# block 1

Figure 1. Routed metal per tile (block 1).
29 x 29 tiles, from white (low) to dark blue (high), scaled to the fullest tile. Values are wire area over tile area, all layers added.
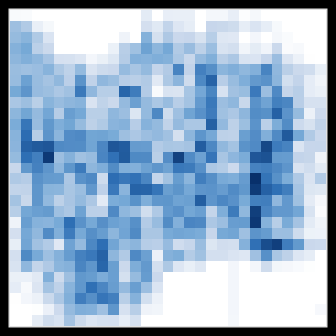

===== src/rtl/sao_stat_acc_nway.sv =====
// ---------------------------------------------------------------------------
// sao_stat_acc_nway
// SAO statistics collector for one band/edge category, NPIX pixels per beat.
// Each beat masks the pixels whose category equals cate_target. A registered
// adder tree sums the masked diffs and counts the matches. The per-beat
// results are accumulated over one CTU, and the totals are pulsed out when
// the CTU's last beat leaves the tree.
//
// Optional feature macro: SAO_STAT_SAT_EN
//   defined   -> accumulators clamp and sat_flag reports a clamp (sticky per CTU)
//   undefined -> accumulators wrap (two's complement) and sat_flag stays 0
//
// Ports
//   clk, arst_n      clock, asynchronous active-low reset
//   en               global advance; when low every register holds
//   start            clear accumulators and pipe valids, begin a new CTU
//   in_valid/in_last beat present / final beat of the CTU
//   cate_target      category being collected
//   cate[], diff[]   per-pixel category and signed clipped difference
//   busy             FSM not idle
//   out_valid        one-cycle pulse with sum_out/cnt_out
//   sum_out, cnt_out CTU totals, held until the next out_valid
//   sat_flag         an accumulator clamped during this CTU
// ---------------------------------------------------------------------------
module sao_stat_acc_nway #(
  parameter int NPIX   = 8,
  parameter int DIFF_W = 4,
  parameter int CATE_W = 5,
  parameter int ACC_W  = 18,
  parameter int CNT_W  = 16
) (
  input  logic                    clk,
  input  logic                    arst_n,
  input  logic                    en,
  input  logic                    start,
  input  logic                    in_valid,
  input  logic                    in_last,
  input  logic [CATE_W-1:0]       cate_target,
  input  logic [CATE_W-1:0]       cate [NPIX],
  input  logic signed [DIFF_W:0]  diff [NPIX],
  output logic                    busy,
  output logic                    out_valid,
  output logic signed [ACC_W-1:0] sum_out,
  output logic [CNT_W-1:0]        cnt_out,
  output logic                    sat_flag
);
  localparam int L      = $clog2(NPIX);
  localparam int SUM_W  = DIFF_W + 1 + L;
  localparam int TCNT_W = $clog2(NPIX + 1);

  localparam logic [1:0] ST_IDLE  = 2'd0;
  localparam logic [1:0] ST_ACCUM = 2'd1;
  localparam logic [1:0] ST_DRAIN = 2'd2;

  // Level 0 holds the masked diffs; level L element 0 is the tree result.
  // Every level is NPIX wide, and nodes beyond a level's population are
  // held at zero.
  logic signed [SUM_W-1:0]  sum_reg  [L+1][NPIX];
  logic signed [SUM_W-1:0]  sum_next [L+1][NPIX];
  logic [TCNT_W-1:0]        cnt_reg  [L+1][NPIX];
  logic [TCNT_W-1:0]        cnt_next [L+1][NPIX];
  logic [NPIX-1:0]          mask;

  logic [L:0]               vld_reg;
  logic [L:0]               lst_reg;
  logic [1:0]               state_reg;
  logic signed [ACC_W-1:0]  acc_sum_reg;
  logic signed [ACC_W-1:0]  acc_sum_next;
  logic [CNT_W-1:0]         acc_cnt_reg;
  logic [CNT_W-1:0]         acc_cnt_next;
  logic                     clamp;
  logic                     sat_reg;
  logic                     out_valid_reg;
  logic signed [ACC_W-1:0]  sum_out_reg;
  logic [CNT_W-1:0]         cnt_out_reg;
  logic                     accept;

  genvar gl, gi;

  generate
    for (gi = 0; gi < NPIX; gi++) begin : g_stage0
      assign mask[gi]        = (cate[gi] == cate_target);
      assign sum_next[0][gi] = mask[gi] ? SUM_W'(diff[gi]) : '0;
      assign cnt_next[0][gi] = mask[gi] ? TCNT_W'(1) : '0;
    end

    for (gl = 1; gl <= L; gl++) begin : g_lvl
      // Number of live nodes at the previous level: ceil(NPIX / 2^(gl-1)).
      localparam int NP = (NPIX + (1 << (gl - 1)) - 1) >> (gl - 1);
      for (gi = 0; gi < NPIX; gi++) begin : g_node
        if (2 * gi + 1 < NP) begin : g_add
          assign sum_next[gl][gi] = sum_reg[gl-1][2*gi] + sum_reg[gl-1][2*gi+1];
          assign cnt_next[gl][gi] = cnt_reg[gl-1][2*gi] + cnt_reg[gl-1][2*gi+1];
        end else if (2 * gi < NP) begin : g_pass
          // An odd element left over at this level passes through registered.
          assign sum_next[gl][gi] = sum_reg[gl-1][2*gi];
          assign cnt_next[gl][gi] = cnt_reg[gl-1][2*gi];
        end else begin : g_zero
          assign sum_next[gl][gi] = '0;
          assign cnt_next[gl][gi] = '0;
        end
      end
    end
  endgenerate

  always_ff @(posedge clk or negedge arst_n) begin
    if (!arst_n) begin
      for (int l = 0; l <= L; l++) begin
        for (int j = 0; j < NPIX; j++) begin
          sum_reg[l][j] <= '0;
          cnt_reg[l][j] <= '0;
        end
      end
    end else if (en) begin
      sum_reg <= sum_next;
      cnt_reg <= cnt_next;
    end
  end

`ifdef SAO_STAT_SAT_EN
  // One guard bit on each accumulator detects overflow before the clamp.
  logic signed [ACC_W:0] sum_wide;
  logic [CNT_W:0]        cnt_wide;
  logic                  sum_ovf;

  always_comb begin
    sum_wide     = (ACC_W+1)'(acc_sum_reg) + (ACC_W+1)'(sum_reg[L][0]);
    cnt_wide     = (CNT_W+1)'(acc_cnt_reg) + (CNT_W+1)'(cnt_reg[L][0]);
    sum_ovf      = sum_wide[ACC_W] ^ sum_wide[ACC_W-1];
    acc_sum_next = sum_wide[ACC_W-1:0];
    if (sum_ovf) begin
      acc_sum_next = sum_wide[ACC_W] ? {1'b1, {(ACC_W-1){1'b0}}}
                                     : {1'b0, {(ACC_W-1){1'b1}}};
    end
    acc_cnt_next = cnt_wide[CNT_W] ? '1 : cnt_wide[CNT_W-1:0];
    clamp        = sum_ovf | cnt_wide[CNT_W];
  end
`else
  always_comb begin
    acc_sum_next = acc_sum_reg + ACC_W'(sum_reg[L][0]);
    acc_cnt_next = acc_cnt_reg + CNT_W'(cnt_reg[L][0]);
    clamp        = 1'b0;
  end
`endif

  // start opens a CTU from any state, so a beat presented with it is taken.
  assign accept = in_valid & (start | (state_reg == ST_ACCUM));

  always_ff @(posedge clk or negedge arst_n) begin
    if (!arst_n) begin
      vld_reg       <= '0;
      lst_reg       <= '0;
      state_reg     <= ST_IDLE;
      acc_sum_reg   <= '0;
      acc_cnt_reg   <= '0;
      sat_reg       <= 1'b0;
      out_valid_reg <= 1'b0;
      sum_out_reg   <= '0;
      cnt_out_reg   <= '0;
    end else if (en) begin
      out_valid_reg <= 1'b0;
      lst_reg       <= {lst_reg[L-1:0], accept & in_last};
      if (start) begin
        // Abort any in-flight CTU: drop every beat still in the tree.
        vld_reg     <= (L+1)'(accept);
        acc_sum_reg <= '0;
        acc_cnt_reg <= '0;
        sat_reg     <= 1'b0;
        state_reg   <= (in_valid & in_last) ? ST_DRAIN : ST_ACCUM;
      end else begin
        vld_reg <= {vld_reg[L-1:0], accept};
        if (state_reg == ST_ACCUM && in_valid && in_last) begin
          state_reg <= ST_DRAIN;
        end
        if (vld_reg[L]) begin
          acc_sum_reg <= acc_sum_next;
          acc_cnt_reg <= acc_cnt_next;
          if (clamp) begin
            sat_reg <= 1'b1;
          end
          if (lst_reg[L]) begin
            sum_out_reg   <= acc_sum_next;
            cnt_out_reg   <= acc_cnt_next;
            out_valid_reg <= 1'b1;
            state_reg     <= ST_IDLE;
          end
        end
      end
    end
  end

  assign busy      = (state_reg != ST_IDLE);
  assign out_valid = out_valid_reg;
  assign sum_out   = sum_out_reg;
  assign cnt_out   = cnt_out_reg;
  assign sat_flag  = sat_reg;

endmodule


===== config.mk =====
export PLATFORM = sky130hd
export DESIGN_NAME = sao_stat_acc_nway
export DESIGN_NICKNAME = d
export VERILOG_FILES = /design/src/rtl/sao_stat_acc_nway.sv
export SDC_FILE = /design/constraint.sdc
export NUM_CORES = 1
export LEC_CHECK = 0
export CORE_UTILIZATION = 51
export DETAILED_ROUTE_END_ITERATION = 10
export GPL_ROUTABILITY_DRIVEN = 0
export PLACE_DENSITY = 0.88
export SETUP_SLACK_MARGIN = 0.3
export SYNTH_ARGS = -nofsm -noshare
export SYNTH_HDL_FRONTEND = slang
export SYNTH_SLANG_ARGS = --single-unit

===== constraint.sdc =====
create_clock -name clk -period 2.3 [get_ports clk]
set_input_delay 0.575 -clock clk [delete_from_list [all_inputs] [get_ports clk]]
set_output_delay 0.575 -clock clk [all_outputs]
set_load 0.03 [all_outputs]

# block 2

`config.mk`:
```
export PLATFORM = sky130hd
export DESIGN_NAME = fm_phase_discriminator
export DESIGN_NICKNAME = d
export VERILOG_FILES = /design/src/rtl/fm_phase_discriminator.sv
export SDC_FILE = /design/constraint.sdc
export NUM_CORES = 1
export LEC_CHECK = 0
export CORE_MARGIN = 2
export CORE_UTILIZATION = 50
export CTS_CLUSTER_DIAMETER = 120
export DETAILED_ROUTE_END_ITERATION = 8
export PLACE_DENSITY = 0.77
export SYNTH_ARGS = -nofsm -noshare
export SYNTH_HDL_FRONTEND = slang
export SYNTH_SLANG_ARGS = --single-unit
```
`constraint.sdc`:
```
create_clock -name s00_axis_aclk -period 3.1 [get_ports s00_axis_aclk]
set_input_delay 0.465 -clock s00_axis_aclk [delete_from_list [all_inputs] [get_ports s00_axis_aclk]]
set_output_delay 0.465 -clock s00_axis_aclk [all_outputs]
set_load 0.005 [all_outputs]
```
`src/rtl/fm_phase_discriminator.sv`:
```
// FM phase discriminator: per-channel wrapped phase difference, 2^DECIM_LOG2 averaging,
// AXI-Stream output register. Define FM_DEEMPH_EN to add one-pole de-emphasis per channel.
module fm_phase_discriminator #(
  parameter int ANGLE_WIDTH  = 16,
  parameter int NUM_CH       = 1,
  parameter int DECIM_LOG2   = 0,
  parameter int DEEMPH_SHIFT = 4
) (
  input  logic        s00_axis_aclk,
  input  logic        s00_axis_aresetn,
  input  logic        s00_axis_tvalid,
  output logic        s00_axis_tready,
  input  logic [31:0] s00_axis_tdata,
  input  logic        s00_axis_tlast,
  input  logic [3:0]  s00_axis_tstrb,
  output logic        m00_axis_tvalid,
  input  logic        m00_axis_tready,
  output logic [31:0] m00_axis_tdata,
  output logic        m00_axis_tlast,
  output logic [3:0]  m00_axis_tstrb
);
  localparam int W    = ANGLE_WIDTH;
  localparam int AW   = ANGLE_WIDTH + DECIM_LOG2;
  localparam int CHW  = (NUM_CH > 1) ? $clog2(NUM_CH) : 1;
  localparam int WINW = DECIM_LOG2 + 1;
  localparam logic [WINW-1:0] WIN_LAST = WINW'((1 << DECIM_LOG2) - 1);
  localparam logic [CHW-1:0]  CH_LAST  = CHW'(NUM_CH - 1);

  logic [W-1:0]         prev_q   [NUM_CH];
  logic [W-1:0]         prev_d   [NUM_CH];
  logic                 primed_q [NUM_CH];
  logic                 primed_d [NUM_CH];
  logic signed [AW-1:0] acc_q    [NUM_CH];
  logic signed [AW-1:0] acc_d    [NUM_CH];
  logic [WINW-1:0]      win_q    [NUM_CH];
  logic [WINW-1:0]      win_d    [NUM_CH];
  logic                 sticky_q [NUM_CH];
  logic                 sticky_d [NUM_CH];
`ifdef FM_DEEMPH_EN
  localparam int W1 = ANGLE_WIDTH + 1;
  logic signed [W-1:0]  y_q      [NUM_CH];
  logic signed [W-1:0]  y_d      [NUM_CH];
  logic signed [W1-1:0] dm_err;
  logic signed [W1-1:0] dm_y;
`endif

  logic [CHW-1:0] ch_q, ch_d;
  logic           m_valid_q, m_valid_d;
  logic           m_last_q, m_last_d;
  logic [15:0]    m_res_q, m_res_d;
  logic [7:0]     m_ch_q, m_ch_d;

  logic [W-1:0]         angle;
  logic                 accept;
  logic                 win_done;
  logic signed [W-1:0]  diff;
  logic signed [W-1:0]  avg;
  logic signed [W-1:0]  res;
  logic signed [AW-1:0] acc_sum;
  logic signed [AW-1:0] avg_full;
  logic                 unused;

  assign angle = s00_axis_tdata[31 -: W];
  assign s00_axis_tready = m00_axis_tready || !m_valid_q;
  assign accept = s00_axis_tvalid && s00_axis_tready;
  assign unused = ^{s00_axis_tstrb, s00_axis_tdata[31-W:0], DEEMPH_SHIFT[0]};

  // Modular subtraction wraps implicitly; exactly pi lands on -2^(W-1).
  always_comb begin
    diff     = signed'(angle - prev_q[ch_q]);
    acc_sum  = acc_q[ch_q] + AW'(diff);
    avg_full = acc_sum >>> DECIM_LOG2;
    avg      = avg_full[W-1:0];
    win_done = (win_q[ch_q] == WIN_LAST);
`ifdef FM_DEEMPH_EN
    dm_err   = W1'(avg) - W1'(y_q[ch_q]);
    dm_y     = W1'(y_q[ch_q]) + (dm_err >>> DEEMPH_SHIFT);
    res      = dm_y[W-1:0];
`else
    res      = avg;
`endif
  end

  always_comb begin
    prev_d    = prev_q;
    primed_d  = primed_q;
    acc_d     = acc_q;
    win_d     = win_q;
    sticky_d  = sticky_q;
`ifdef FM_DEEMPH_EN
    y_d       = y_q;
`endif
    ch_d      = ch_q;
    m_valid_d = m_valid_q && !m00_axis_tready;
    m_last_d  = m_last_q;
    m_res_d   = m_res_q;
    m_ch_d    = m_ch_q;
    if (accept) begin
      ch_d = (s00_axis_tlast || ch_q == CH_LAST) ? '0 : ch_q + 1'b1;
      prev_d[ch_q]   = angle;
      primed_d[ch_q] = 1'b1;
      if (!primed_q[ch_q]) begin
        sticky_d[ch_q] = sticky_q[ch_q] | s00_axis_tlast;
      end else if (win_done) begin
        m_valid_d      = 1'b1;
        m_res_d        = 16'(res);
        m_ch_d         = 8'(ch_q);
        m_last_d       = sticky_q[ch_q] | s00_axis_tlast;
        acc_d[ch_q]    = '0;
        win_d[ch_q]    = '0;
        sticky_d[ch_q] = 1'b0;
`ifdef FM_DEEMPH_EN
        y_d[ch_q]      = res;
`endif
      end else begin
        acc_d[ch_q]    = acc_sum;
        win_d[ch_q]    = win_q[ch_q] + 1'b1;
        sticky_d[ch_q] = sticky_q[ch_q] | s00_axis_tlast;
      end
    end
  end

  always_ff @(posedge s00_axis_aclk or negedge s00_axis_aresetn) begin
    if (!s00_axis_aresetn) begin
      for (int i = 0; i < NUM_CH; i++) begin
        prev_q[i]   <= '0;
        primed_q[i] <= 1'b0;
        acc_q[i]    <= '0;
        win_q[i]    <= '0;
        sticky_q[i] <= 1'b0;
`ifdef FM_DEEMPH_EN
        y_q[i]      <= '0;
`endif
      end
      ch_q      <= '0;
      m_valid_q <= 1'b0;
      m_last_q  <= 1'b0;
      m_res_q   <= '0;
      m_ch_q    <= '0;
    end else begin
      prev_q    <= prev_d;
      primed_q  <= primed_d;
      acc_q     <= acc_d;
      win_q     <= win_d;
      sticky_q  <= sticky_d;
`ifdef FM_DEEMPH_EN
      y_q       <= y_d;
`endif
      ch_q      <= ch_d;
      m_valid_q <= m_valid_d;
      m_last_q  <= m_last_d;
      m_res_q   <= m_res_d;
      m_ch_q    <= m_ch_d;
    end
  end

  assign m00_axis_tvalid = m_valid_q;
  assign m00_axis_tdata  = {8'h00, m_ch_q, m_res_q};
  assign m00_axis_tlast  = m_last_q;
  assign m00_axis_tstrb  = m_valid_q ? 4'hF : 4'h0;

endmodule

```
Figure 2. Close-up of the layout (block 2).
Scale bar: 5 um. Window x 56 to 76, y 56 to 76 um. Cells in gray, sequential cells in the stronger gray; small squares are vias.
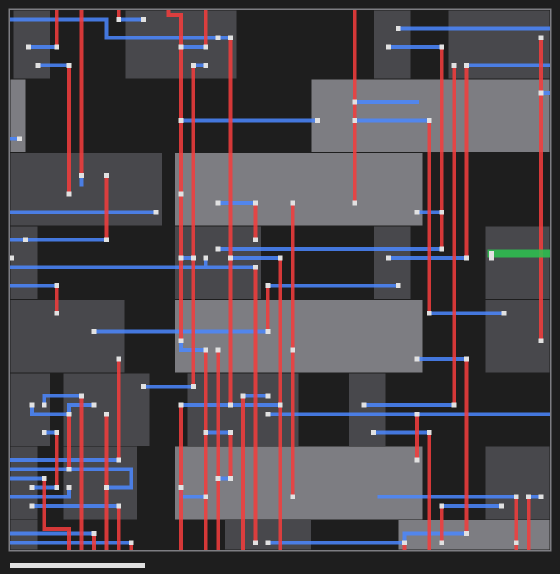
metal 2: in red. metal 1: in blue. metal 3: in green.
Netlist names of flops here include acc_q (2). Sequential cells in the window: 4. 22 logic cells have their middle in the window. Most frequent: inv_1 (5), mux2_2 (4), dfrtp_1 (4).

==> impl_metrics.py, block 2 <==
# Physical implementation metrics
metrics = {
    "final_layout": {
        "num-clock-buffers": 5,
        "largestClassByArea": "combinational gates",
        "design_area_um2": 4300,
        "lay_top_count": "inv_1",
    },
    "timing": {
        "setup_viol": 0,
        "period_used_pct": 97.4,
        "setup_tns_ps": 0,
        "slew_headroom_pct": 51.7,
    },
    "synthesis": {
        "synth-xor-area-share_pct": 3.70,
        "syn_area_per_cell_um2": 9.98,
        "topCellsByArea": "dfrtp_1 (39%), mux2_2 (8.6%), fa_1 (8.5%)",
        "synth_seq_share_pct": 38.7,
    },
    "clocking": {
        "cts_buffers": 5,
        "path_clk_slew_ps": 120,
    },
    "floorplan": {
        "die.size.y_um": 88.3,
        "die_w_um": 88.3,
        "tap_cells": 96,
    },
    "worst_setup_path": {
        "crit_top_cell": "inv_1",
        "crit_slowest_cell": "fa_1",
        "slowest_delay_ps": 530,
        "path_buffers": 3,
    },
    "drt": {
        "wl_um": 7130,
        "vias": 2600,
        "drc_errors": 0,
    },
    "pwr": {
        "p_sw_share_pct": 34.1,
        "comb-power_w": 0.00120,
        "power_clock_w": 0.000429,
        "maxPowerGroup": "combinational cells",
        "p_leak_nw": 2.08,
    },
    "placed_design": {
        "place.detailed.hpwl_um": 5380,
        "numPlacedInstances": 514,
    },
    "grt": {
        "gr-total-overflow": 0,
    },
    "run_status": {
        "status": "finished clean",
    },
    "flow_run": {
        "drv_cap": 0,
    },
}
Figure 3. Routing congestion (block 1).
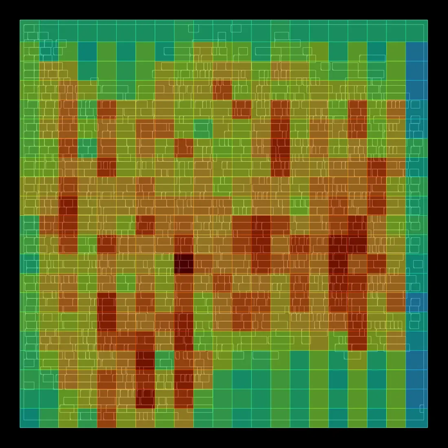
GRT met1 Usage: 27.0%
met3 GRT Util: 3.10%

Figure 4. Signal wires on met1 (block 1).
Scale bar: 50 um.
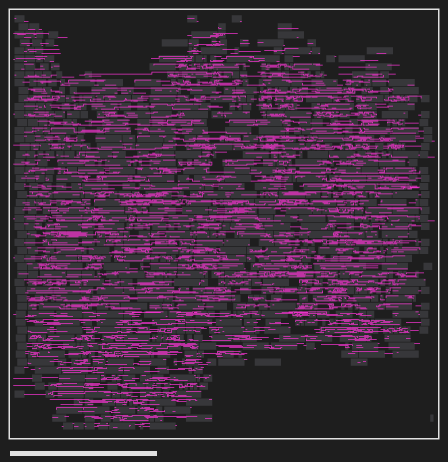
The layer carries 9860 um of wire. The longest straight run is 28.5 um. The wires run mostly horizontal.
via count: 8019
WL final: 23900 um

## Picture notes: Figure 1
29% of the tiles are over half the peak. The emptiest ninth of the die: lower right. The mean over all tiles is 0.18. The fullest tile reaches 0.52. 16% of the tiles are nearly empty.
GR Util All Layers: 22.0%
wire per inst: 16.5 um

==> impl_metrics.py, block 1 <==
# Physical implementation metrics
metrics = {
    "worst_setup_path": {
        "critPathCaptureType": "register",
        "startpoint": "sum_reg[63]",
    },
    "final_layout": {
        "nets": 1334,
        "design_area_um2": 13700,
    },
    "run_status": {
        "violations": "negative setup slack",
        "status": "finished with violations",
    },
    "placed_design": {
        "io_buffers": 126,
    },
    "synthesis": {
        "synth_seq_share_pct": 47.7,
        "floorplan.nets": 1162,
        "synth_area_um2": 10500,
    },
    "floorplan": {
        "dieArea_um2": 21300,
        "core_um2": 20200,
    },
    "flow_run": {
        "tool_warnings": 29,
    },
    "drt": {
        "detail-route-antenna-nets": 0,
    },
    "timing": {
        "layout_setup_ws_ps": -126,
        "setup_viol": 8,
        "rsz0062_at_grt": "yes",
    },
    "clocking": {
        "clkLatencyLatePin_ps": 510,
        "cts_buffers": 23,
    },
    "pwr": {
        "pg_seq_w": 0.00399,
        "p_sw_share_pct": 29.2,
    },
}

# block 3

==> src/rtl/pc_fetch_unit_pkg.sv <==
// Shared definitions for the RAT MCU program-counter / instruction-register slice:
// address and instruction widths, the interrupt vector, the PC source select
// encoding and the instruction field positions used by the control unit.
package pc_fetch_unit_pkg;

   localparam int unsigned PC_W      = 10;
   localparam int unsigned IR_W      = 18;
   localparam logic [PC_W-1:0] INT_VEC = 10'h3FF;
   localparam int unsigned RAS_DEPTH = 8;

   // Instruction field positions
   localparam int unsigned IR_FIVE_HI = 17;
   localparam int unsigned IR_FIVE_LO = 13;
   localparam int unsigned IMMED_HI   = 12;
   localparam int unsigned IMMED_LO   = 3;
   localparam int unsigned IR_TWO_HI  = 1;
   localparam int unsigned IR_TWO_LO  = 0;

   typedef enum logic [1:0] {
      IMMED = 2'b00,
      STACK = 2'b01,
      INTR  = 2'b10,
      RSVD  = 2'b11
   } pc_mux_sel_t;

   function automatic logic [4:0] ir_five_of(input logic [IR_W-1:0] ir);
      return ir[IR_FIVE_HI:IR_FIVE_LO];
   endfunction

   function automatic logic [1:0] ir_two_of(input logic [IR_W-1:0] ir);
      return ir[IR_TWO_HI:IR_TWO_LO];
   endfunction

   function automatic logic [PC_W-1:0] immed_of(input logic [IR_W-1:0] ir);
      return ir[IMMED_HI:IMMED_LO];
   endfunction

endpackage

==> src/rtl/pc_fetch_unit_if.sv <==
// Control-unit / program-ROM side bundle of the fetch unit.
// master: control unit plus ROM and scratch RAM (drives strobes and data).
// slave : pc_fetch_unit.
interface pc_fetch_unit_if;
   import pc_fetch_unit_pkg::*;

   logic            MCU_RST;
   logic            PC_LD;
   logic            PC_INC;
   logic [1:0]      PC_MUX_SEL_MCU;
   logic            IR_LD;
   logic [PC_W-1:0] STACK_DATA;
   logic [IR_W-1:0] PROG_DATA;
   logic            RAS_PUSH;
   logic            RAS_POP;

   logic [PC_W-1:0] PROG_ADDR;
   logic [IR_W-1:0] IR;
   logic [4:0]      IR_FIVE;
   logic [1:0]      IR_TWO;
   logic [PC_W-1:0] IMMED_ADDR;
   logic            MUX_ERR;
   logic            RAS_OVF;
   logic            RAS_UNF;

   modport master (
      output MCU_RST, PC_LD, PC_INC, PC_MUX_SEL_MCU, IR_LD,
             STACK_DATA, PROG_DATA, RAS_PUSH, RAS_POP,
      input  PROG_ADDR, IR, IR_FIVE, IR_TWO, IMMED_ADDR,
             MUX_ERR, RAS_OVF, RAS_UNF
   );

   modport slave (
      input  MCU_RST, PC_LD, PC_INC, PC_MUX_SEL_MCU, IR_LD,
             STACK_DATA, PROG_DATA, RAS_PUSH, RAS_POP,
      output PROG_ADDR, IR, IR_FIVE, IR_TWO, IMMED_ADDR,
             MUX_ERR, RAS_OVF, RAS_UNF
   );

endinterface

==> src/rtl/pc_fetch_unit_ras.sv <==
// pc_ras: return-address LIFO with occupancy count and sticky over/underflow
// flags. Top-of-stack is read combinationally and reads 0 when empty.
// A simultaneous push and pop replaces the top entry in place.
module pc_ras #(
   parameter int unsigned DEPTH = 8,
   parameter int unsigned W     = 10
) (
   input  logic         CLK,
   input  logic         RESET_N,
   input  logic         clr,
   input  logic         push,
   input  logic         pop,
   input  logic [W-1:0] pc_in,
   output logic [W-1:0] top,
   output logic         ovf,
   output logic         unf
);

   localparam int unsigned CW = $clog2(DEPTH + 1);
   localparam int unsigned AW = (DEPTH > 1) ? $clog2(DEPTH) : 1;

   logic [W-1:0]  mem [DEPTH];
   logic [CW-1:0] count;
   logic          empty;
   logic          full;
   logic [AW-1:0] top_addr;
   logic [AW-1:0] push_addr;
   logic          mem_we;
   logic [AW-1:0] mem_waddr;

   assign empty = (count == '0);
   assign full  = (count == CW'(DEPTH));
   assign top   = empty ? '0 : mem[top_addr];

   // Address and write-enable decode for the storage array
   always_comb begin
      top_addr  = AW'(count - 1'b1);
      push_addr = AW'(count);
      mem_we    = 1'b0;
      mem_waddr = push_addr;
      if (!clr) begin
         if (push && !pop && !full) begin
            mem_we    = 1'b1;
            mem_waddr = push_addr;
         end else if (push && pop && !empty) begin
            mem_we    = 1'b1;
            mem_waddr = top_addr;
         end
      end
   end

   // Storage array write port (contents need no reset; count gates validity)
   always_ff @(posedge CLK) begin
      if (mem_we) begin
         mem[mem_waddr] <= pc_in;
      end
   end

   // Occupancy count and sticky error flags
   always_ff @(posedge CLK or negedge RESET_N) begin
      if (!RESET_N) begin
         count <= '0;
         ovf   <= 1'b0;
         unf   <= 1'b0;
      end else if (clr) begin
         count <= '0;
         ovf   <= 1'b0;
         unf   <= 1'b0;
      end else begin
         case ({push, pop})
            2'b10: begin
               if (full) ovf <= 1'b1;
               else      count <= count + 1'b1;
            end
            2'b01: begin
               if (empty) unf <= 1'b1;
               else       count <= count - 1'b1;
            end
            default: ;
         endcase
      end
   end

endmodule

==> src/rtl/pc_fetch_unit.sv <==
// pc_fetch_unit: program counter and instruction register for the RAT MCU.
// PROG_ADDR is the PC register itself; IR captures ROM data on IR_LD.
// Optional feature macro: PC_RAS_EN enables the internal return-address
// stack (pc_ras); when undefined, select 01 takes STACK_DATA and the RAS
// strobes are ignored with RAS_OVF/RAS_UNF tied low.
module pc_fetch_unit
   import pc_fetch_unit_pkg::*;
(
   input  logic            CLK,
   input  logic            RESET_N,
   pc_fetch_unit_if.slave  bus
);

   logic [PC_W-1:0] pc_q;
   logic [PC_W-1:0] pc_d;
   logic [IR_W-1:0] ir_q;
   logic            mux_err_q;
   logic            mux_err_set;
   logic [PC_W-1:0] stack_src;
   logic [PC_W-1:0] immed_addr;
   pc_mux_sel_t     sel;

   assign sel        = pc_mux_sel_t'(bus.PC_MUX_SEL_MCU);
   assign immed_addr = immed_of(ir_q);

`ifdef PC_RAS_EN
   logic [PC_W-1:0] ras_top;
   logic [PC_W-1:0] unused_stack_data;

   assign unused_stack_data = bus.STACK_DATA;

   pc_ras #(
      .DEPTH (RAS_DEPTH),
      .W     (PC_W)
   ) u_pc_ras (
      .CLK     (CLK),
      .RESET_N (RESET_N),
      .clr     (bus.MCU_RST),
      .push    (bus.RAS_PUSH),
      .pop     (bus.RAS_POP),
      .pc_in   (pc_q),
      .top     (ras_top),
      .ovf     (bus.RAS_OVF),
      .unf     (bus.RAS_UNF)
   );

   assign stack_src = ras_top;
`else
   logic unused_ras_strobes;

   assign unused_ras_strobes = bus.RAS_PUSH ^ bus.RAS_POP;
   assign stack_src          = bus.STACK_DATA;
   assign bus.RAS_OVF        = 1'b0;
   assign bus.RAS_UNF        = 1'b0;
`endif

   // Next-PC selection: load beats increment beats hold; reserved select holds
   always_comb begin
      pc_d        = pc_q;
      mux_err_set = 1'b0;
      if (bus.PC_LD) begin
         case (sel)
            IMMED: pc_d = immed_addr;
            STACK: pc_d = stack_src;
            INTR:  pc_d = INT_VEC;
            RSVD:  mux_err_set = 1'b1;
            default: ;
         endcase
      end else if (bus.PC_INC) begin
         pc_d = pc_q + 1'b1;
      end
   end

   // PC, IR and sticky select-error register; MCU_RST acts as a synchronous clear
   always_ff @(posedge CLK or negedge RESET_N) begin
      if (!RESET_N) begin
         pc_q      <= '0;
         ir_q      <= '0;
         mux_err_q <= 1'b0;
      end else if (bus.MCU_RST) begin
         pc_q      <= '0;
         ir_q      <= '0;
         mux_err_q <= 1'b0;
      end else begin
         pc_q      <= pc_d;
         mux_err_q <= mux_err_q | mux_err_set;
         if (bus.IR_LD) begin
            ir_q <= bus.PROG_DATA;
         end
      end
   end

   assign bus.PROG_ADDR  = pc_q;
   assign bus.IR         = ir_q;
   assign bus.IR_FIVE    = ir_five_of(ir_q);
   assign bus.IR_TWO     = ir_two_of(ir_q);
   assign bus.IMMED_ADDR = immed_addr;
   assign bus.MUX_ERR    = mux_err_q;

endmodule

==> src/flat_wrapper.sv <==
// flat-port wrapper written by rule: the top's interface ports become plain ports
module pc_fetch_unit_flat import pc_fetch_unit_pkg::*;
  (CLK, RESET_N, bus_MCU_RST, bus_PC_LD, bus_PC_INC, bus_PC_MUX_SEL_MCU, bus_IR_LD, bus_STACK_DATA, bus_PROG_DATA, bus_RAS_PUSH, bus_RAS_POP, bus_PROG_ADDR, bus_IR, bus_IR_FIVE, bus_IR_TWO, bus_IMMED_ADDR, bus_MUX_ERR, bus_RAS_OVF, bus_RAS_UNF);
  pc_fetch_unit_if bus_i ();
  input  logic CLK;
  input  logic RESET_N;
  input wire logic [$bits(bus_i.MCU_RST)-1:0] bus_MCU_RST;
  input wire logic [$bits(bus_i.PC_LD)-1:0] bus_PC_LD;
  input wire logic [$bits(bus_i.PC_INC)-1:0] bus_PC_INC;
  input wire logic [$bits(bus_i.PC_MUX_SEL_MCU)-1:0] bus_PC_MUX_SEL_MCU;
  input wire logic [$bits(bus_i.IR_LD)-1:0] bus_IR_LD;
  input wire logic [$bits(bus_i.STACK_DATA)-1:0] bus_STACK_DATA;
  input wire logic [$bits(bus_i.PROG_DATA)-1:0] bus_PROG_DATA;
  input wire logic [$bits(bus_i.RAS_PUSH)-1:0] bus_RAS_PUSH;
  input wire logic [$bits(bus_i.RAS_POP)-1:0] bus_RAS_POP;
  output wire logic [$bits(bus_i.PROG_ADDR)-1:0] bus_PROG_ADDR;
  output wire logic [$bits(bus_i.IR)-1:0] bus_IR;
  output wire logic [$bits(bus_i.IR_FIVE)-1:0] bus_IR_FIVE;
  output wire logic [$bits(bus_i.IR_TWO)-1:0] bus_IR_TWO;
  output wire logic [$bits(bus_i.IMMED_ADDR)-1:0] bus_IMMED_ADDR;
  output wire logic [$bits(bus_i.MUX_ERR)-1:0] bus_MUX_ERR;
  output wire logic [$bits(bus_i.RAS_OVF)-1:0] bus_RAS_OVF;
  output wire logic [$bits(bus_i.RAS_UNF)-1:0] bus_RAS_UNF;
  assign bus_i.MCU_RST = bus_MCU_RST;
  assign bus_i.PC_LD = bus_PC_LD;
  assign bus_i.PC_INC = bus_PC_INC;
  assign bus_i.PC_MUX_SEL_MCU = bus_PC_MUX_SEL_MCU;
  assign bus_i.IR_LD = bus_IR_LD;
  assign bus_i.STACK_DATA = bus_STACK_DATA;
  assign bus_i.PROG_DATA = bus_PROG_DATA;
  assign bus_i.RAS_PUSH = bus_RAS_PUSH;
  assign bus_i.RAS_POP = bus_RAS_POP;
  assign bus_PROG_ADDR = bus_i.PROG_ADDR;
  assign bus_IR = bus_i.IR;
  assign bus_IR_FIVE = bus_i.IR_FIVE;
  assign bus_IR_TWO = bus_i.IR_TWO;
  assign bus_IMMED_ADDR = bus_i.IMMED_ADDR;
  assign bus_MUX_ERR = bus_i.MUX_ERR;
  assign bus_RAS_OVF = bus_i.RAS_OVF;
  assign bus_RAS_UNF = bus_i.RAS_UNF;
  pc_fetch_unit u_core (.CLK(CLK), .RESET_N(RESET_N), .bus(bus_i));
endmodule
==> config.mk <==
export PLATFORM = sky130hd
export DESIGN_NAME = pc_fetch_unit_flat
export DESIGN_NICKNAME = d
export VERILOG_FILES = /design/src/rtl/pc_fetch_unit_pkg.sv /design/src/rtl/pc_fetch_unit_if.sv /design/src/rtl/pc_fetch_unit_ras.sv /design/src/rtl/pc_fetch_unit.sv /design/src/flat_wrapper.sv
export SDC_FILE = /design/constraint.sdc
export NUM_CORES = 1
export LEC_CHECK = 0
export ABC_AREA = 1
export CORE_UTILIZATION = 45
export CTS_CLUSTER_DIAMETER = 50
export CTS_CLUSTER_SIZE = 10
export DETAILED_ROUTE_END_ITERATION = 6
export DONT_BUFFER_PORTS = 1
export PLACE_DENSITY = 0.66
export SKIP_LAST_GASP = 1
export SLEW_MARGIN = 20
export SYNTH_ARGS = -nofsm -noshare
export SYNTH_HDL_FRONTEND = slang
export SYNTH_HIERARCHICAL = 1
export SYNTH_SLANG_ARGS = --single-unit
==> constraint.sdc <==
create_clock -name CLK -period 2.6 [get_ports CLK]
set_input_delay 0.52 -clock CLK [delete_from_list [all_inputs] [get_ports CLK]]
set_output_delay 0.52 -clock CLK [all_outputs]
set_load 0.02 [all_outputs]
# block 4

===== src/rtl/fp8_pkg.sv =====
// Shared FP8 (E4M3) definitions for the adder/accumulator datapath.
//   fp8_t        : packed {sign, exp, man} as it arrives on the operand buses
//   unpacked_t   : {sign, eff_exp, frac} with the hidden bit made explicit
//   align_out_t  : registered result fields of fp8_align_stage
package fp8_pkg;

  localparam int unsigned EXP_W  = 4;
  localparam int unsigned MAN_W  = 3;
  localparam int unsigned FRAC_W = MAN_W + 1;

  localparam logic [EXP_W-1:0] EXP_SPECIAL = 4'hF;

  typedef struct packed {
    logic             sign;
    logic [EXP_W-1:0] exp;
    logic [MAN_W-1:0] man;
  } fp8_t;

  typedef struct packed {
    logic              sign;
    logic [EXP_W-1:0]  eff_exp;
    logic [FRAC_W-1:0] frac;
  } unpacked_t;

  typedef struct packed {
    logic [FRAC_W-1:0] fraca;
    logic [FRAC_W-1:0] fracb;
    logic [EXP_W-1:0]  exp_large;
    logic [EXP_W-1:0]  d;
    logic              sub;
    logic              sign_res;
    logic              path_near;
    logic              exact_cancel;
    logic              special;
  } align_out_t;

  // Magnitude key: effective exponent concatenated with {hidden, man} orders
  // normals and subnormals correctly as an unsigned compare.
  function automatic logic [EXP_W+FRAC_W-1:0] mag_key(unpacked_t u);
    return {u.eff_exp, u.frac};
  endfunction

endpackage


===== src/rtl/fp8_unpack.sv =====
// Combinational E4M3 unpack.
//   op_i         : raw FP8 operand
//   unp_o        : sign, effective exponent (subnormals use 1), {hidden, man}
//   is_special_o : exponent field is all ones (NaN class)
module fp8_unpack
  import fp8_pkg::*;
(
  input  fp8_t      op_i,
  output unpacked_t unp_o,
  output logic      is_special_o
);

  always_comb begin
    unp_o.sign = op_i.sign;
    if (op_i.exp == '0) begin
      unp_o.eff_exp = 4'd1;
      unp_o.frac    = {1'b0, op_i.man};
    end else begin
      unp_o.eff_exp = op_i.exp;
      unp_o.frac    = {1'b1, op_i.man};
    end
    is_special_o = (op_i.exp == EXP_SPECIAL);
  end

endmodule


===== src/rtl/fp8_align_stage.sv =====
// FP8 operand-preparation stage, 2-deep valid/ready pipeline.
// Stage 1 registers unpacked operands, both exponent differences and the
// magnitude compare; stage 2 registers the swap mux and all result fields.
//   clk, rst_n              : clock, asynchronous active-low reset
//   in_valid_i/in_ready_o   : operand handshake (in_ready combinational
//                             from out_ready_i, no skid buffer)
//   op_a_i, op_b_i, op_sub_i: operands, 1 = a - b
//   out_valid_o/out_ready_i : result handshake
//   fraca_c_o .. special_o  : aligned result fields (0 while out_valid_o = 0)
module fp8_align_stage
  import fp8_pkg::*;
#(
  parameter int unsigned BIAS = 7
) (
  input  logic              clk,
  input  logic              rst_n,
  input  logic              in_valid_i,
  output logic              in_ready_o,
  input  logic [7:0]        op_a_i,
  input  logic [7:0]        op_b_i,
  input  logic              op_sub_i,
  output logic              out_valid_o,
  input  logic              out_ready_i,
  output logic [FRAC_W-1:0] fraca_c_o,
  output logic [FRAC_W-1:0] fracb_c_o,
  output logic [EXP_W-1:0]  exp_large_o,
  output logic [EXP_W-1:0]  d_o,
  output logic              sub_o,
  output logic              sign_res_o,
  output logic              path_near_o,
  output logic              exact_cancel_o,
  output logic              special_o
);

  // ---------------------------------------------------------------------------
  // Pipeline control
  // ---------------------------------------------------------------------------
  logic valid1_q, valid2_q;
  logic load1, load2;

  assign load2      = !valid2_q || out_ready_i;
  assign load1      = !valid1_q || load2;
  assign in_ready_o = load1;

  always_ff @(posedge clk or negedge rst_n) begin
    if (!rst_n) begin
      valid1_q <= 1'b0;
      valid2_q <= 1'b0;
    end else begin
      if (load1) valid1_q <= in_valid_i;
      if (load2) valid2_q <= valid1_q;
    end
  end

  // ---------------------------------------------------------------------------
  // Stage 1: unpack, difference both ways, compare
  // ---------------------------------------------------------------------------
  unpacked_t unp_a, unp_b;
  logic      spec_a, spec_b;

  fp8_unpack u_unpack_a (
    .op_i        (fp8_t'(op_a_i)),
    .unp_o       (unp_a),
    .is_special_o(spec_a)
  );

  fp8_unpack u_unpack_b (
    .op_i        (fp8_t'(op_b_i)),
    .unp_o       (unp_b),
    .is_special_o(spec_b)
  );

  logic [EXP_W:0] diff_ab_d, diff_ba_d;
  logic           a_ge_b_d, mag_eq_d;

  always_comb begin
    diff_ab_d = {1'b0, unp_a.eff_exp} - {1'b0, unp_b.eff_exp};
    diff_ba_d = {1'b0, unp_b.eff_exp} - {1'b0, unp_a.eff_exp};
    // Ties keep op_a on the large side.
    a_ge_b_d  = mag_key(unp_a) >= mag_key(unp_b);
    mag_eq_d  = mag_key(unp_a) == mag_key(unp_b);
  end

  unpacked_t      unp_a_q, unp_b_q;
  logic [EXP_W:0] diff_ab_q, diff_ba_q;
  logic           a_ge_b_q, mag_eq_q, sub_q, sign_b_eff_q, special_q;

  always_ff @(posedge clk or negedge rst_n) begin
    if (!rst_n) begin
      unp_a_q      <= '0;
      unp_b_q      <= '0;
      diff_ab_q    <= '0;
      diff_ba_q    <= '0;
      a_ge_b_q     <= 1'b0;
      mag_eq_q     <= 1'b0;
      sub_q        <= 1'b0;
      sign_b_eff_q <= 1'b0;
      special_q    <= 1'b0;
    end else if (load1 && in_valid_i) begin
      unp_a_q      <= unp_a;
      unp_b_q      <= unp_b;
      diff_ab_q    <= diff_ab_d;
      diff_ba_q    <= diff_ba_d;
      a_ge_b_q     <= a_ge_b_d;
      mag_eq_q     <= mag_eq_d;
      sub_q        <= unp_a.sign ^ unp_b.sign ^ op_sub_i;
      sign_b_eff_q <= unp_b.sign ^ op_sub_i;
      special_q    <= spec_a | spec_b;
    end
  end

  // ---------------------------------------------------------------------------
  // Stage 2: swap mux and result fields
  // ---------------------------------------------------------------------------
  align_out_t res_d, res_q;

  always_comb begin
    res_d = '0;
    if (a_ge_b_q) begin
      res_d.fraca     = unp_a_q.frac;
      res_d.fracb     = unp_b_q.frac;
      res_d.exp_large = unp_a_q.eff_exp;
      res_d.d         = diff_ab_q[EXP_W-1:0];
      res_d.sign_res  = unp_a_q.sign;
    end else begin
      res_d.fraca     = unp_b_q.frac;
      res_d.fracb     = unp_a_q.frac;
      res_d.exp_large = unp_b_q.eff_exp;
      res_d.d         = diff_ba_q[EXP_W-1:0];
      res_d.sign_res  = sign_b_eff_q;
    end
    res_d.sub          = sub_q;
    res_d.exact_cancel = sub_q & mag_eq_q;
    res_d.path_near    = sub_q & (res_d.d <= 4'd1);
    res_d.special      = special_q;
    // Exact cancellation always yields +0.
    if (res_d.exact_cancel) res_d.sign_res = 1'b0;
  end

  always_ff @(posedge clk or negedge rst_n) begin
    if (!rst_n) begin
      res_q <= '0;
    end else if (load2) begin
      // Bubbles load zeros so the outputs read 0 whenever out_valid_o is low.
      res_q <= valid1_q ? res_d : '0;
    end
  end

  assign out_valid_o    = valid2_q;
  assign fraca_c_o      = res_q.fraca;
  assign fracb_c_o      = res_q.fracb;
  assign exp_large_o    = res_q.exp_large;
  assign d_o            = res_q.d;
  assign sub_o          = res_q.sub;
  assign sign_res_o     = res_q.sign_res;
  assign path_near_o    = res_q.path_near;
  assign exact_cancel_o = res_q.exact_cancel;
  assign special_o      = res_q.special;

  // BIAS is informational; the sign bit of each difference is implied by the
  // registered compare, so it is never read.
  logic unused_bits;
  assign unused_bits = ^{BIAS, diff_ab_q[EXP_W], diff_ba_q[EXP_W]};

endmodule


===== config.mk =====
export PLATFORM = sky130hd
export DESIGN_NAME = fp8_align_stage
export DESIGN_NICKNAME = d
export VERILOG_FILES = /design/src/rtl/fp8_pkg.sv /design/src/rtl/fp8_unpack.sv /design/src/rtl/fp8_align_stage.sv
export SDC_FILE = /design/constraint.sdc
export NUM_CORES = 1
export LEC_CHECK = 0
export CORE_MARGIN = 5
export CORE_UTILIZATION = 53
export DETAILED_ROUTE_END_ITERATION = 6
export PLACE_DENSITY_LB_ADDON = 0.08
export SYNTH_ARGS = -nofsm -noshare
export SYNTH_HDL_FRONTEND = slang
export SYNTH_HIERARCHICAL = 1
export SYNTH_SLANG_ARGS = --single-unit

===== constraint.sdc =====
create_clock -name clk -period 1.9 [get_ports clk]
set_input_delay 0.38 -clock clk [delete_from_list [all_inputs] [get_ports clk]]
set_output_delay 0.38 -clock clk [all_outputs]
set_load 0.05 [all_outputs]

Figure 5. Routing congestion (block 4).
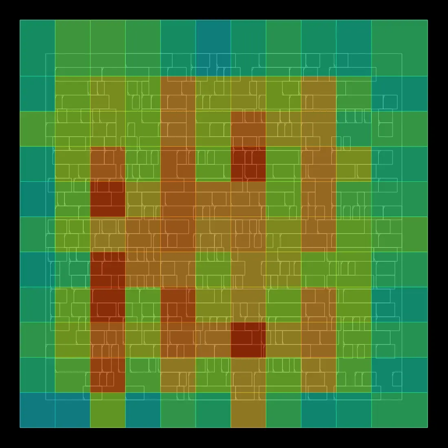
GRT met1 Usage: 25.9%
met3 GRT Util: 3.50%
final core occ: 71.7%

Figure 6. Signal wires by layer (block 4).
Scale bar: 20 um. Only two layers are drawn.
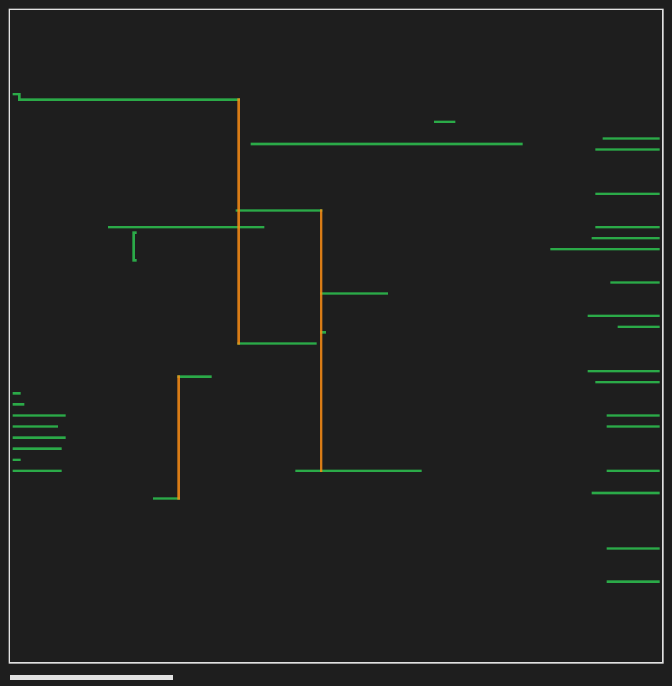
metal 3: in green, wire length 293 um. metal 4: in orange, wire length 76.8 um.
WL final: 5530 um
wire per inst: 13.8 um
via count: 2037
GR Util All Layers: 19.0%

==> impl_metrics.py, block 4 <==
# Physical implementation metrics
metrics = {
    "synthesis": {
        "synth_cells": 272,
        "synth-simple-area-share_pct": 16.7,
        "ys_sh_adder_pct": 7.32,
        "topCombFamilyByArea": "simple AND/OR/NAND/NOR gates",
        "synth_area_um2": 2600,
        "yosys.area_share.aoi_pct": 11.6,
        "ff_type": "dfrtp_1",
        "synth_seq_share_pct": 50.1,
    },
    "grt": {
        "grt_most_used_layer": "met2",
        "grt_use_met2_pct": 30.9,
    },
    "final_layout": {
        "nets": 368,
        "diodes": 0,
        "final_layout_top_logic_cells": "nand2_1 (63), dfrtp_1 (52), buf_4 (45), o21ai_0 (40), clkdlybuf4s50_1 (21)",
        "layout.nonclk_buf_share_pct": 20.2,
        "comb_area_share_pct": 34.4,
        "seq_share_pct": 38.2,
    },
    "timing": {
        "tightest_slew_ps": 558,
        "layout_setup_ws_ps": 28.7,
        "finalCriticalPeriod_ps": 1870,
        "period_used_pct": 98.5,
        "rsz0062_at_grt": "yes",
    },
    "drt": {
        "m1WireLength_um": 2560,
    },
    "floorplan": {
        "ioPinCount": 44,
        "die.size.y_um": 80.0,
    },
    "clocking": {
        "clock_path_buffers": 2,
        "postCtsSetupBuffers": 4,
        "clkLatencyLatePin_ps": 300,
    },
    "pwr": {
        "p_leak_nw": 1.70,
        "seqPwrFrac_pct": 44.8,
        "clkPwrFrac_pct": 23.8,
        "p_sw_w": 0.00108,
        "maxPowerGroup": "registers",
    },
    "run_status": {
        "status": "finished clean",
    },
    "worst_setup_path": {
        "cp_cell_sequence": "clkbuf_2 > nor3_2 > or2_1 > inv_2 > ha_4 > a211oi_2 > nor2_1 > or4_1 > o22a_1",
    },
}
Figure 7. Routed metal per tile (block 3).
14 x 14 tiles, from white (low) to dark blue (high), scaled to the fullest tile. Values are wire area over tile area, all layers added.
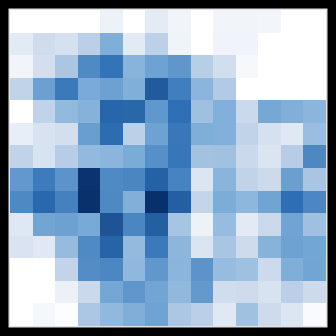
32% of the tiles are over half the peak. 13% of the tiles are nearly empty. The densest ninth of the die: center. The mean over all tiles is 0.16. The fullest tile reaches 0.43.
GR Util All Layers: 20.8%
WL final: 4330 um
wire per inst: 14.8 um
via count: 1565

==> impl_metrics.py, block 3 <==
# Physical implementation metrics
metrics = {
    "pwr": {
        "combPwrFrac_pct": 15.4,
        "p_sw_share_pct": 34.9,
        "clkPwrFrac_pct": 31.2,
        "p_per_area_nw_per_um2": 585,
        "p_total_w": 0.00112,
    },
    "synthesis": {
        "topCombFamilyByArea": "simple AND/OR/NAND/NOR gates",
        "ys_area_um2": 1960,
        "syn_area_per_cell_um2": 7.50,
        "synth_cell_types": 25,
        "synth_seq_share_pct": 37.1,
        "top_cells_by_count": "nand2_1 (71), nand3_1 (35), inv_1 (33), dfrtp_1 (29), buf_4 (19)",
        "ys_sh_adder_pct": 3.20,
    },
    "final_layout": {
        "largest_register_ff_count": 18,
        "design_area_um2": 1910,
        "comb_cells": 167,
        "final_layout_top_logic_cells": "nand2_1 (71), nand3_1 (35), inv_1 (33), dfrtp_1 (29), o21ai_0 (13)",
        "clockNetworkAreaShare_pct": 4.31,
        "comb_area_share_pct": 46.0,
        "fillCellCount": 433,
    },
    "placed_design": {
        "place.gp.congestion": 0.816,
        "numPlacedInstances": 284,
        "io_buffers": 0,
    },
    "worst_setup_path": {
        "r2r-start": "u_core/bus.PROG_ADDR[0]",
        "cp_num_cells": 8,
        "cp_max_fo": 6,
        "timing.rr.end": "u_core/bus.PROG_ADDR[8]",
        "worstPathRequired_ps": 2770,
    },
    "floorplan": {
        "core_um2": 4090,
        "tap_cells": 50,
        "initCoreUtil_pct": 47.9,
    },
    "run_status": {
        "status": "finished clean",
    },
    "grt": {
        "grt_pass1_vias": 1551,
    },
    "drt": {
        "drt_iter0_markers": 70,
    },
    "timing": {
        "maxSlewViolCount": 0,
        "hold_slack_ps": 58.8,
        "period_used_pct": 58.7,
        "rsz0062_at_grt": "no",
    },
    "hold_path": {
        "worstHoldPathType": "in2async",
    },
}

# block 5

Figure 8. Routing congestion (block 5).
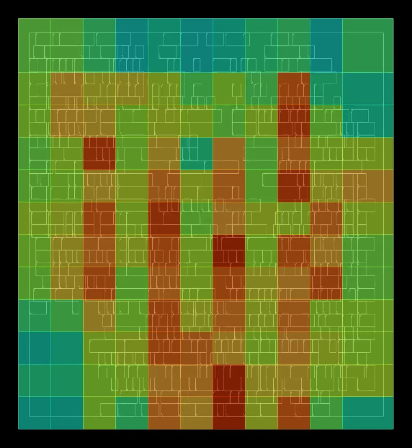

File: config.mk
export PLATFORM = sky130hd
export DESIGN_NAME = store_merge_unit
export DESIGN_NICKNAME = d
export VERILOG_FILES = /design/src/rtl/cpu_pkg.sv /design/src/rtl/hw_merge.sv /design/src/rtl/store_merge_unit.sv
export SDC_FILE = /design/constraint.sdc
export NUM_CORES = 1
export LEC_CHECK = 0
export ABC_AREA = 1
export CAP_MARGIN = 20
export CORE_ASPECT_RATIO = 1.1
export CORE_MARGIN = 2
export CORE_UTILIZATION = 43
export DETAILED_ROUTE_END_ITERATION = 6
export GPL_ROUTABILITY_DRIVEN = 0
export PLACE_DENSITY = 0.91
export SLEW_MARGIN = 20
export SYNTH_ARGS = -nofsm -noshare
export SYNTH_HDL_FRONTEND = slang
export SYNTH_SLANG_ARGS = --single-unit
File: constraint.sdc
create_clock -name clk -period 1.5 [get_ports clk]
set_input_delay 0.15 -clock clk [delete_from_list [all_inputs] [get_ports clk]]
set_output_delay 0.15 -clock clk [all_outputs]
set_load 0.01 [all_outputs]
File: src/rtl/cpu_pkg.sv
// Shared definitions for the store-merge unit: FSM state encoding and the
// address-alignment rules that select between word, halfword and error paths.
package cpu_pkg;

  typedef enum logic [1:0] {
    ST_IDLE  = 2'd0,
    ST_READ  = 2'd1,
    ST_WRITE = 2'd2,
    ST_ERR   = 2'd3
  } smu_state_t;

  // Low address bits that must be zero for each access size
  localparam logic [1:0] WORD_ALIGN_MASK = 2'b11;
  localparam logic [1:0] HALF_ALIGN_MASK = 2'b01;

  function automatic smu_state_t store_next_state(input logic sh, input logic [1:0] lo);
    smu_state_t nxt;
    nxt = ST_ERR;
    if (!sh && ((lo & WORD_ALIGN_MASK) == 2'b00)) begin
      nxt = ST_WRITE;
    end else if (sh && ((lo & HALF_ALIGN_MASK) == 2'b00)) begin
      nxt = ST_READ;
    end
    return nxt;
  endfunction

endpackage

File: src/rtl/hw_merge.sv
// Places a 16-bit halfword into the low or high half of an existing word
// (little-endian: select=1 means the upper halfword).
module hw_merge (
  input  logic [31:0] i_old,
  input  logic [15:0] i_half,
  input  logic        i_sel,
  output logic [31:0] o_merged
);

  assign o_merged = i_sel ? {i_half, i_old[15:0]} : {i_old[31:16], i_half};

endmodule

File: src/rtl/store_merge_unit.sv
// Store unit: word stores write directly, halfword stores read-modify-write
// the containing word, misaligned stores raise a one-cycle error pulse.
module store_merge_unit
  import cpu_pkg::*;
#(
  parameter int ADDR_W = 10
) (
  input  logic              clk,
  input  logic              rst,
  input  logic              req,
  input  logic              SH,
  input  logic [31:0]       addr,
  input  logic [31:0]       wdata,
  output logic              busy,
  output logic              done,
  output logic              err,
  output logic [ADDR_W-1:0] mem_addr,
  input  logic [31:0]       mem_rdata,
  output logic              mem_we,
  output logic [31:0]       mem_wdata
);

  smu_state_t        r_state;
  logic [ADDR_W-1:0] r_waddr;
  logic              r_hsel;
  logic              r_sh;
  logic [31:0]       r_wdata;
  logic [31:0]       w_merged;
  logic              w_unused_addr;

  // Requests are only looked at in IDLE; anything arriving while busy is dropped
  always_ff @(posedge clk) begin
    if (rst) begin
      r_state <= ST_IDLE;
      r_waddr <= '0;
      r_hsel  <= 1'b0;
      r_sh    <= 1'b0;
      r_wdata <= '0;
    end else begin
      case (r_state)
        ST_IDLE: begin
          if (req) begin
            r_waddr <= addr[ADDR_W+1:2];
            r_hsel  <= addr[1];
            r_sh    <= SH;
            r_wdata <= wdata;
            r_state <= store_next_state(SH, addr[1:0]);
          end
        end
        ST_READ: r_state <= ST_WRITE;
        default: r_state <= ST_IDLE;
      endcase
    end
  end

  // Reset gates the strobes immediately so an aborted operation never writes
  assign busy   = !rst && (r_state != ST_IDLE);
  assign done   = !rst && (r_state == ST_WRITE);
  assign mem_we = !rst && (r_state == ST_WRITE);
  assign err    = !rst && (r_state == ST_ERR);

  // In IDLE the incoming address goes straight to memory; afterwards the captured one
  assign mem_addr = (r_state == ST_IDLE) ? addr[ADDR_W+1:2] : r_waddr;

  hw_merge u_hw_merge (
    .i_old    (mem_rdata),
    .i_half   (r_wdata[15:0]),
    .i_sel    (r_hsel),
    .o_merged (w_merged)
  );

  assign mem_wdata = r_sh ? w_merged : r_wdata;

  assign w_unused_addr = ^addr[31:ADDR_W+2];

endmodule

# block 6

[src/rtl/ins_mem_access_pkg.sv]
// Shared definitions for the memory-access stage: FSM encoding, timeout default,
// and RV32 width constants.
package ins_mem_access_pkg;

  localparam int XLEN            = 32;
  localparam int REG_ADDR_W      = 5;
  localparam int CNT_W           = 8;
  localparam int TIMEOUT_DEFAULT = 255;

  typedef enum logic {
    ST_IDLE = 1'b0,
    ST_WAIT = 1'b1
  } ma_state_e;

endpackage

[src/rtl/ins_mem_access.sv]
// RV32 memory-access stage: issues word loads/stores on a req/ack port,
// stalls upstream while an access is outstanding, and registers MA/WB results.
module ins_mem_access
  import ins_mem_access_pkg::*;
#(
  parameter int TIMEOUT_CYCLES = TIMEOUT_DEFAULT
) (
  input  logic                  clk,
  input  logic                  rst,
  input  logic [XLEN-1:0]       ma_pc_plus_4_in,
  input  logic [XLEN-1:0]       ma_alu_result_in,
  input  logic [XLEN-1:0]       ma_write_data_in,
  input  logic [REG_ADDR_W-1:0] ma_rd_addr_in,
  input  logic                  ma_mem_read_in,
  input  logic                  ma_mem_write_in,
  input  logic                  ma_reg_write_in,
  input  logic                  ma_mem_to_reg_in,
  output logic                  dmem_req_out,
  output logic                  dmem_we_out,
  output logic [XLEN-1:0]       dmem_addr_out,
  output logic [XLEN-1:0]       dmem_wdata_out,
  input  logic [XLEN-1:0]       dmem_rdata_in,
  input  logic                  dmem_ack_in,
  output logic                  mem_stall_out,
  output logic [XLEN-1:0]       wb_pc_plus_4_out,
  output logic [REG_ADDR_W-1:0] wb_rd_addr_out,
  output logic [XLEN-1:0]       wb_write_data_out,
  output logic                  wb_reg_write_en_out,
  output logic                  misaligned_err_out,
  output logic                  bus_err_out
);

  // Last WAIT count before the access is abandoned.
  localparam logic [CNT_W-1:0] CNT_LAST = CNT_W'(TIMEOUT_CYCLES - 1);

  ma_state_e        state;
  logic [CNT_W-1:0] cnt;

  logic access;
  logic aligned;
  logic rd_en;
  logic timeout_hit;

  // Decode the incoming EX/MA controls and derive the combinational stall.
  always_comb begin
    access      = ma_mem_read_in | ma_mem_write_in;
    aligned     = (ma_alu_result_in[1:0] == 2'b00);
    rd_en       = ma_reg_write_in & (ma_rd_addr_in != '0);
    timeout_hit = (state == ST_WAIT) & ~dmem_ack_in & (cnt == CNT_LAST);
    mem_stall_out = 1'b0;
    if (state == ST_IDLE)
      mem_stall_out = access & aligned;
    else
      mem_stall_out = ~dmem_ack_in & ~timeout_hit;
  end

  // FSM, data-memory request registers and MA/WB pipeline registers.
  always_ff @(posedge clk or negedge rst) begin
    if (!rst) begin
      state               <= ST_IDLE;
      cnt                 <= '0;
      dmem_req_out        <= 1'b0;
      dmem_we_out         <= 1'b0;
      dmem_addr_out       <= '0;
      dmem_wdata_out      <= '0;
      wb_pc_plus_4_out    <= '0;
      wb_rd_addr_out      <= '0;
      wb_write_data_out   <= '0;
      wb_reg_write_en_out <= 1'b0;
      misaligned_err_out  <= 1'b0;
      bus_err_out         <= 1'b0;
    end else begin
      misaligned_err_out <= 1'b0;
      bus_err_out        <= 1'b0;
      case (state)
        ST_IDLE: begin
          if (access && aligned) begin
            // Launch the access; WB holds its previous contents meanwhile.
            dmem_req_out   <= 1'b1;
            dmem_we_out    <= ma_mem_write_in;
            dmem_addr_out  <= {ma_alu_result_in[XLEN-1:2], 2'b00};
            dmem_wdata_out <= ma_write_data_in;
            cnt            <= '0;
            state          <= ST_WAIT;
          end else begin
            // Plain pass-through, or a misaligned access squashed in place.
            wb_pc_plus_4_out    <= ma_pc_plus_4_in;
            wb_rd_addr_out      <= ma_rd_addr_in;
            wb_write_data_out   <= ma_alu_result_in;
            wb_reg_write_en_out <= rd_en & ~access;
            misaligned_err_out  <= access;
          end
        end
        ST_WAIT: begin
          if (dmem_ack_in) begin
            dmem_req_out        <= 1'b0;
            wb_pc_plus_4_out    <= ma_pc_plus_4_in;
            wb_rd_addr_out      <= ma_rd_addr_in;
            wb_write_data_out   <= ma_mem_to_reg_in ? dmem_rdata_in : ma_alu_result_in;
            wb_reg_write_en_out <= rd_en;
            state               <= ST_IDLE;
          end else if (cnt == CNT_LAST) begin
            // Nobody answered: drop the request and retire without write-back.
            dmem_req_out        <= 1'b0;
            wb_pc_plus_4_out    <= ma_pc_plus_4_in;
            wb_rd_addr_out      <= ma_rd_addr_in;
            wb_write_data_out   <= ma_alu_result_in;
            wb_reg_write_en_out <= 1'b0;
            bus_err_out         <= 1'b1;
            state               <= ST_IDLE;
          end else begin
            cnt <= cnt + 1'b1;
          end
        end
        default: state <= ST_IDLE;
      endcase
    end
  end

endmodule

[config.mk]
export PLATFORM = sky130hd
export DESIGN_NAME = ins_mem_access
export DESIGN_NICKNAME = d
export VERILOG_FILES = /design/src/rtl/ins_mem_access_pkg.sv /design/src/rtl/ins_mem_access.sv
export SDC_FILE = /design/constraint.sdc
export NUM_CORES = 1
export LEC_CHECK = 0
export CAP_MARGIN = 30
export CORE_UTILIZATION = 40
export CTS_CLUSTER_SIZE = 20
export DETAILED_ROUTE_END_ITERATION = 10
export PLACE_DENSITY = 0.83
export SYNTH_ARGS = -nofsm -noshare
export SYNTH_HDL_FRONTEND = slang
export SYNTH_SLANG_ARGS = --single-unit
[constraint.sdc]
create_clock -name clk -period 2.3 [get_ports clk]
set_clock_uncertainty 0.05 [all_clocks]
set_input_delay 0.46 -clock clk [delete_from_list [all_inputs] [get_ports clk]]
set_output_delay 0.46 -clock clk [all_outputs]
set_load 0.01 [all_outputs]
# block 7

--- config.mk ---
export PLATFORM = sky130hd
export DESIGN_NAME = mem_split32
export DESIGN_NICKNAME = d
export VERILOG_FILES = /design/src/rtl/mem_split32.sv
export SDC_FILE = /design/constraint.sdc
export NUM_CORES = 1
export LEC_CHECK = 0
export CAP_MARGIN = 0
export CORE_UTILIZATION = 45
export CTS_CLUSTER_SIZE = 28
export DETAILED_ROUTE_END_ITERATION = 8
export GPL_ROUTABILITY_DRIVEN = 0
export PLACE_DENSITY = 0.75
export SETUP_SLACK_MARGIN = 0.05
export SKIP_CTS_REPAIR_TIMING = 1
export SLEW_MARGIN = 20
export SYNTH_ARGS = -nofsm -noshare
export SYNTH_HDL_FRONTEND = slang
export SYNTH_SLANG_ARGS = --single-unit
export TNS_END_PERCENT = 5
--- constraint.sdc ---
create_clock -name clk -period 2.1 [get_ports clk]
set_input_delay 0.315 -clock clk [delete_from_list [all_inputs] [get_ports clk]]
set_output_delay 0.315 -clock clk [all_outputs]
set_load 0.005 [all_outputs]
--- src/rtl/mem_split32.sv ---
// Splits 32-bit CPU word requests into two 16-bit SRAM sequencer transactions and reassembles reads.
// Optional macro MEM_SPLIT_HALF_EN adds req_half for single half-word accesses.
module mem_split32 #(
    parameter int ADDR_W   = 32,
    parameter int HI_FIRST = 0
) (
    input  logic              clk,
    input  logic              reset,
    input  logic              req_valid,
    output logic              req_ready,
    input  logic              req_rw,
    input  logic [ADDR_W-1:0] req_addr,
    input  logic [31:0]       req_wdata,
`ifdef MEM_SPLIT_HALF_EN
    input  logic              req_half,
`endif
    output logic              resp_valid,
    output logic [31:0]       resp_rdata,
    output logic              valid,
    output logic              rw,
    output logic [ADDR_W-1:0] addri,
    output logic [15:0]       dtw,
    input  logic [15:0]       dtr,
    input  logic              done
);

    localparam logic FIRST_HI = (HI_FIRST != 0);

    typedef enum logic [1:0] {
        IDLE  = 2'd0,
        WAIT0 = 2'd1,
        WAIT1 = 2'd2
    } state_t;

    state_t            state_reg, state_next;
    logic              ready_reg, ready_next;
    logic              resp_valid_reg, resp_valid_next;
    logic [31:0]       resp_rdata_reg, resp_rdata_next;
    logic              valid_reg, valid_next;
    logic              rw_reg, rw_next;
    logic [ADDR_W-1:0] addri_reg, addri_next;
    logic [15:0]       dtw_reg, dtw_next;
    logic [ADDR_W-3:0] word_reg, word_next;
    logic [31:0]       wdata_reg, wdata_next;
    logic [15:0]       first_reg, first_next;
    logic              half_reg, half_next;

    logic half_in;
    logic first_hi_in;
    logic unused_addr_bits;

`ifdef MEM_SPLIT_HALF_EN
    assign half_in = req_half;
`else
    assign half_in = 1'b0;
`endif

    // A half-word request picks its only half from addr[1]; word requests follow HI_FIRST.
    assign first_hi_in      = half_in ? req_addr[1] : FIRST_HI;
    assign unused_addr_bits = ^req_addr[1:0];

    always_ff @(posedge clk or negedge reset) begin
        if (!reset) begin
            state_reg      <= IDLE;
            ready_reg      <= 1'b1;
            resp_valid_reg <= 1'b0;
            resp_rdata_reg <= '0;
            valid_reg      <= 1'b0;
            rw_reg         <= 1'b0;
            addri_reg      <= '0;
            dtw_reg        <= '0;
            word_reg       <= '0;
            wdata_reg      <= '0;
            first_reg      <= '0;
            half_reg       <= 1'b0;
        end else begin
            state_reg      <= state_next;
            ready_reg      <= ready_next;
            resp_valid_reg <= resp_valid_next;
            resp_rdata_reg <= resp_rdata_next;
            valid_reg      <= valid_next;
            rw_reg         <= rw_next;
            addri_reg      <= addri_next;
            dtw_reg        <= dtw_next;
            word_reg       <= word_next;
            wdata_reg      <= wdata_next;
            first_reg      <= first_next;
            half_reg       <= half_next;
        end
    end

    always_comb begin
        state_next      = state_reg;
        ready_next      = ready_reg;
        resp_valid_next = 1'b0;
        resp_rdata_next = resp_rdata_reg;
        valid_next      = 1'b0;
        rw_next         = rw_reg;
        addri_next      = addri_reg;
        dtw_next        = dtw_reg;
        word_next       = word_reg;
        wdata_next      = wdata_reg;
        first_next      = first_reg;
        half_next       = half_reg;

        case (state_reg)
            IDLE: begin
                ready_next = 1'b1;
                if (req_valid) begin
                    rw_next    = req_rw;
                    word_next  = req_addr[ADDR_W-1:2];
                    wdata_next = req_wdata;
                    half_next  = half_in;
                    ready_next = 1'b0;
                    valid_next = 1'b1;
                    addri_next = {req_addr[ADDR_W-1:2], first_hi_in, 1'b0};
                    dtw_next   = (!half_in && FIRST_HI) ? req_wdata[31:16] : req_wdata[15:0];
                    state_next = WAIT0;
                end
            end

            // done coinciding with our own launch pulse belongs to no transaction of ours.
            WAIT0: begin
                if (done && !valid_reg) begin
                    first_next = dtr;
                    if (half_reg) begin
                        resp_valid_next = 1'b1;
                        resp_rdata_next = rw_reg ? 32'h0 : {16'h0, dtr};
                        ready_next      = 1'b1;
                        state_next      = IDLE;
                    end else begin
                        valid_next = 1'b1;
                        addri_next = {word_reg, ~FIRST_HI, 1'b0};
                        dtw_next   = FIRST_HI ? wdata_reg[15:0] : wdata_reg[31:16];
                        state_next = WAIT1;
                    end
                end
            end

            WAIT1: begin
                if (done && !valid_reg) begin
                    resp_valid_next = 1'b1;
                    if (rw_reg) begin
                        resp_rdata_next = 32'h0;
                    end else if (FIRST_HI) begin
                        resp_rdata_next = {first_reg, dtr};
                    end else begin
                        resp_rdata_next = {dtr, first_reg};
                    end
                    ready_next = 1'b1;
                    state_next = IDLE;
                end
            end

            default: begin
                state_next = IDLE;
                ready_next = 1'b1;
            end
        endcase
    end

    assign req_ready  = ready_reg;
    assign resp_valid = resp_valid_reg;
    assign resp_rdata = resp_rdata_reg;
    assign valid      = valid_reg;
    assign rw         = rw_reg;
    assign addri      = addri_reg;
    assign dtw        = dtw_reg;

endmodule

Figure 9. Close-up of the layout (block 5).
Scale bar: 5 um. Window x 50 to 70, y 56 to 76 um. Cells in gray, sequential cells in the stronger gray; small squares are vias.
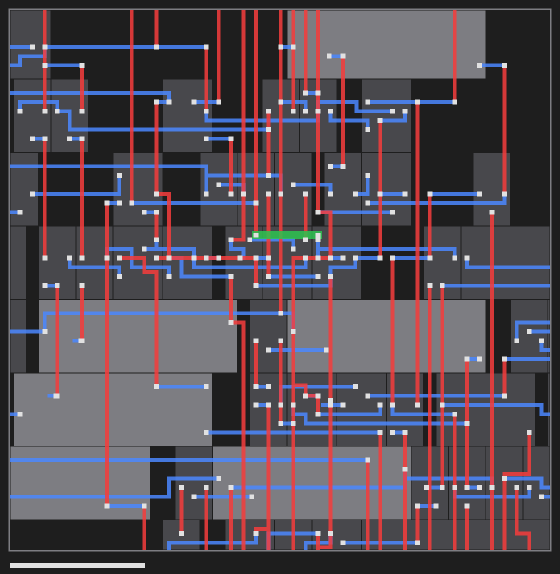
metal 1: in blue. metal 2: in red. metal 3: in green.
Netlist names of flops here include r_wdata (6). Most frequent: nor2_1 (13), nand2_1 (7), a21oi_1 (7). Sequential cells in the window: 6. 41 logic cells have their middle in the window.

Figure 10. Routed metal per tile (block 5).
16 x 17 tiles, from white (low) to dark blue (high), scaled to the fullest tile. Values are wire area over tile area, all layers added.
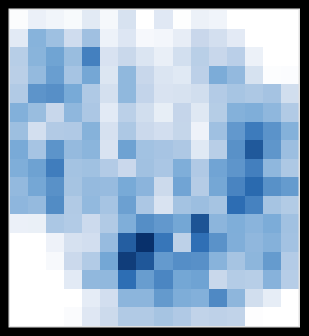
The emptiest ninth of the die: lower left. 12% of the tiles are nearly empty. The mean over all tiles is 0.20. 20% of the tiles are over half the peak. The fullest tile reaches 0.61.
GR Util All Layers: 24.6%
via count: 3268
WL final: 8610 um
wire per inst: 13.5 um

About Figure 8:
final core occ: 66.2%
met3 GRT Util: 5.50%
layer with the highest usage: met2

==> impl_metrics.py, block 5 <==
# Physical implementation metrics
metrics = {
    "timing": {
        "setup_tns_ps": 0,
        "hold_viol_final": 0,
        "setup_viol": 0,
        "period_used_pct": 98.3,
        "skew_ps": 5.72,
    },
    "final_layout": {
        "num-clock-buffers": 8,
        "layout.nonclk_buf_share_pct": 33.0,
        "fillCellCount": 525,
        "comb_cells": 321,
        "nFlopsAndLatches": 46,
        "lay_top_count": "nand2_1",
    },
    "run_status": {
        "status": "finished clean",
    },
    "pwr": {
        "pg_seq_w": 0.00142,
        "combPwrFrac_pct": 34.5,
        "comb-power_w": 0.00120,
        "power_clock_w": 0.000867,
        "seqPwrFrac_pct": 40.7,
    },
    "hold_path": {
        "hold_path_end": "r_state[1]",
    },
    "drt": {
        "dr_wl_met2_um": 4380,
    },
    "worst_setup_path": {
        "path_buffers": 2,
        "worstPathRequired_ps": 1350,
        "cp_top_family": "buffers and inverters",
    },
    "synthesis": {
        "synth-simple-area-share_pct": 41.3,
        "topCombFamilyByArea": "simple AND/OR/NAND/NOR gates",
    },
    "clocking": {
        "cts-root-buf": "clkbuf_8",
        "cts_tree": "yes",
        "path_clk_slew_ps": 80,
    },
    "floorplan": {
        "tap_cells": 80,
        "die.size.y_um": 87.4,
    },
    "placed_design": {
        "dpl-instance-area_um2": 3980,
        "io_buffers": 125,
    },
}
Figure 11. Signal wires on met1 (block 7).
Scale bar: 20 um.
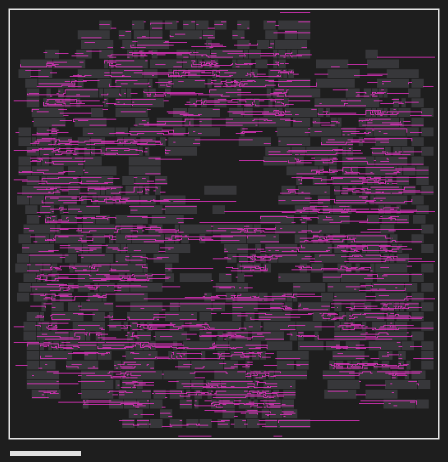
The longest straight run is 39.6 um. 672 nets have wire on it. The layer holds 43% of the routed length. The layer carries 6310 um of wire. The wires run mostly horizontal.
WL final: 14700 um
via count: 4774
GRT met1 Usage: 27.8%

Figure 12. Signal wires by layer (block 7).
Scale bar: 20 um. Only two layers are drawn.
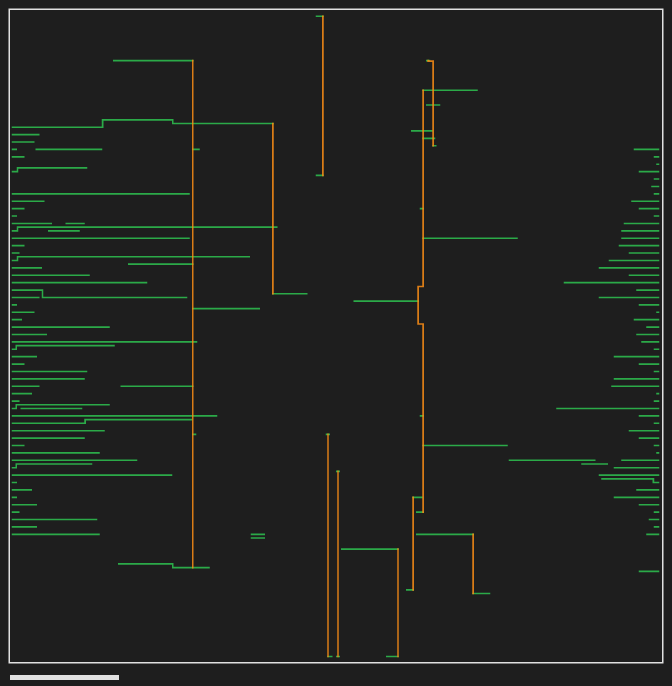
metal 3: in green, wire length 1190 um. metal 4: in orange, wire length 372 um.
wire per inst: 16.3 um
GR Util All Layers: 22.3%

==> impl_metrics.py, block 7 <==
# Physical implementation metrics
metrics = {
    "synthesis": {
        "topCellsByArea": "dfrtp_1 (59%), mux2_2 (9.2%), nand2_1 (7.5%)",
        "synth-simple-area-share_pct": 15.7,
        "ys_sh_adder_pct": 0,
        "top_cell_area_share_pct": 58.5,
        "largest_area_cell": "dfrtp_1",
    },
    "final_layout": {
        "seq_share_pct": 42.1,
        "largest_register_ff_count": 32,
        "final_layout_top_logic_cells": "clkdlybuf4s50_1 (164), dfrtp_1 (146), nand2_1 (124), mux2_2 (51), nor3_1 (46)",
        "layout.nonclk_buf_share_pct": 22.2,
        "syn_to_final_growth_pct": 39.9,
    },
    "worst_setup_path": {
        "slowest_delay_ps": 530,
        "worstRegToRegCells": 5,
        "crit_top_cell": "buf_4",
    },
    "drt": {
        "drt_iter0_markers": 274,
        "met3_length_um": 1190,
    },
    "grt": {
        "grt_use_met2_pct": 34.9,
        "antenna_found_initial": 0,
    },
    "placed_design": {
        "place.detailed.hpwl_um": 10200,
        "dpl-instance-area_um2": 8160,
    },
    "pwr": {
        "maxPowerGroup": "combinational cells",
        "seqPwrFrac_pct": 37.5,
        "p_per_area_nw_per_um2": 1550,
        "p_leak_nw": 3.63,
    },
    "timing": {
        "hold_slack_ps": 399,
        "setup_viol": 0,
        "finalCriticalPeriod_ps": 1820,
    },
    "floorplan": {
        "ioPinCount": 169,
        "core_um2": 13400,
    },
    "clocking": {
        "htree_levels": 4,
    },
    "run_status": {
        "status": "finished clean",
    },
}
Figure 13. Signal wires by layer (block 6).
Scale bar: 20 um. Only two layers are drawn.
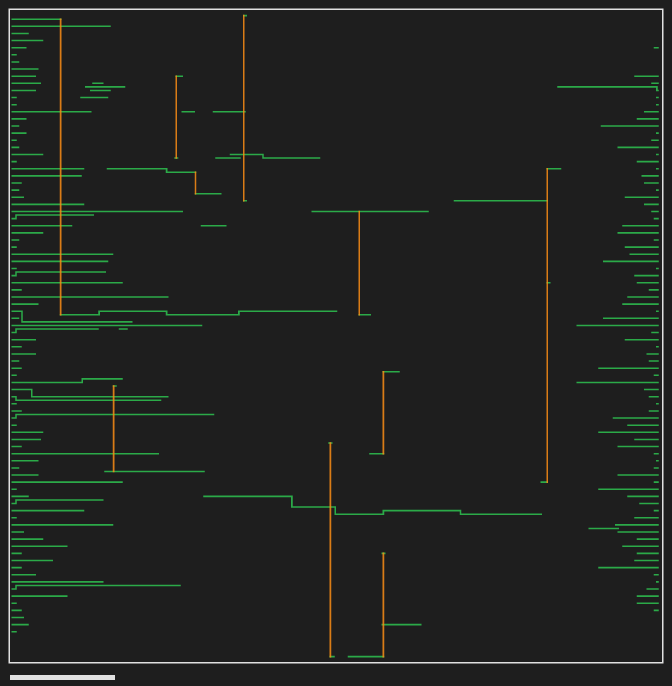
metal 3: in green, wire length 1390 um. metal 4: in orange, wire length 284 um.
via count: 4607
GR Util All Layers: 21.7%
wire per inst: 17.8 um
WL final: 16200 um

==> impl_metrics.py, block 6 <==
# Physical implementation metrics
metrics = {
    "worst_setup_path": {
        "crit_path_start_kind": "input port",
        "worstSetupPathType": "in2out",
    },
    "final_layout": {
        "nets": 860,
        "seq_share_pct": 37.5,
    },
    "synthesis": {
        "ys_sh_adder_pct": 0.417,
        "synth_flop_count": 145,
        "synth_cells": 428,
    },
    "placed_design": {
        "io_buffers": 276,
        "numPlacedInstances": 882,
        "dpl-instance-area_um2": 9080,
    },
    "run_status": {
        "status": "finished clean",
    },
    "grt": {
        "antenna_found_initial": 0,
    },
    "clocking": {
        "clkLatencyLatePin_ps": 420,
        "cts_buffers": 17,
        "postCtsSetupBuffers": 0,
    },
    "timing": {
        "setup_viol": 0,
    },
    "pwr": {
        "p_sw_share_pct": 26.2,
    },
    "flow_run": {
        "drv_cap": 0,
    },
}

# block 8

Figure 14. Routed metal per tile (block 8).
27 x 19 tiles, from white (low) to dark blue (high), scaled to the fullest tile. Values are wire area over tile area, all layers added.
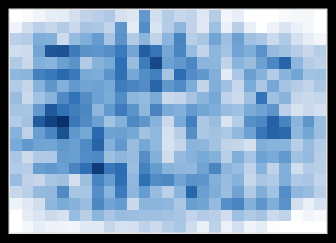

<file path="src/rtl/memwb_skid.sv">
// MEM/WB pipeline register with a two-entry skid buffer. The head entry drives
// the WB stage and the forwarding path; the skid entry absorbs one extra beat.
module memwb_skid #(
  parameter int DATA_W = 32,
  parameter int RA_W   = 5,
  parameter int WB_W   = 2
) (
  input  logic              clk,
  input  logic              rst,
  input  logic              flush,
  input  logic              in_valid,
  output logic              in_ready,
  input  logic [WB_W-1:0]   in_wb,
  input  logic [DATA_W-1:0] in_alu,
  input  logic [DATA_W-1:0] in_mem,
  input  logic [RA_W-1:0]   in_rd,
  output logic              out_valid,
  input  logic              out_ready,
  output logic [WB_W-1:0]   out_wb,
  output logic [DATA_W-1:0] out_alu,
  output logic [DATA_W-1:0] out_mem,
  output logic [RA_W-1:0]   out_rd,
  output logic              fwd_en,
  output logic [RA_W-1:0]   fwd_rd,
  output logic [DATA_W-1:0] fwd_data,
  output logic [1:0]        occ
);

  typedef enum logic [1:0] {
    EMPTY = 2'd0,
    ONE   = 2'd1,
    FULL  = 2'd2
  } state_t;

  typedef struct packed {
    logic [WB_W-1:0]   wb;
    logic [DATA_W-1:0] alu;
    logic [DATA_W-1:0] mem;
    logic [RA_W-1:0]   rd;
  } beat_t;

  state_t state_reg;
  beat_t  head_reg;
  beat_t  skid_reg;
  beat_t  in_beat;
  logic   in_ready_reg;
  logic   accept;
  logic   drain;

  assign in_beat = '{wb: in_wb, alu: in_alu, mem: in_mem, rd: in_rd};
  assign accept  = in_valid && in_ready_reg;
  assign drain   = out_valid && out_ready;

  always_ff @(posedge clk) begin
    if (rst) begin
      state_reg    <= EMPTY;
      in_ready_reg <= 1'b1;
      head_reg     <= '0;
      skid_reg     <= '0;
    end else if (flush) begin
      // Data fields are left alone so out_alu/out_mem/out_rd keep their last values.
      state_reg    <= EMPTY;
      in_ready_reg <= 1'b1;
    end else begin
      case (state_reg)
        EMPTY: begin
          if (accept) begin
            head_reg  <= in_beat;
            state_reg <= ONE;
          end
        end
        ONE: begin
          if (accept && !drain) begin
            skid_reg     <= in_beat;
            state_reg    <= FULL;
            in_ready_reg <= 1'b0;
          end else if (accept && drain) begin
            head_reg <= in_beat;
          end else if (drain) begin
            state_reg <= EMPTY;
          end
        end
        FULL: begin
          if (drain) begin
            head_reg     <= skid_reg;
            state_reg    <= ONE;
            in_ready_reg <= 1'b1;
          end
        end
        default: begin
          state_reg    <= EMPTY;
          in_ready_reg <= 1'b1;
        end
      endcase
    end
  end

  assign in_ready  = in_ready_reg;
  assign occ       = state_reg;
  assign out_valid = (state_reg != EMPTY);
  // Control is gated so an empty stage can never issue a stray RegWrite.
  assign out_wb    = out_valid ? head_reg.wb : '0;
  assign out_alu   = head_reg.alu;
  assign out_mem   = head_reg.mem;
  assign out_rd    = head_reg.rd;

  assign fwd_en   = out_valid && out_wb[1] && (out_rd != '0);
  assign fwd_rd   = out_rd;
  assign fwd_data = out_wb[0] ? out_mem : out_alu;

endmodule
</file>
<file path="config.mk">
export PLATFORM = sky130hd
export DESIGN_NAME = memwb_skid
export DESIGN_NICKNAME = d
export VERILOG_FILES = /design/src/rtl/memwb_skid.sv
export SDC_FILE = /design/constraint.sdc
export NUM_CORES = 1
export LEC_CHECK = 0
export CAP_MARGIN = 20
export CORE_ASPECT_RATIO = 0.7
export CORE_UTILIZATION = 52
export DETAILED_ROUTE_END_ITERATION = 12
export GPL_TIMING_DRIVEN = 0
export PLACE_DENSITY = 0.86
export SYNTH_ARGS = -nofsm -noshare
export SYNTH_HDL_FRONTEND = slang
export SYNTH_SLANG_ARGS = --single-unit
</file>
<file path="constraint.sdc">
create_clock -name clk -period 2.6 [get_ports clk]
set_input_delay 0.78 -clock clk [delete_from_list [all_inputs] [get_ports clk]]
set_output_delay 0.78 -clock clk [all_outputs]
set_load 0.005 [all_outputs]
</file>
# block 9

## config.mk

```make
export PLATFORM = sky130hd
export DESIGN_NAME = writeback_stage
export DESIGN_NICKNAME = d
export VERILOG_FILES = /design/src/rtl/writeback_stage.sv
export SDC_FILE = /design/constraint.sdc
export NUM_CORES = 1
export LEC_CHECK = 0
export ABC_AREA = 0
export CORE_ASPECT_RATIO = 1.4
export CORE_UTILIZATION = 47
export CTS_CLUSTER_SIZE = 40
export DETAILED_ROUTE_END_ITERATION = 12
export HOLD_SLACK_MARGIN = 0.1
export PLACE_DENSITY = 0.81
export SYNTH_ARGS = -nofsm -noshare
export SYNTH_HDL_FRONTEND = slang
export SYNTH_SLANG_ARGS = --single-unit
```

## constraint.sdc

```tcl
create_clock -name clk_in -period 3.9 [get_ports clk_in]
set_input_delay 0.585 -clock clk_in [delete_from_list [all_inputs] [get_ports clk_in]]
set_output_delay 0.585 -clock clk_in [all_outputs]
set_load 0.03 [all_outputs]
```

## src/rtl/writeback_stage.sv

```systemverilog
// Final RV32I pipeline stage: retires instructions into the register file,
// waits for load data, extends it, counts retirements and flags response faults.
module writeback_stage #(
    parameter int LOAD_TIMEOUT = 200,
    parameter int TMO_W        = 8
) (
    input  logic        clk_in,
    input  logic        rst_in,
    input  logic        wb_valid_in,
    output logic        wb_ready_out,
    input  logic [4:0]  wb_rd_addr_in,
    input  logic        wb_rd_en_in,
    input  logic        wb_is_load_in,
    input  logic [2:0]  wb_funct3_in,
    input  logic [1:0]  wb_addr_lsb_in,
    input  logic [31:0] wb_result_in,
    input  logic        dmem_rvalid_in,
    input  logic [31:0] dmem_rdata_in,
    output logic [4:0]  rd_addr_out,
    output logic [31:0] rd_out,
    output logic        wr_en_out,
    output logic        load_busy_out,
    output logic [31:0] instret_out,
    output logic        spurious_err_out,
    output logic        timeout_err_out
);

    typedef enum logic [0:0] {IDLE, WAIT_LOAD} state_t;

    localparam logic [TMO_W-1:0] TMO_LAST = TMO_W'(LOAD_TIMEOUT - 1);

    state_t            state_reg, state_next;
    logic [4:0]        rd_addr_reg, rd_addr_next;
    logic [31:0]       rd_data_reg, rd_data_next;
    logic              wr_en_reg, wr_en_next;
    logic [31:0]       instret_reg, instret_next;
    logic              spurious_reg, spurious_next;
    logic              timeout_reg, timeout_next;
    logic [4:0]        ld_rd_reg, ld_rd_next;
    logic              ld_rd_en_reg, ld_rd_en_next;
    logic [2:0]        ld_funct3_reg, ld_funct3_next;
    logic [1:0]        ld_lsb_reg, ld_lsb_next;
    logic [TMO_W-1:0]  tmo_cnt_reg, tmo_cnt_next;
    logic              accept;

    // Byte/halfword selection and extension; reserved encodings fall back to LW.
    function automatic logic [31:0] extend_load(input logic [2:0] f3,
                                                input logic [1:0] lsb,
                                                input logic [31:0] d);
        logic [7:0]  b;
        logic [15:0] h;
        case (lsb)
            2'd0:    b = d[7:0];
            2'd1:    b = d[15:8];
            2'd2:    b = d[23:16];
            default: b = d[31:24];
        endcase
        h = lsb[1] ? d[31:16] : d[15:0];
        case (f3)
            3'b000:  extend_load = {{24{b[7]}}, b};
            3'b100:  extend_load = {24'd0, b};
            3'b001:  extend_load = {{16{h[15]}}, h};
            3'b101:  extend_load = {16'd0, h};
            default: extend_load = d;
        endcase
    endfunction

    assign accept = wb_valid_in && (state_reg == IDLE);

    always_comb begin
        state_next     = state_reg;
        rd_addr_next   = rd_addr_reg;
        rd_data_next   = rd_data_reg;
        wr_en_next     = 1'b0;
        instret_next   = instret_reg;
        spurious_next  = spurious_reg;
        timeout_next   = timeout_reg;
        ld_rd_next     = ld_rd_reg;
        ld_rd_en_next  = ld_rd_en_reg;
        ld_funct3_next = ld_funct3_reg;
        ld_lsb_next    = ld_lsb_reg;
        tmo_cnt_next   = tmo_cnt_reg;

        case (state_reg)
            IDLE: begin
                if (dmem_rvalid_in)
                    spurious_next = 1'b1;
                if (accept) begin
                    if (wb_is_load_in) begin
                        ld_rd_next     = wb_rd_addr_in;
                        ld_rd_en_next  = wb_rd_en_in;
                        ld_funct3_next = wb_funct3_in;
                        ld_lsb_next    = wb_addr_lsb_in;
                        tmo_cnt_next   = '0;
                        state_next     = WAIT_LOAD;
                    end else begin
                        instret_next = instret_reg + 32'd1;
                        if (wb_rd_en_in && (wb_rd_addr_in != 5'd0)) begin
                            wr_en_next   = 1'b1;
                            rd_addr_next = wb_rd_addr_in;
                            rd_data_next = wb_result_in;
                        end
                    end
                end
            end
            WAIT_LOAD: begin
                // A response on the final timeout cycle still completes the load.
                if (dmem_rvalid_in) begin
                    state_next   = IDLE;
                    instret_next = instret_reg + 32'd1;
                    if (ld_rd_en_reg && (ld_rd_reg != 5'd0)) begin
                        wr_en_next   = 1'b1;
                        rd_addr_next = ld_rd_reg;
                        rd_data_next = extend_load(ld_funct3_reg, ld_lsb_reg, dmem_rdata_in);
                    end
                end else if (tmo_cnt_reg == TMO_LAST) begin
                    state_next   = IDLE;
                    timeout_next = 1'b1;
                end else begin
                    tmo_cnt_next = tmo_cnt_reg + TMO_W'(1);
                end
            end
            default: state_next = IDLE;
        endcase
    end

    always_ff @(posedge clk_in or posedge rst_in) begin
        if (rst_in) begin
            state_reg     <= IDLE;
            rd_addr_reg   <= '0;
            rd_data_reg   <= '0;
            wr_en_reg     <= 1'b0;
            instret_reg   <= '0;
            spurious_reg  <= 1'b0;
            timeout_reg   <= 1'b0;
            ld_rd_reg     <= '0;
            ld_rd_en_reg  <= 1'b0;
            ld_funct3_reg <= '0;
            ld_lsb_reg    <= '0;
            tmo_cnt_reg   <= '0;
        end else begin
            state_reg     <= state_next;
            rd_addr_reg   <= rd_addr_next;
            rd_data_reg   <= rd_data_next;
            wr_en_reg     <= wr_en_next;
            instret_reg   <= instret_next;
            spurious_reg  <= spurious_next;
            timeout_reg   <= timeout_next;
            ld_rd_reg     <= ld_rd_next;
            ld_rd_en_reg  <= ld_rd_en_next;
            ld_funct3_reg <= ld_funct3_next;
            ld_lsb_reg    <= ld_lsb_next;
            tmo_cnt_reg   <= tmo_cnt_next;
        end
    end

    assign wb_ready_out     = (state_reg == IDLE);
    assign load_busy_out    = (state_reg == WAIT_LOAD);
    assign rd_addr_out      = rd_addr_reg;
    assign rd_out           = rd_data_reg;
    assign wr_en_out        = wr_en_reg;
    assign instret_out      = instret_reg;
    assign spurious_err_out = spurious_reg;
    assign timeout_err_out  = timeout_reg;

endmodule
```

# block 10

File: config.mk
export PLATFORM = sky130hd
export DESIGN_NAME = chol_lower_2_flat
export DESIGN_NICKNAME = d
export VERILOG_FILES = /design/src/rtl/chol_lower_2_if.sv /design/src/rtl/chol_lower_2.sv /design/src/flat_wrapper.sv
export SDC_FILE = /design/constraint.sdc
export NUM_CORES = 2
export LEC_CHECK = 0
export ABC_AREA = 1
export CORE_MARGIN = 1
export CORE_UTILIZATION = 55
export DETAILED_ROUTE_END_ITERATION = 10
export HOLD_SLACK_MARGIN = 0.06
export PLACE_DENSITY = 0.8
export SETUP_SLACK_MARGIN = 0.1
export SYNTH_ARGS = -nofsm -noshare
export SYNTH_HDL_FRONTEND = slang
export SYNTH_SLANG_ARGS = --single-unit
export TNS_END_PERCENT = 50
File: constraint.sdc
create_clock -name clk -period 9.55 [get_ports clk]
set_input_delay 0.955 -clock clk [delete_from_list [all_inputs] [get_ports clk]]
set_output_delay 0.955 -clock clk [all_outputs]
set_load 0.01 [all_outputs]
File: src/rtl/chol_lower_2_if.sv
// Request/result bundle for chol_lower_2: packed P in, packed S out with status.
// Valid/ready semantics: there is no ready. P is taken on an enabled edge when
// P_valid=1 and busy=0; S/err are meaningful only while S_valid=1, which is a
// level held until the next accepted P_valid.
interface chol_lower_2_if;
  logic [95:0] P;
  logic        P_valid;
  logic [95:0] S;
  logic        S_valid;
  logic        err;
  logic        busy;
  logic [2:0]  state_dbg;

  modport master (
    output P, P_valid,
    input  S, S_valid, err, busy, state_dbg
  );

  modport slave (
    input  P, P_valid,
    output S, S_valid, err, busy, state_dbg
  );
endinterface

File: src/rtl/chol_lower_2.sv
// 2x2 inverse-Cholesky factor: S = {1/L22, L21, 1/L11} in Q16.16, computed
// sequentially with one shared bit-serial square root and one shared divider.
module chol_lower_2 (
  input  logic           clk,
  input  logic           rst_n,
  input  logic           clk_en,
  chol_lower_2_if.slave  bus
);

  typedef enum logic [2:0] {
    S_IDLE  = 3'd0,
    S_SQRT  = 3'd1,
    S_RECIP = 3'd2,
    S_L21   = 3'd3,
    S_SCHUR = 3'd4
  } state_t;

  state_t      state_q, state_d;
  logic        pass_q, pass_d;
  logic [4:0]  cnt_q, cnt_d;
  logic [47:0] sq_x_q, sq_x_d;
  logic [25:0] sq_r_q, sq_r_d;
  logic [23:0] sq_q_q, sq_q_d;
  logic [31:0] dv_r_q, dv_r_d;
  logic [31:0] dv_q_q, dv_q_d;
  logic [31:0] dv_l_q, dv_l_d;
  logic [31:0] p21_q, p21_d;
  logic [31:0] p22_q, p22_d;
  logic [95:0] s_q, s_d;
  logic        s_valid_q, s_valid_d;
  logic        err_q, err_d;
  logic        busy_q, busy_d;

  // Square root step: bring down two radicand bits, try subtracting 4q+1.
  logic [27:0] sq_shift, sq_trial, sq_diff;
  logic        sq_ge;
  logic [25:0] sq_r_nxt;
  logic [23:0] sq_q_nxt;

  assign sq_shift = {sq_r_q, sq_x_q[47:46]};
  assign sq_trial = {2'b00, sq_q_q, 2'b01};
  assign sq_ge    = (sq_shift >= sq_trial);
  assign sq_diff  = sq_shift - sq_trial;
  assign sq_r_nxt = sq_ge ? sq_diff[25:0] : sq_shift[25:0];
  assign sq_q_nxt = {sq_q_q[22:0], sq_ge};

  // Division step on 2^32 / L: remainder starts at 1 (the 2^32 bit), zeros shift in.
  logic [32:0] dv_shift, dv_diff;
  logic        dv_ge;
  logic [31:0] dv_r_nxt;
  logic [31:0] dv_q_nxt;

  assign dv_shift = {dv_r_q, 1'b0};
  assign dv_ge    = (dv_shift >= {1'b0, dv_l_q});
  assign dv_diff  = dv_shift - {1'b0, dv_l_q};
  assign dv_r_nxt = dv_ge ? dv_diff[31:0] : dv_shift[31:0];
  assign dv_q_nxt = {dv_q_q[30:0], dv_ge};

  // L21 = P21 * (1/L11), Q16.16 rescale by taking bits [47:16]; wraps on overflow.
  logic signed [63:0] l21_a, l21_b, l21_prod;
  assign l21_a    = {{32{p21_q[31]}}, p21_q};
  assign l21_b    = {{32{s_q[31]}}, s_q[31:0]};
  assign l21_prod = l21_a * l21_b;

  // Schur complement d = P22 - L21^2, wide enough that it cannot wrap.
  logic signed [63:0] l21_sq_a, l21_sq;
  logic signed [48:0] p22_ext, sq_ext, schur_d;
  logic               schur_pos;

  assign l21_sq_a  = {{32{s_q[63]}}, s_q[63:32]};
  assign l21_sq    = l21_sq_a * l21_sq_a;
  assign p22_ext   = {{17{p22_q[31]}}, p22_q};
  assign sq_ext    = {17'b0, l21_sq[47:16]};
  assign schur_d   = p22_ext - sq_ext;
  assign schur_pos = !schur_d[48] && (schur_d != 49'sd0);

  logic p11_nonpos;
  assign p11_nonpos = bus.P[31] || (bus.P[31:0] == 32'd0);

  logic unused_bits;
  assign unused_bits = ^{sq_diff[27:26], dv_diff[32], l21_prod[63:48], l21_prod[15:0],
                         l21_sq[63:48], l21_sq[15:0]};

  always_comb begin
    state_d   = state_q;
    pass_d    = pass_q;
    cnt_d     = cnt_q;
    sq_x_d    = sq_x_q;
    sq_r_d    = sq_r_q;
    sq_q_d    = sq_q_q;
    dv_r_d    = dv_r_q;
    dv_q_d    = dv_q_q;
    dv_l_d    = dv_l_q;
    p21_d     = p21_q;
    p22_d     = p22_q;
    s_d       = s_q;
    s_valid_d = s_valid_q;
    err_d     = err_q;

    case (state_q)
      S_IDLE: begin
        if (bus.P_valid) begin
          p21_d     = bus.P[63:32];
          p22_d     = bus.P[95:64];
          s_d       = '0;
          s_valid_d = 1'b0;
          err_d     = 1'b0;
          pass_d    = 1'b0;
          cnt_d     = '0;
          if (p11_nonpos) begin
            err_d     = 1'b1;
            s_valid_d = 1'b1;
          end else begin
            sq_x_d  = {bus.P[31:0], 16'b0};
            sq_r_d  = '0;
            sq_q_d  = '0;
            state_d = S_SQRT;
          end
        end
      end

      S_SQRT: begin
        sq_x_d = {sq_x_q[45:0], 2'b00};
        sq_r_d = sq_r_nxt;
        sq_q_d = sq_q_nxt;
        if (cnt_q == 5'd23) begin
          // Hand the finished root straight to the divider.
          cnt_d   = '0;
          dv_l_d  = {8'b0, sq_q_nxt};
          dv_r_d  = 32'd1;
          dv_q_d  = '0;
          state_d = S_RECIP;
        end else begin
          cnt_d = cnt_q + 5'd1;
        end
      end

      S_RECIP: begin
        dv_r_d = dv_r_nxt;
        dv_q_d = dv_q_nxt;
        if (cnt_q == 5'd31) begin
          cnt_d = '0;
          if (!pass_q) begin
            s_d[31:0] = dv_q_nxt;
            state_d   = S_L21;
          end else begin
            s_d[95:64] = dv_q_nxt;
            s_valid_d  = 1'b1;
            state_d    = S_IDLE;
          end
        end else begin
          cnt_d = cnt_q + 5'd1;
        end
      end

      S_L21: begin
        s_d[63:32] = l21_prod[47:16];
        state_d    = S_SCHUR;
      end

      S_SCHUR: begin
        if (!schur_pos) begin
          s_d       = '0;
          err_d     = 1'b1;
          s_valid_d = 1'b1;
          state_d   = S_IDLE;
        end else begin
          sq_x_d  = {schur_d[31:0], 16'b0};
          sq_r_d  = '0;
          sq_q_d  = '0;
          pass_d  = 1'b1;
          cnt_d   = '0;
          state_d = S_SQRT;
        end
      end

      default: state_d = S_IDLE;
    endcase

    busy_d = (state_d != S_IDLE);
  end

  always_ff @(posedge clk or negedge rst_n) begin
    if (!rst_n) begin
      state_q   <= S_IDLE;
      pass_q    <= 1'b0;
      cnt_q     <= '0;
      sq_x_q    <= '0;
      sq_r_q    <= '0;
      sq_q_q    <= '0;
      dv_r_q    <= '0;
      dv_q_q    <= '0;
      dv_l_q    <= '0;
      p21_q     <= '0;
      p22_q     <= '0;
      s_q       <= '0;
      s_valid_q <= 1'b0;
      err_q     <= 1'b0;
      busy_q    <= 1'b0;
    end else if (clk_en) begin
      state_q   <= state_d;
      pass_q    <= pass_d;
      cnt_q     <= cnt_d;
      sq_x_q    <= sq_x_d;
      sq_r_q    <= sq_r_d;
      sq_q_q    <= sq_q_d;
      dv_r_q    <= dv_r_d;
      dv_q_q    <= dv_q_d;
      dv_l_q    <= dv_l_d;
      p21_q     <= p21_d;
      p22_q     <= p22_d;
      s_q       <= s_d;
      s_valid_q <= s_valid_d;
      err_q     <= err_d;
      busy_q    <= busy_d;
    end
  end

  assign bus.S         = s_q;
  assign bus.S_valid   = s_valid_q;
  assign bus.err       = err_q;
  assign bus.busy      = busy_q;
  assign bus.state_dbg = state_q;

endmodule

File: src/flat_wrapper.sv
// flat-port wrapper written by rule: the top's interface ports become plain ports
module chol_lower_2_flat 
  (clk, rst_n, clk_en, bus_P, bus_P_valid, bus_S, bus_S_valid, bus_err, bus_busy, bus_state_dbg);
  chol_lower_2_if bus_i ();
  input  logic clk;
  input  logic rst_n;
  input  logic clk_en;
  input wire logic [$bits(bus_i.P)-1:0] bus_P;
  input wire logic [$bits(bus_i.P_valid)-1:0] bus_P_valid;
  output wire logic [$bits(bus_i.S)-1:0] bus_S;
  output wire logic [$bits(bus_i.S_valid)-1:0] bus_S_valid;
  output wire logic [$bits(bus_i.err)-1:0] bus_err;
  output wire logic [$bits(bus_i.busy)-1:0] bus_busy;
  output wire logic [$bits(bus_i.state_dbg)-1:0] bus_state_dbg;
  assign bus_i.P = bus_P;
  assign bus_i.P_valid = bus_P_valid;
  assign bus_S = bus_i.S;
  assign bus_S_valid = bus_i.S_valid;
  assign bus_err = bus_i.err;
  assign bus_busy = bus_i.busy;
  assign bus_state_dbg = bus_i.state_dbg;
  chol_lower_2 u_core (.clk(clk), .rst_n(rst_n), .clk_en(clk_en), .bus(bus_i));
endmodule
# block 11

**src/rtl/load_store_unit_pkg.sv**
```systemverilog
// Shared types and constants for the load/store unit.
package load_store_unit_pkg;

  typedef logic [31:0] data_t;
  typedef logic [31:0] addr_t;

  // RV32I load/store width and sign encodings (funct3)
  localparam logic [2:0] F3_B  = 3'b000;
  localparam logic [2:0] F3_H  = 3'b001;
  localparam logic [2:0] F3_W  = 3'b010;
  localparam logic [2:0] F3_BU = 3'b100;
  localparam logic [2:0] F3_HU = 3'b101;

  typedef enum logic [1:0] {
    ST_IDLE   = 2'b00,
    ST_ACCESS = 2'b01,
    ST_RESP   = 2'b10
  } lsu_state_t;

endpackage

```
**src/rtl/lsu_align.sv**
```systemverilog
// Combinational lane logic: byte enables, alignment/legality checks,
// store-data replication and load-data extraction with extension.
module lsu_align
  import load_store_unit_pkg::*;
(
  input  logic       we,
  input  logic [2:0] funct3,
  input  logic [1:0] addr_lo,
  input  data_t      wdata,
  input  data_t      mem_rd,
  output logic [3:0] be,
  output logic       misaligned,
  output logic       illegal,
  output data_t      wd,
  output data_t      rdata_ext
);

  data_t lane_s;

  // Decode width from funct3; misaligned is only meaningful for a legal access
  always_comb begin
    lane_s     = mem_rd >> {addr_lo, 3'b000};
    be         = 4'b0000;
    misaligned = 1'b0;
    illegal    = 1'b0;
    wd         = wdata;
    rdata_ext  = 32'h0000_0000;
    case (funct3)
      F3_B: begin
        be        = 4'b0001 << addr_lo;
        wd        = {4{wdata[7:0]}};
        rdata_ext = {{24{lane_s[7]}}, lane_s[7:0]};
      end
      F3_H: begin
        be         = 4'b0011 << {addr_lo[1], 1'b0};
        wd         = {2{wdata[15:0]}};
        misaligned = addr_lo[0];
        rdata_ext  = {{16{lane_s[15]}}, lane_s[15:0]};
      end
      F3_W: begin
        be         = 4'b1111;
        misaligned = (addr_lo != 2'b00);
        rdata_ext  = lane_s;
      end
      F3_BU: begin
        be        = 4'b0001 << addr_lo;
        illegal   = we;
        rdata_ext = {24'h00_0000, lane_s[7:0]};
      end
      F3_HU: begin
        be         = 4'b0011 << {addr_lo[1], 1'b0};
        illegal    = we;
        misaligned = addr_lo[0] & ~we;
        rdata_ext  = {16'h0000, lane_s[15:0]};
      end
      default: begin
        illegal = 1'b1;
      end
    endcase
  end

endmodule

```
**src/rtl/load_store_unit.sv**
```systemverilog
// Load/store unit: accepts one core request, drives the data-memory port,
// waits (bounded by TIMEOUT) for completion and returns one response pulse.
module load_store_unit
  import load_store_unit_pkg::*;
#(
  parameter int TIMEOUT = 16,
  parameter int CNT_W   = 5
) (
  input  logic        i_clk,
  input  logic        i_rst,
  input  logic        i_req_valid,
  output logic        o_req_ready,
  input  logic        i_we,
  input  logic [2:0]  i_funct3,
  input  addr_t       i_addr,
  input  data_t       i_wdata,
  output logic        o_rsp_valid,
  output data_t       o_rdata,
  output logic        o_misaligned,
  output logic        o_fault,
  output addr_t       o_mem_addr,
  output data_t       o_mem_wd,
  output logic [3:0]  o_mem_be,
  output logic        o_mem_wen,
  output logic        o_mem_ren,
  input  data_t       i_mem_rd,
  input  logic        i_mem_ready
);

  localparam logic [CNT_W-1:0] CNT_LAST = CNT_W'(TIMEOUT - 1);
  localparam logic [CNT_W-1:0] CNT_ONE  = CNT_W'(1);

  lsu_state_t       state_r, state_nxt_s;
  logic [CNT_W-1:0] cnt_r, cnt_nxt_s;
  logic             we_r, we_nxt_s;
  logic [2:0]       funct3_r, funct3_nxt_s;
  logic [1:0]       addr_lo_r, addr_lo_nxt_s;
  logic             req_ready_r, req_ready_nxt_s;
  logic             rsp_valid_r, rsp_valid_nxt_s;
  data_t            rdata_r, rdata_nxt_s;
  logic             misaligned_r, misaligned_nxt_s;
  logic             fault_r, fault_nxt_s;
  addr_t            mem_addr_r, mem_addr_nxt_s;
  data_t            mem_wd_r, mem_wd_nxt_s;
  logic [3:0]       mem_be_r, mem_be_nxt_s;
  logic             mem_wen_r, mem_wen_nxt_s;
  logic             mem_ren_r, mem_ren_nxt_s;

  logic             al_we_s;
  logic [2:0]       al_funct3_s;
  logic [1:0]       al_addr_lo_s;
  logic [3:0]       al_be_s;
  logic             al_misaligned_s;
  logic             al_illegal_s;
  data_t            al_wd_s;
  data_t            al_rdata_s;

  // Lane logic sees the live request in IDLE and the captured request afterwards
  always_comb begin
    if (state_r == ST_IDLE) begin
      al_we_s      = i_we;
      al_funct3_s  = i_funct3;
      al_addr_lo_s = i_addr[1:0];
    end else begin
      al_we_s      = we_r;
      al_funct3_s  = funct3_r;
      al_addr_lo_s = addr_lo_r;
    end
  end

  lsu_align u_align (
    .we         (al_we_s),
    .funct3     (al_funct3_s),
    .addr_lo    (al_addr_lo_s),
    .wdata      (i_wdata),
    .mem_rd     (i_mem_rd),
    .be         (al_be_s),
    .misaligned (al_misaligned_s),
    .illegal    (al_illegal_s),
    .wd         (al_wd_s),
    .rdata_ext  (al_rdata_s)
  );

  // Next-state and next-output logic; every output register defaults to idle/zero
  always_comb begin
    state_nxt_s      = state_r;
    cnt_nxt_s        = cnt_r;
    we_nxt_s         = we_r;
    funct3_nxt_s     = funct3_r;
    addr_lo_nxt_s    = addr_lo_r;
    req_ready_nxt_s  = 1'b0;
    rsp_valid_nxt_s  = 1'b0;
    rdata_nxt_s      = 32'h0000_0000;
    misaligned_nxt_s = 1'b0;
    fault_nxt_s      = 1'b0;
    mem_addr_nxt_s   = 32'h0000_0000;
    mem_wd_nxt_s     = 32'h0000_0000;
    mem_be_nxt_s     = 4'b0000;
    mem_wen_nxt_s    = 1'b0;
    mem_ren_nxt_s    = 1'b0;
    case (state_r)
      ST_IDLE: begin
        if (i_req_valid && req_ready_r) begin
          we_nxt_s      = i_we;
          funct3_nxt_s  = i_funct3;
          addr_lo_nxt_s = i_addr[1:0];
          if (al_illegal_s || al_misaligned_s) begin
            // Rejected without touching memory
            state_nxt_s      = ST_RESP;
            rsp_valid_nxt_s  = 1'b1;
            misaligned_nxt_s = al_misaligned_s;
            fault_nxt_s      = al_illegal_s;
          end else begin
            state_nxt_s    = ST_ACCESS;
            cnt_nxt_s      = {CNT_W{1'b0}};
            mem_addr_nxt_s = {i_addr[31:2], 2'b00};
            mem_wd_nxt_s   = al_wd_s;
            mem_be_nxt_s   = al_be_s;
            mem_ren_nxt_s  = ~i_we;
            mem_wen_nxt_s  = i_we;
          end
        end else begin
          req_ready_nxt_s = 1'b1;
        end
      end
      ST_ACCESS: begin
        if (i_mem_ready) begin
          state_nxt_s     = ST_RESP;
          rsp_valid_nxt_s = 1'b1;
          rdata_nxt_s     = we_r ? 32'h0000_0000 : al_rdata_s;
        end else if (cnt_r == CNT_LAST) begin
          state_nxt_s     = ST_RESP;
          rsp_valid_nxt_s = 1'b1;
          fault_nxt_s     = 1'b1;
        end else begin
          // Keep the memory port stable while waiting
          cnt_nxt_s      = cnt_r + CNT_ONE;
          mem_addr_nxt_s = mem_addr_r;
          mem_wd_nxt_s   = mem_wd_r;
          mem_be_nxt_s   = mem_be_r;
          mem_wen_nxt_s  = mem_wen_r;
          mem_ren_nxt_s  = mem_ren_r;
        end
      end
      ST_RESP: begin
        state_nxt_s     = ST_IDLE;
        req_ready_nxt_s = 1'b1;
      end
      default: begin
        state_nxt_s     = ST_IDLE;
        req_ready_nxt_s = 1'b1;
      end
    endcase
  end

  // State, captured request and registered outputs; reset aborts any access
  always_ff @(posedge i_clk or posedge i_rst) begin
    if (i_rst) begin
      state_r      <= ST_IDLE;
      cnt_r        <= {CNT_W{1'b0}};
      we_r         <= 1'b0;
      funct3_r     <= 3'b000;
      addr_lo_r    <= 2'b00;
      req_ready_r  <= 1'b1;
      rsp_valid_r  <= 1'b0;
      rdata_r      <= 32'h0000_0000;
      misaligned_r <= 1'b0;
      fault_r      <= 1'b0;
      mem_addr_r   <= 32'h0000_0000;
      mem_wd_r     <= 32'h0000_0000;
      mem_be_r     <= 4'b0000;
      mem_wen_r    <= 1'b0;
      mem_ren_r    <= 1'b0;
    end else begin
      state_r      <= state_nxt_s;
      cnt_r        <= cnt_nxt_s;
      we_r         <= we_nxt_s;
      funct3_r     <= funct3_nxt_s;
      addr_lo_r    <= addr_lo_nxt_s;
      req_ready_r  <= req_ready_nxt_s;
      rsp_valid_r  <= rsp_valid_nxt_s;
      rdata_r      <= rdata_nxt_s;
      misaligned_r <= misaligned_nxt_s;
      fault_r      <= fault_nxt_s;
      mem_addr_r   <= mem_addr_nxt_s;
      mem_wd_r     <= mem_wd_nxt_s;
      mem_be_r     <= mem_be_nxt_s;
      mem_wen_r    <= mem_wen_nxt_s;
      mem_ren_r    <= mem_ren_nxt_s;
    end
  end

  assign o_req_ready  = req_ready_r;
  assign o_rsp_valid  = rsp_valid_r;
  assign o_rdata      = rdata_r;
  assign o_misaligned = misaligned_r;
  assign o_fault      = fault_r;
  assign o_mem_addr   = mem_addr_r;
  assign o_mem_wd     = mem_wd_r;
  assign o_mem_be     = mem_be_r;
  assign o_mem_wen    = mem_wen_r;
  assign o_mem_ren    = mem_ren_r;

endmodule

```
**config.mk**
```make
export PLATFORM = sky130hd
export DESIGN_NAME = load_store_unit
export DESIGN_NICKNAME = d
export VERILOG_FILES = /design/src/rtl/load_store_unit_pkg.sv /design/src/rtl/lsu_align.sv /design/src/rtl/load_store_unit.sv
export SDC_FILE = /design/constraint.sdc
export NUM_CORES = 1
export LEC_CHECK = 0
export CAP_MARGIN = 25
export CORE_UTILIZATION = 44
export CTS_CLUSTER_SIZE = 24
export DETAILED_ROUTE_END_ITERATION = 12
export PLACE_DENSITY = 0.81
export SYNTH_ARGS = -nofsm -noshare
export SYNTH_HDL_FRONTEND = slang
export SYNTH_SLANG_ARGS = --single-unit
export TNS_END_PERCENT = 10
```
**constraint.sdc**
```tcl
create_clock -name i_clk -period 4.1 [get_ports i_clk]
set_input_delay 0.41 -clock i_clk [delete_from_list [all_inputs] [get_ports i_clk]]
set_output_delay 0.41 -clock i_clk [all_outputs]
set_load 0.02 [all_outputs]
```
Figure 15. Signal wires on met1 (block 9).
Scale bar: 20 um.
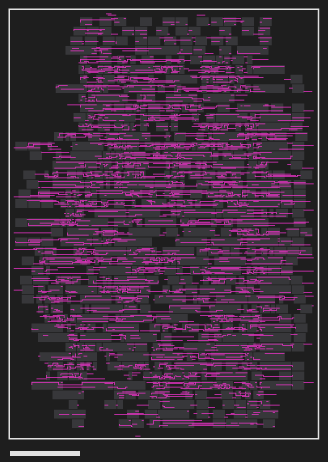
643 nets have wire on it. The layer holds 39% of the routed length. The wires run mostly horizontal. The longest straight run is 33.6 um. The layer carries 5660 um of wire.
via count: 4641
GRT met1 Usage: 35.9%

==> impl_metrics.py, block 9 <==
# Physical implementation metrics
metrics = {
    "synthesis": {
        "synth_cells": 499,
        "synth_cell_types": 54,
        "ff_type": "dfrtp_1",
        "floorplan.nets": 581,
        "ys_cells": 499,
        "synth-xor-area-share_pct": 6.38,
        "yosys.area_share.aoi_pct": 14.2,
    },
    "final_layout": {
        "final_layout_top_logic_cells": "clkdlybuf4s50_1 (153), dfrtp_1 (92), nand2_1 (55), nand3_1 (40), xnor2_1 (28)",
        "comb_area_share_pct": 34.8,
        "final-seq-area_um2": 2300,
    },
    "pwr": {
        "p_leak_nw": 2.83,
        "pg_seq_w": 0.00137,
    },
    "timing": {
        "hold_viol_final": 0,
        "slew_headroom_pct": 43.6,
        "maxSlewViolCount": 0,
    },
    "floorplan": {
        "initCoreUtil_pct": 48.5,
        "dieArea_um2": 10600,
        "ioPinCount": 154,
    },
    "drt": {
        "drc_errors": 0,
        "firstDrtPassIters": 5,
        "drt_iter0_markers": 414,
    },
    "placed_design": {
        "place.detailed.hpwl_um": 10400,
        "place.gp.congestion": 0.926,
    },
    "worst_setup_path": {
        "worstRegToRegCells": 4,
        "startpoint": "ld_lsb_reg[1]",
        "cp_max_fo": 24,
    },
    "grt": {
        "grt_use_met2_pct": 45.5,
        "grt_usage_pct": 27.9,
        "use_met3_pct": 3.66,
    },
    "run_status": {
        "status": "finished clean",
    },
    "clocking": {
        "clock_path_buffers": 2,
    },
    "flow_run": {
        "tool_warnings": 26,
    },
    "hold_path": {
        "hp-start": "timeout_err_out",
    },
}
Figure 16. Signal wires on met1 (block 8).
Scale bar: 50 um.
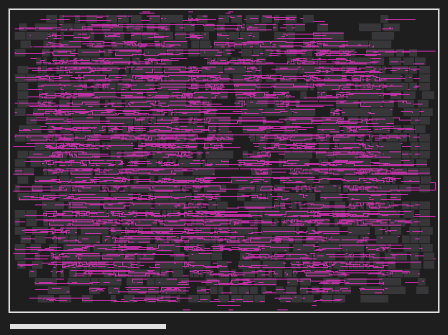
The layer holds 43% of the routed length. The layer carries 8770 um of wire.
WL final: 20300 um
GRT met1 Usage: 41.1%
via count: 6215

Figure 17. Routing congestion (block 8).
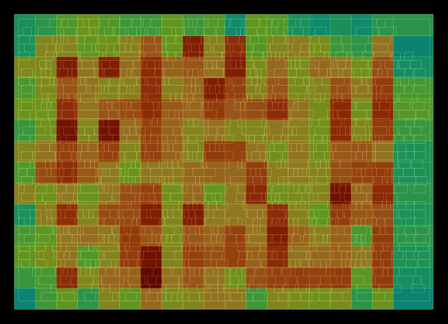
met2 Track Usage GR: 50.3%
wire per inst: 17.6 um
layer with the highest usage: met2
GR Util All Layers: 31.6%
final core occ: 76.9%

Notes on Figure 14 above:
The densest ninth of the die: middle left. 32% of the tiles are over half the peak. The fullest tile reaches 0.61. 2.7% of the tiles are nearly empty.

==> impl_metrics.py, block 8 <==
# Physical implementation metrics
metrics = {
    "hold_path": {
        "worstHoldPathType": "reg2reg",
        "hold_path_end": "skid_reg[48]",
    },
    "pwr": {
        "combPwrFrac_pct": 15.8,
        "pg_seq_w": 0.00242,
    },
    "drt": {
        "drt_iter0_markers": 409,
        "drc_errors": 0,
        "dr_wl_met2_um": 9430,
    },
    "grt": {
        "use_met3_pct": 8.91,
        "grt_max_degree": 17,
    },
    "placed_design": {
        "place.gp.congestion": 0.867,
    },
    "run_status": {
        "violations": "negative setup slack",
        "status": "finished with violations",
    },
    "final_layout": {
        "nets": 1056,
        "seq_share_pct": 30.4,
    },
    "floorplan": {
        "dieArea_um2": 13300,
    },
    "worst_setup_path": {
        "slowest_delay_ps": 350,
        "critPathCaptureType": "output port",
    },
    "timing": {
        "layout_setup_ws_ps": -55.8,
        "setup_viol": 5,
    },
    "synthesis": {
        "floorplan.nets": 836,
    },
    "clocking": {
        "path_clk_slew_ps": 60,
    },
}
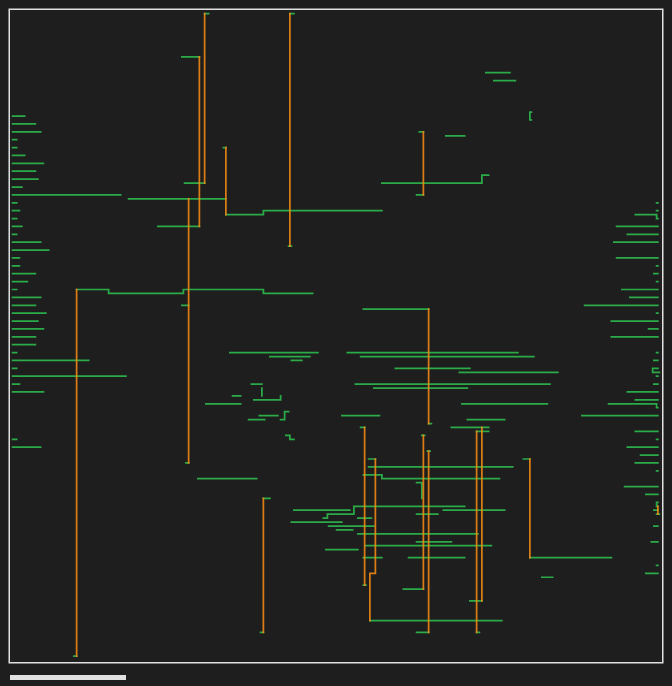
Figure 18: block 11, signal wires by layer.
Scale bar: 20 um. Only two layers are drawn.
metal 3: in green, wire length 922 um. metal 4: in orange, wire length 469 um.
wire per inst: 19.8 um
via count: 4801
WL final: 16500 um
GR Util All Layers: 26.9%

==> impl_metrics.py, block 11 <==
# Physical implementation metrics
metrics = {
    "worst_setup_path": {
        "worstRegToRegCells": 6,
        "cp_top_family": "multiplexers",
        "crit_path_start_kind": "register",
        "path_buffers": 1,
        "worstSetupPathType": "reg2reg",
        "timing.rr.end": "o_mem_wd[15]",
        "cp_num_cells": 6,
        "slowest_delay_ps": 680,
        "cp_cell_sequence": "or2_1 > mux2i_4 > o2111ai_1 > nand2_2 > buf_4 > a32o_1",
    },
    "timing": {
        "tightest_slew_ps": 982,
        "skew_ps": 7.24,
        "maxSlewViolCount": 0,
        "slew_headroom_pct": 34.0,
    },
    "grt": {
        "use_met3_pct": 4.97,
        "grt_pass1_vias": 5022,
    },
    "synthesis": {
        "most_common_cell": "dfrtp_1",
        "ys_cells": 474,
        "synth_area_um2": 5370,
        "synth_cells": 474,
        "synth_seq_share_pct": 54.5,
    },
    "placed_design": {
        "dp_slack_ps": 989,
        "io_buffers": 207,
        "dpl-instance-area_um2": 7540,
        "place.detailed.hpwl_um": 11300,
    },
    "drt": {
        "avgViaCountPerCell": 5.78,
        "drc_errors": 0,
        "met3_length_um": 921,
    },
    "floorplan": {
        "dieArea_um2": 12700,
        "initCoreUtil_pct": 46.0,
        "die_w_um": 112,
        "tap_cells": 143,
    },
    "run_status": {
        "status": "finished clean",
    },
    "hold_path": {
        "worstHoldPathType": "reg2reg",
        "hold_path_end": "o_mem_wd[28]",
    },
    "pwr": {
        "maxPowerGroup": "combinational cells",
        "intPower_w": 0.00332,
        "p_total_w": 0.00522,
    },
    "final_layout": {
        "final-seq-area_um2": 2930,
        "final_layout_top_logic_cells": "clkdlybuf4s50_1 (207), dfrtp_1 (116), a22o_1 (52), nand2_1 (45), a21oi_1 (34)",
        "final_util_pct": 70.0,
        "logic_area_um2": 2240,
    },
    "clocking": {
        "cts-root-buf": "clkbuf_16",
    },
}
Figure 19. Signal wires by layer (block 10).
Scale bar: 100 um. Only two layers are drawn.
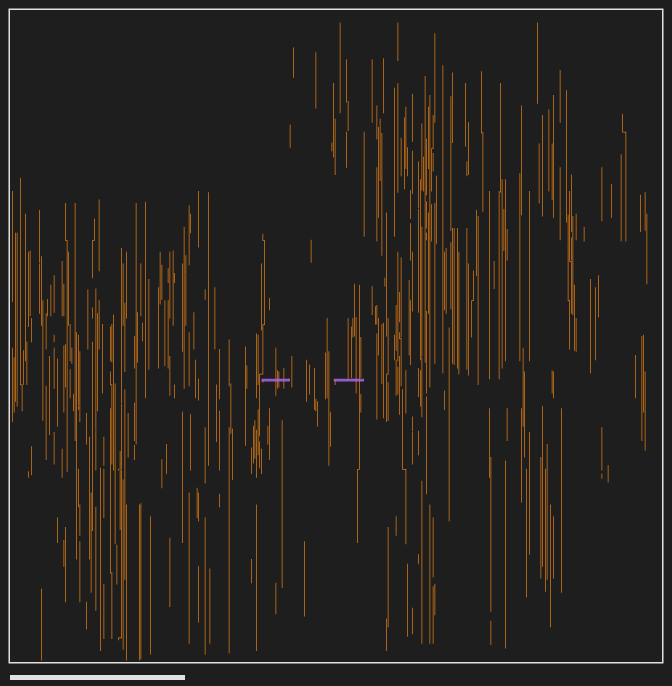
metal 4: in orange, wire length 15800 um. metal 5: in purple, wire length 30.4 um.
via count: 63200
WL final: 229000 um
wire per inst: 19.7 um
GR Util All Layers: 33.0%

==> impl_metrics.py, block 10 <==
# Physical implementation metrics
metrics = {
    "floorplan": {
        "tap_cells": 1781,
        "die_w_um": 374,
        "ioPinCount": 202,
    },
    "drt": {
        "met3_length_um": 21200,
        "firstDrtPassIters": 6,
    },
    "worst_setup_path": {
        "crit_slowest_cell": "fa_2",
        "cp_num_cells": 42,
        "crit_top_cell": "nand2_1",
        "critPathCaptureType": "register",
        "worstRegToRegCells": 42,
    },
    "pwr": {
        "p_sw_share_pct": 46.6,
    },
    "timing": {
        "maxSlewViolCount": 20,
        "rsz0062_at_grt": "yes",
        "layout_setup_ws_ps": 132,
        "setup_tns_ps": 0,
        "slew_headroom_pct": -2.57,
    },
    "clocking": {
        "cts_tree": "yes",
        "htree_levels": 2,
    },
    "grt": {
        "grt_max_degree": 155,
        "grtUsageMet1_pct": 40.8,
    },
    "run_status": {
        "violations": "max-capacitance violations, max-slew violations",
        "status": "finished with violations",
    },
    "placed_design": {
        "numPlacedInstances": 11500,
        "place.gp.congestion": 0.985,
        "place.detailed.hpwl_um": 183000,
    },
    "final_layout": {
        "comb_area_share_pct": 66.7,
        "logic_area_um2": 57800,
    },
    "flow_run": {
        "drv_cap": 1,
    },
}

==> screenshots <==
Close-up of the layout.
shot_01.png
Scale bar: 5 um. Window x 270 to 290, y 270 to 290 um. Cells in gray, sequential cells in the stronger gray; small squares are vias.
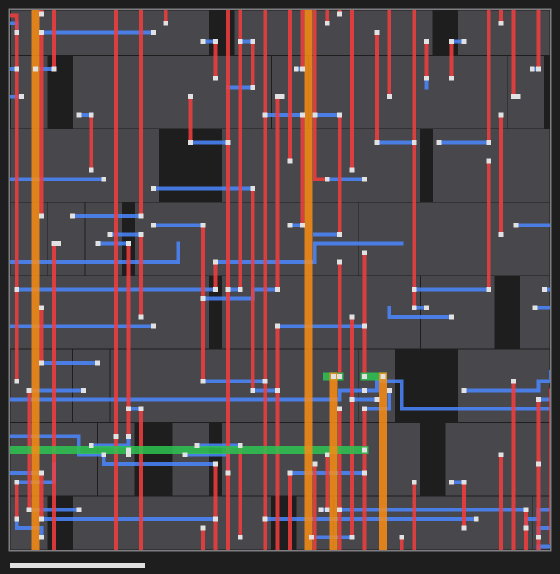
shot_02.png
Scale bar: 5 um. Window x 56 to 76, y 81 to 101 um. Cells in gray, sequential cells in the stronger gray; small squares are vias.
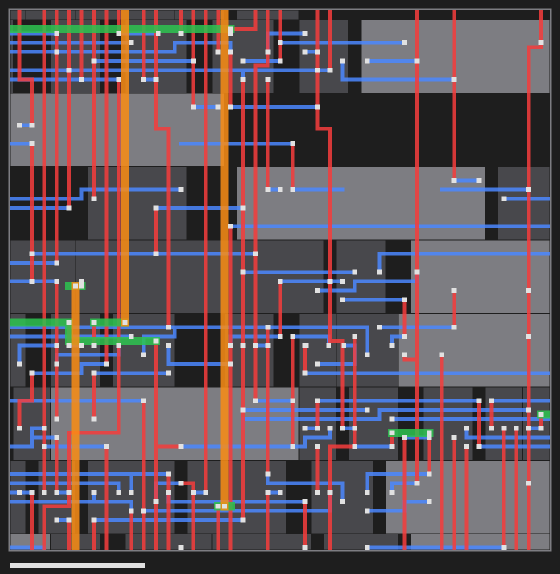
shot_03.png
Scale bar: 5 um. Window x 93 to 113, y 63 to 83 um. Cells in gray, sequential cells in the stronger gray; small squares are vias.
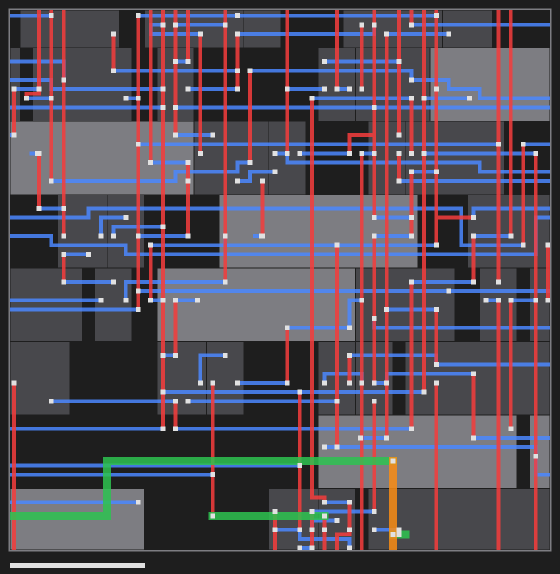
shot_04.png
Scale bar: 5 um. Window x 74 to 94, y 74 to 94 um. Cells in gray, sequential cells in the stronger gray; small squares are vias.
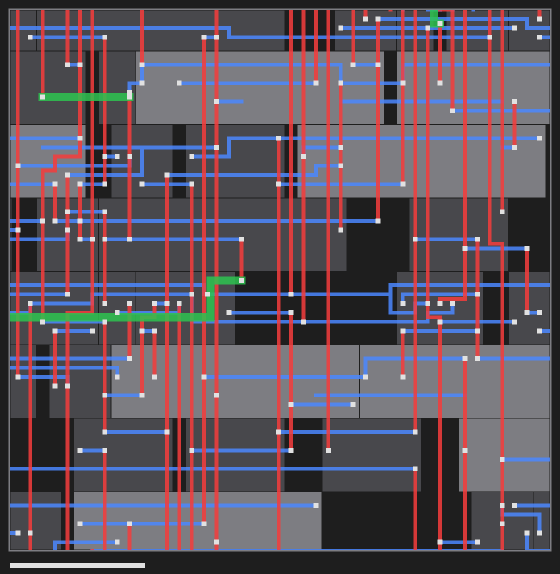
Of these, largest die: shot_01.png
Of these, smallest die: shot_02.png
block 8 -> shot_03.png
block 10 -> shot_01.png
block 9 -> shot_02.png
block 11 -> shot_04.png



## Gallery

Signal wires by layer.
image #1
Scale bar: 20 um. Only two layers are drawn.
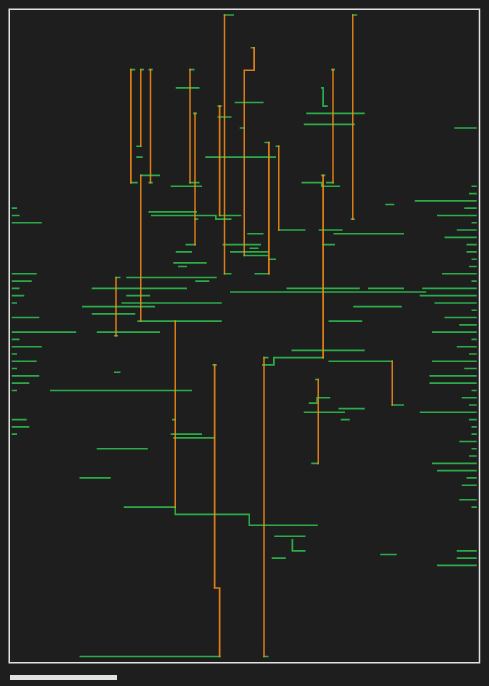
image #2
Scale bar: 20 um. Only two layers are drawn.
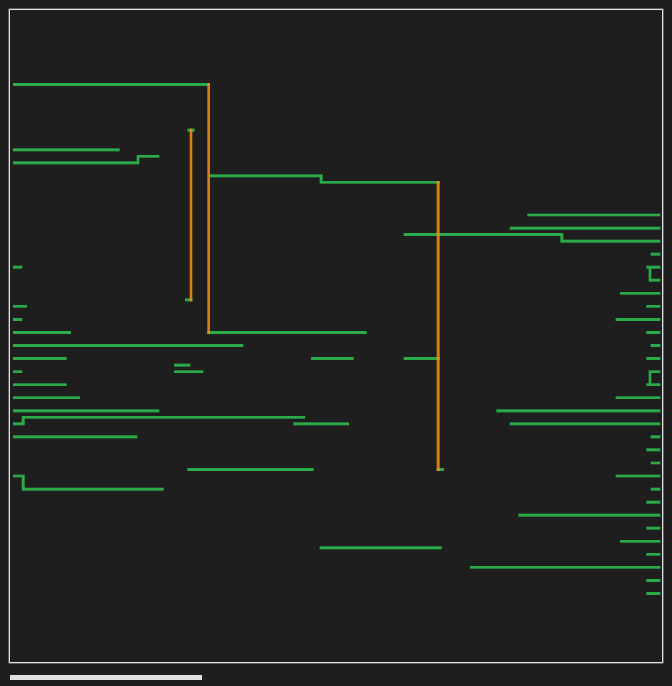
image #3
Scale bar: 20 um. Only two layers are drawn.
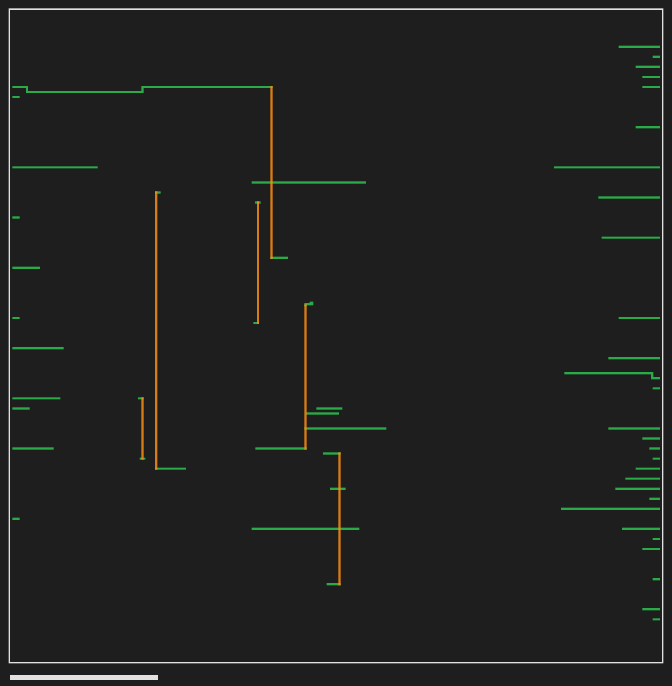
image #4
Scale bar: 20 um. Only two layers are drawn.
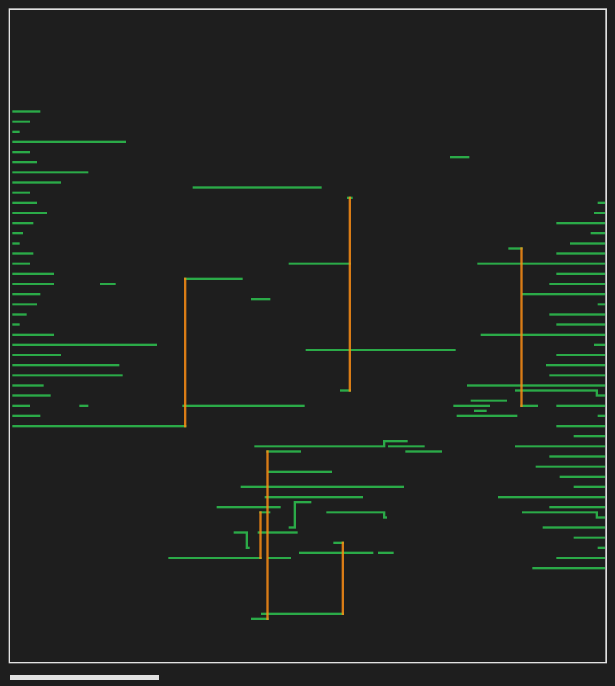
image #5
Scale bar: 50 um. Only two layers are drawn.
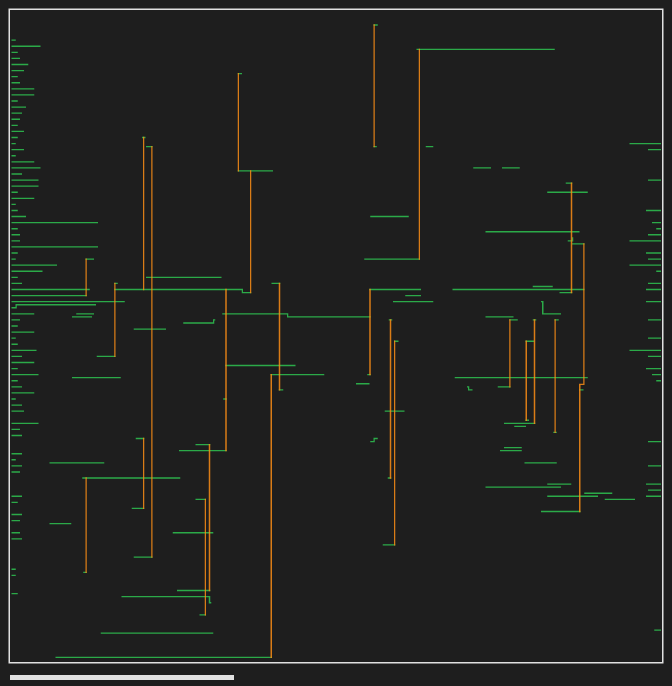
image #6
Scale bar: 50 um. Only two layers are drawn.
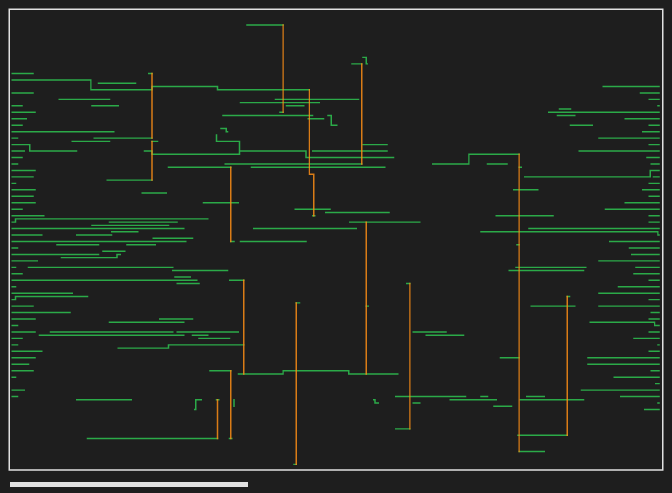
Of these, smallest die: image #2
| from | picture |
|---|---|
| block 1 | image #5 |
| block 8 | image #6 |
| block 3 | image #2 |
| block 5 | image #4 |
| block 9 | image #1 |
| block 2 | image #3 |

Key to image #4:
metal 3: in green, wire length 686 um. metal 4: in orange, wire length 105 um.


==> gallery <==
Routing congestion.
panel A
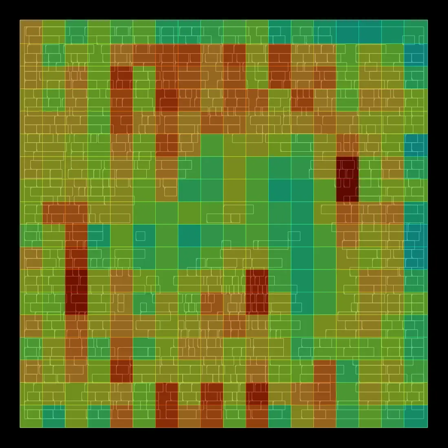
panel B
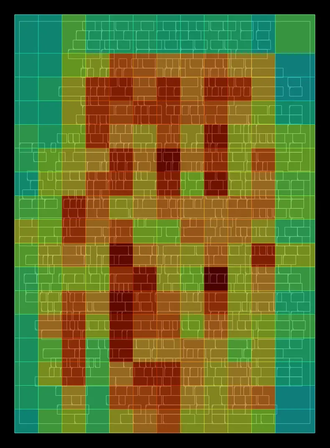
panel C
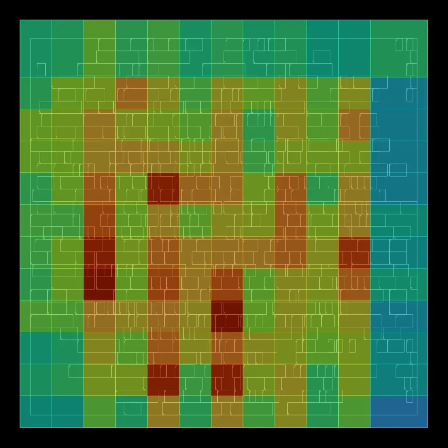
panel D
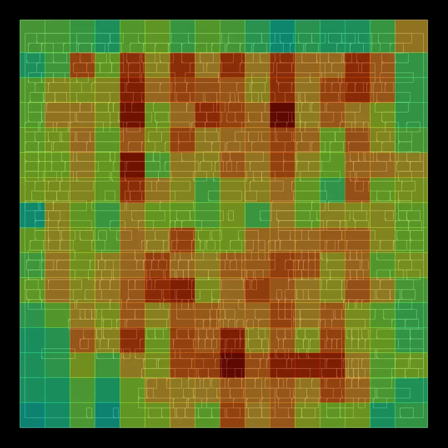
panel E
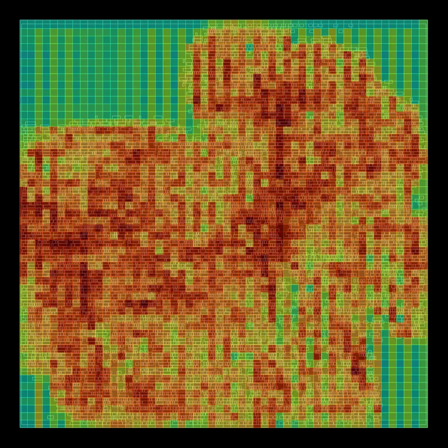
panel F
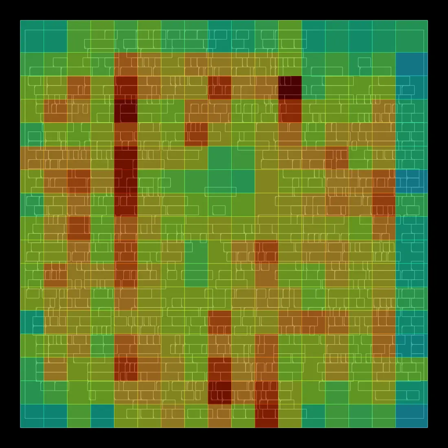
For block 10, see panel E.
For block 6, see panel A.
For block 9, see panel B.
For block 2, see panel C.
For block 7, see panel F.
For block 11, see panel D.
Of these, highest track usage: panel E
Of these, least wire per cell: panel C

Power and IR drop assume default switching activity.
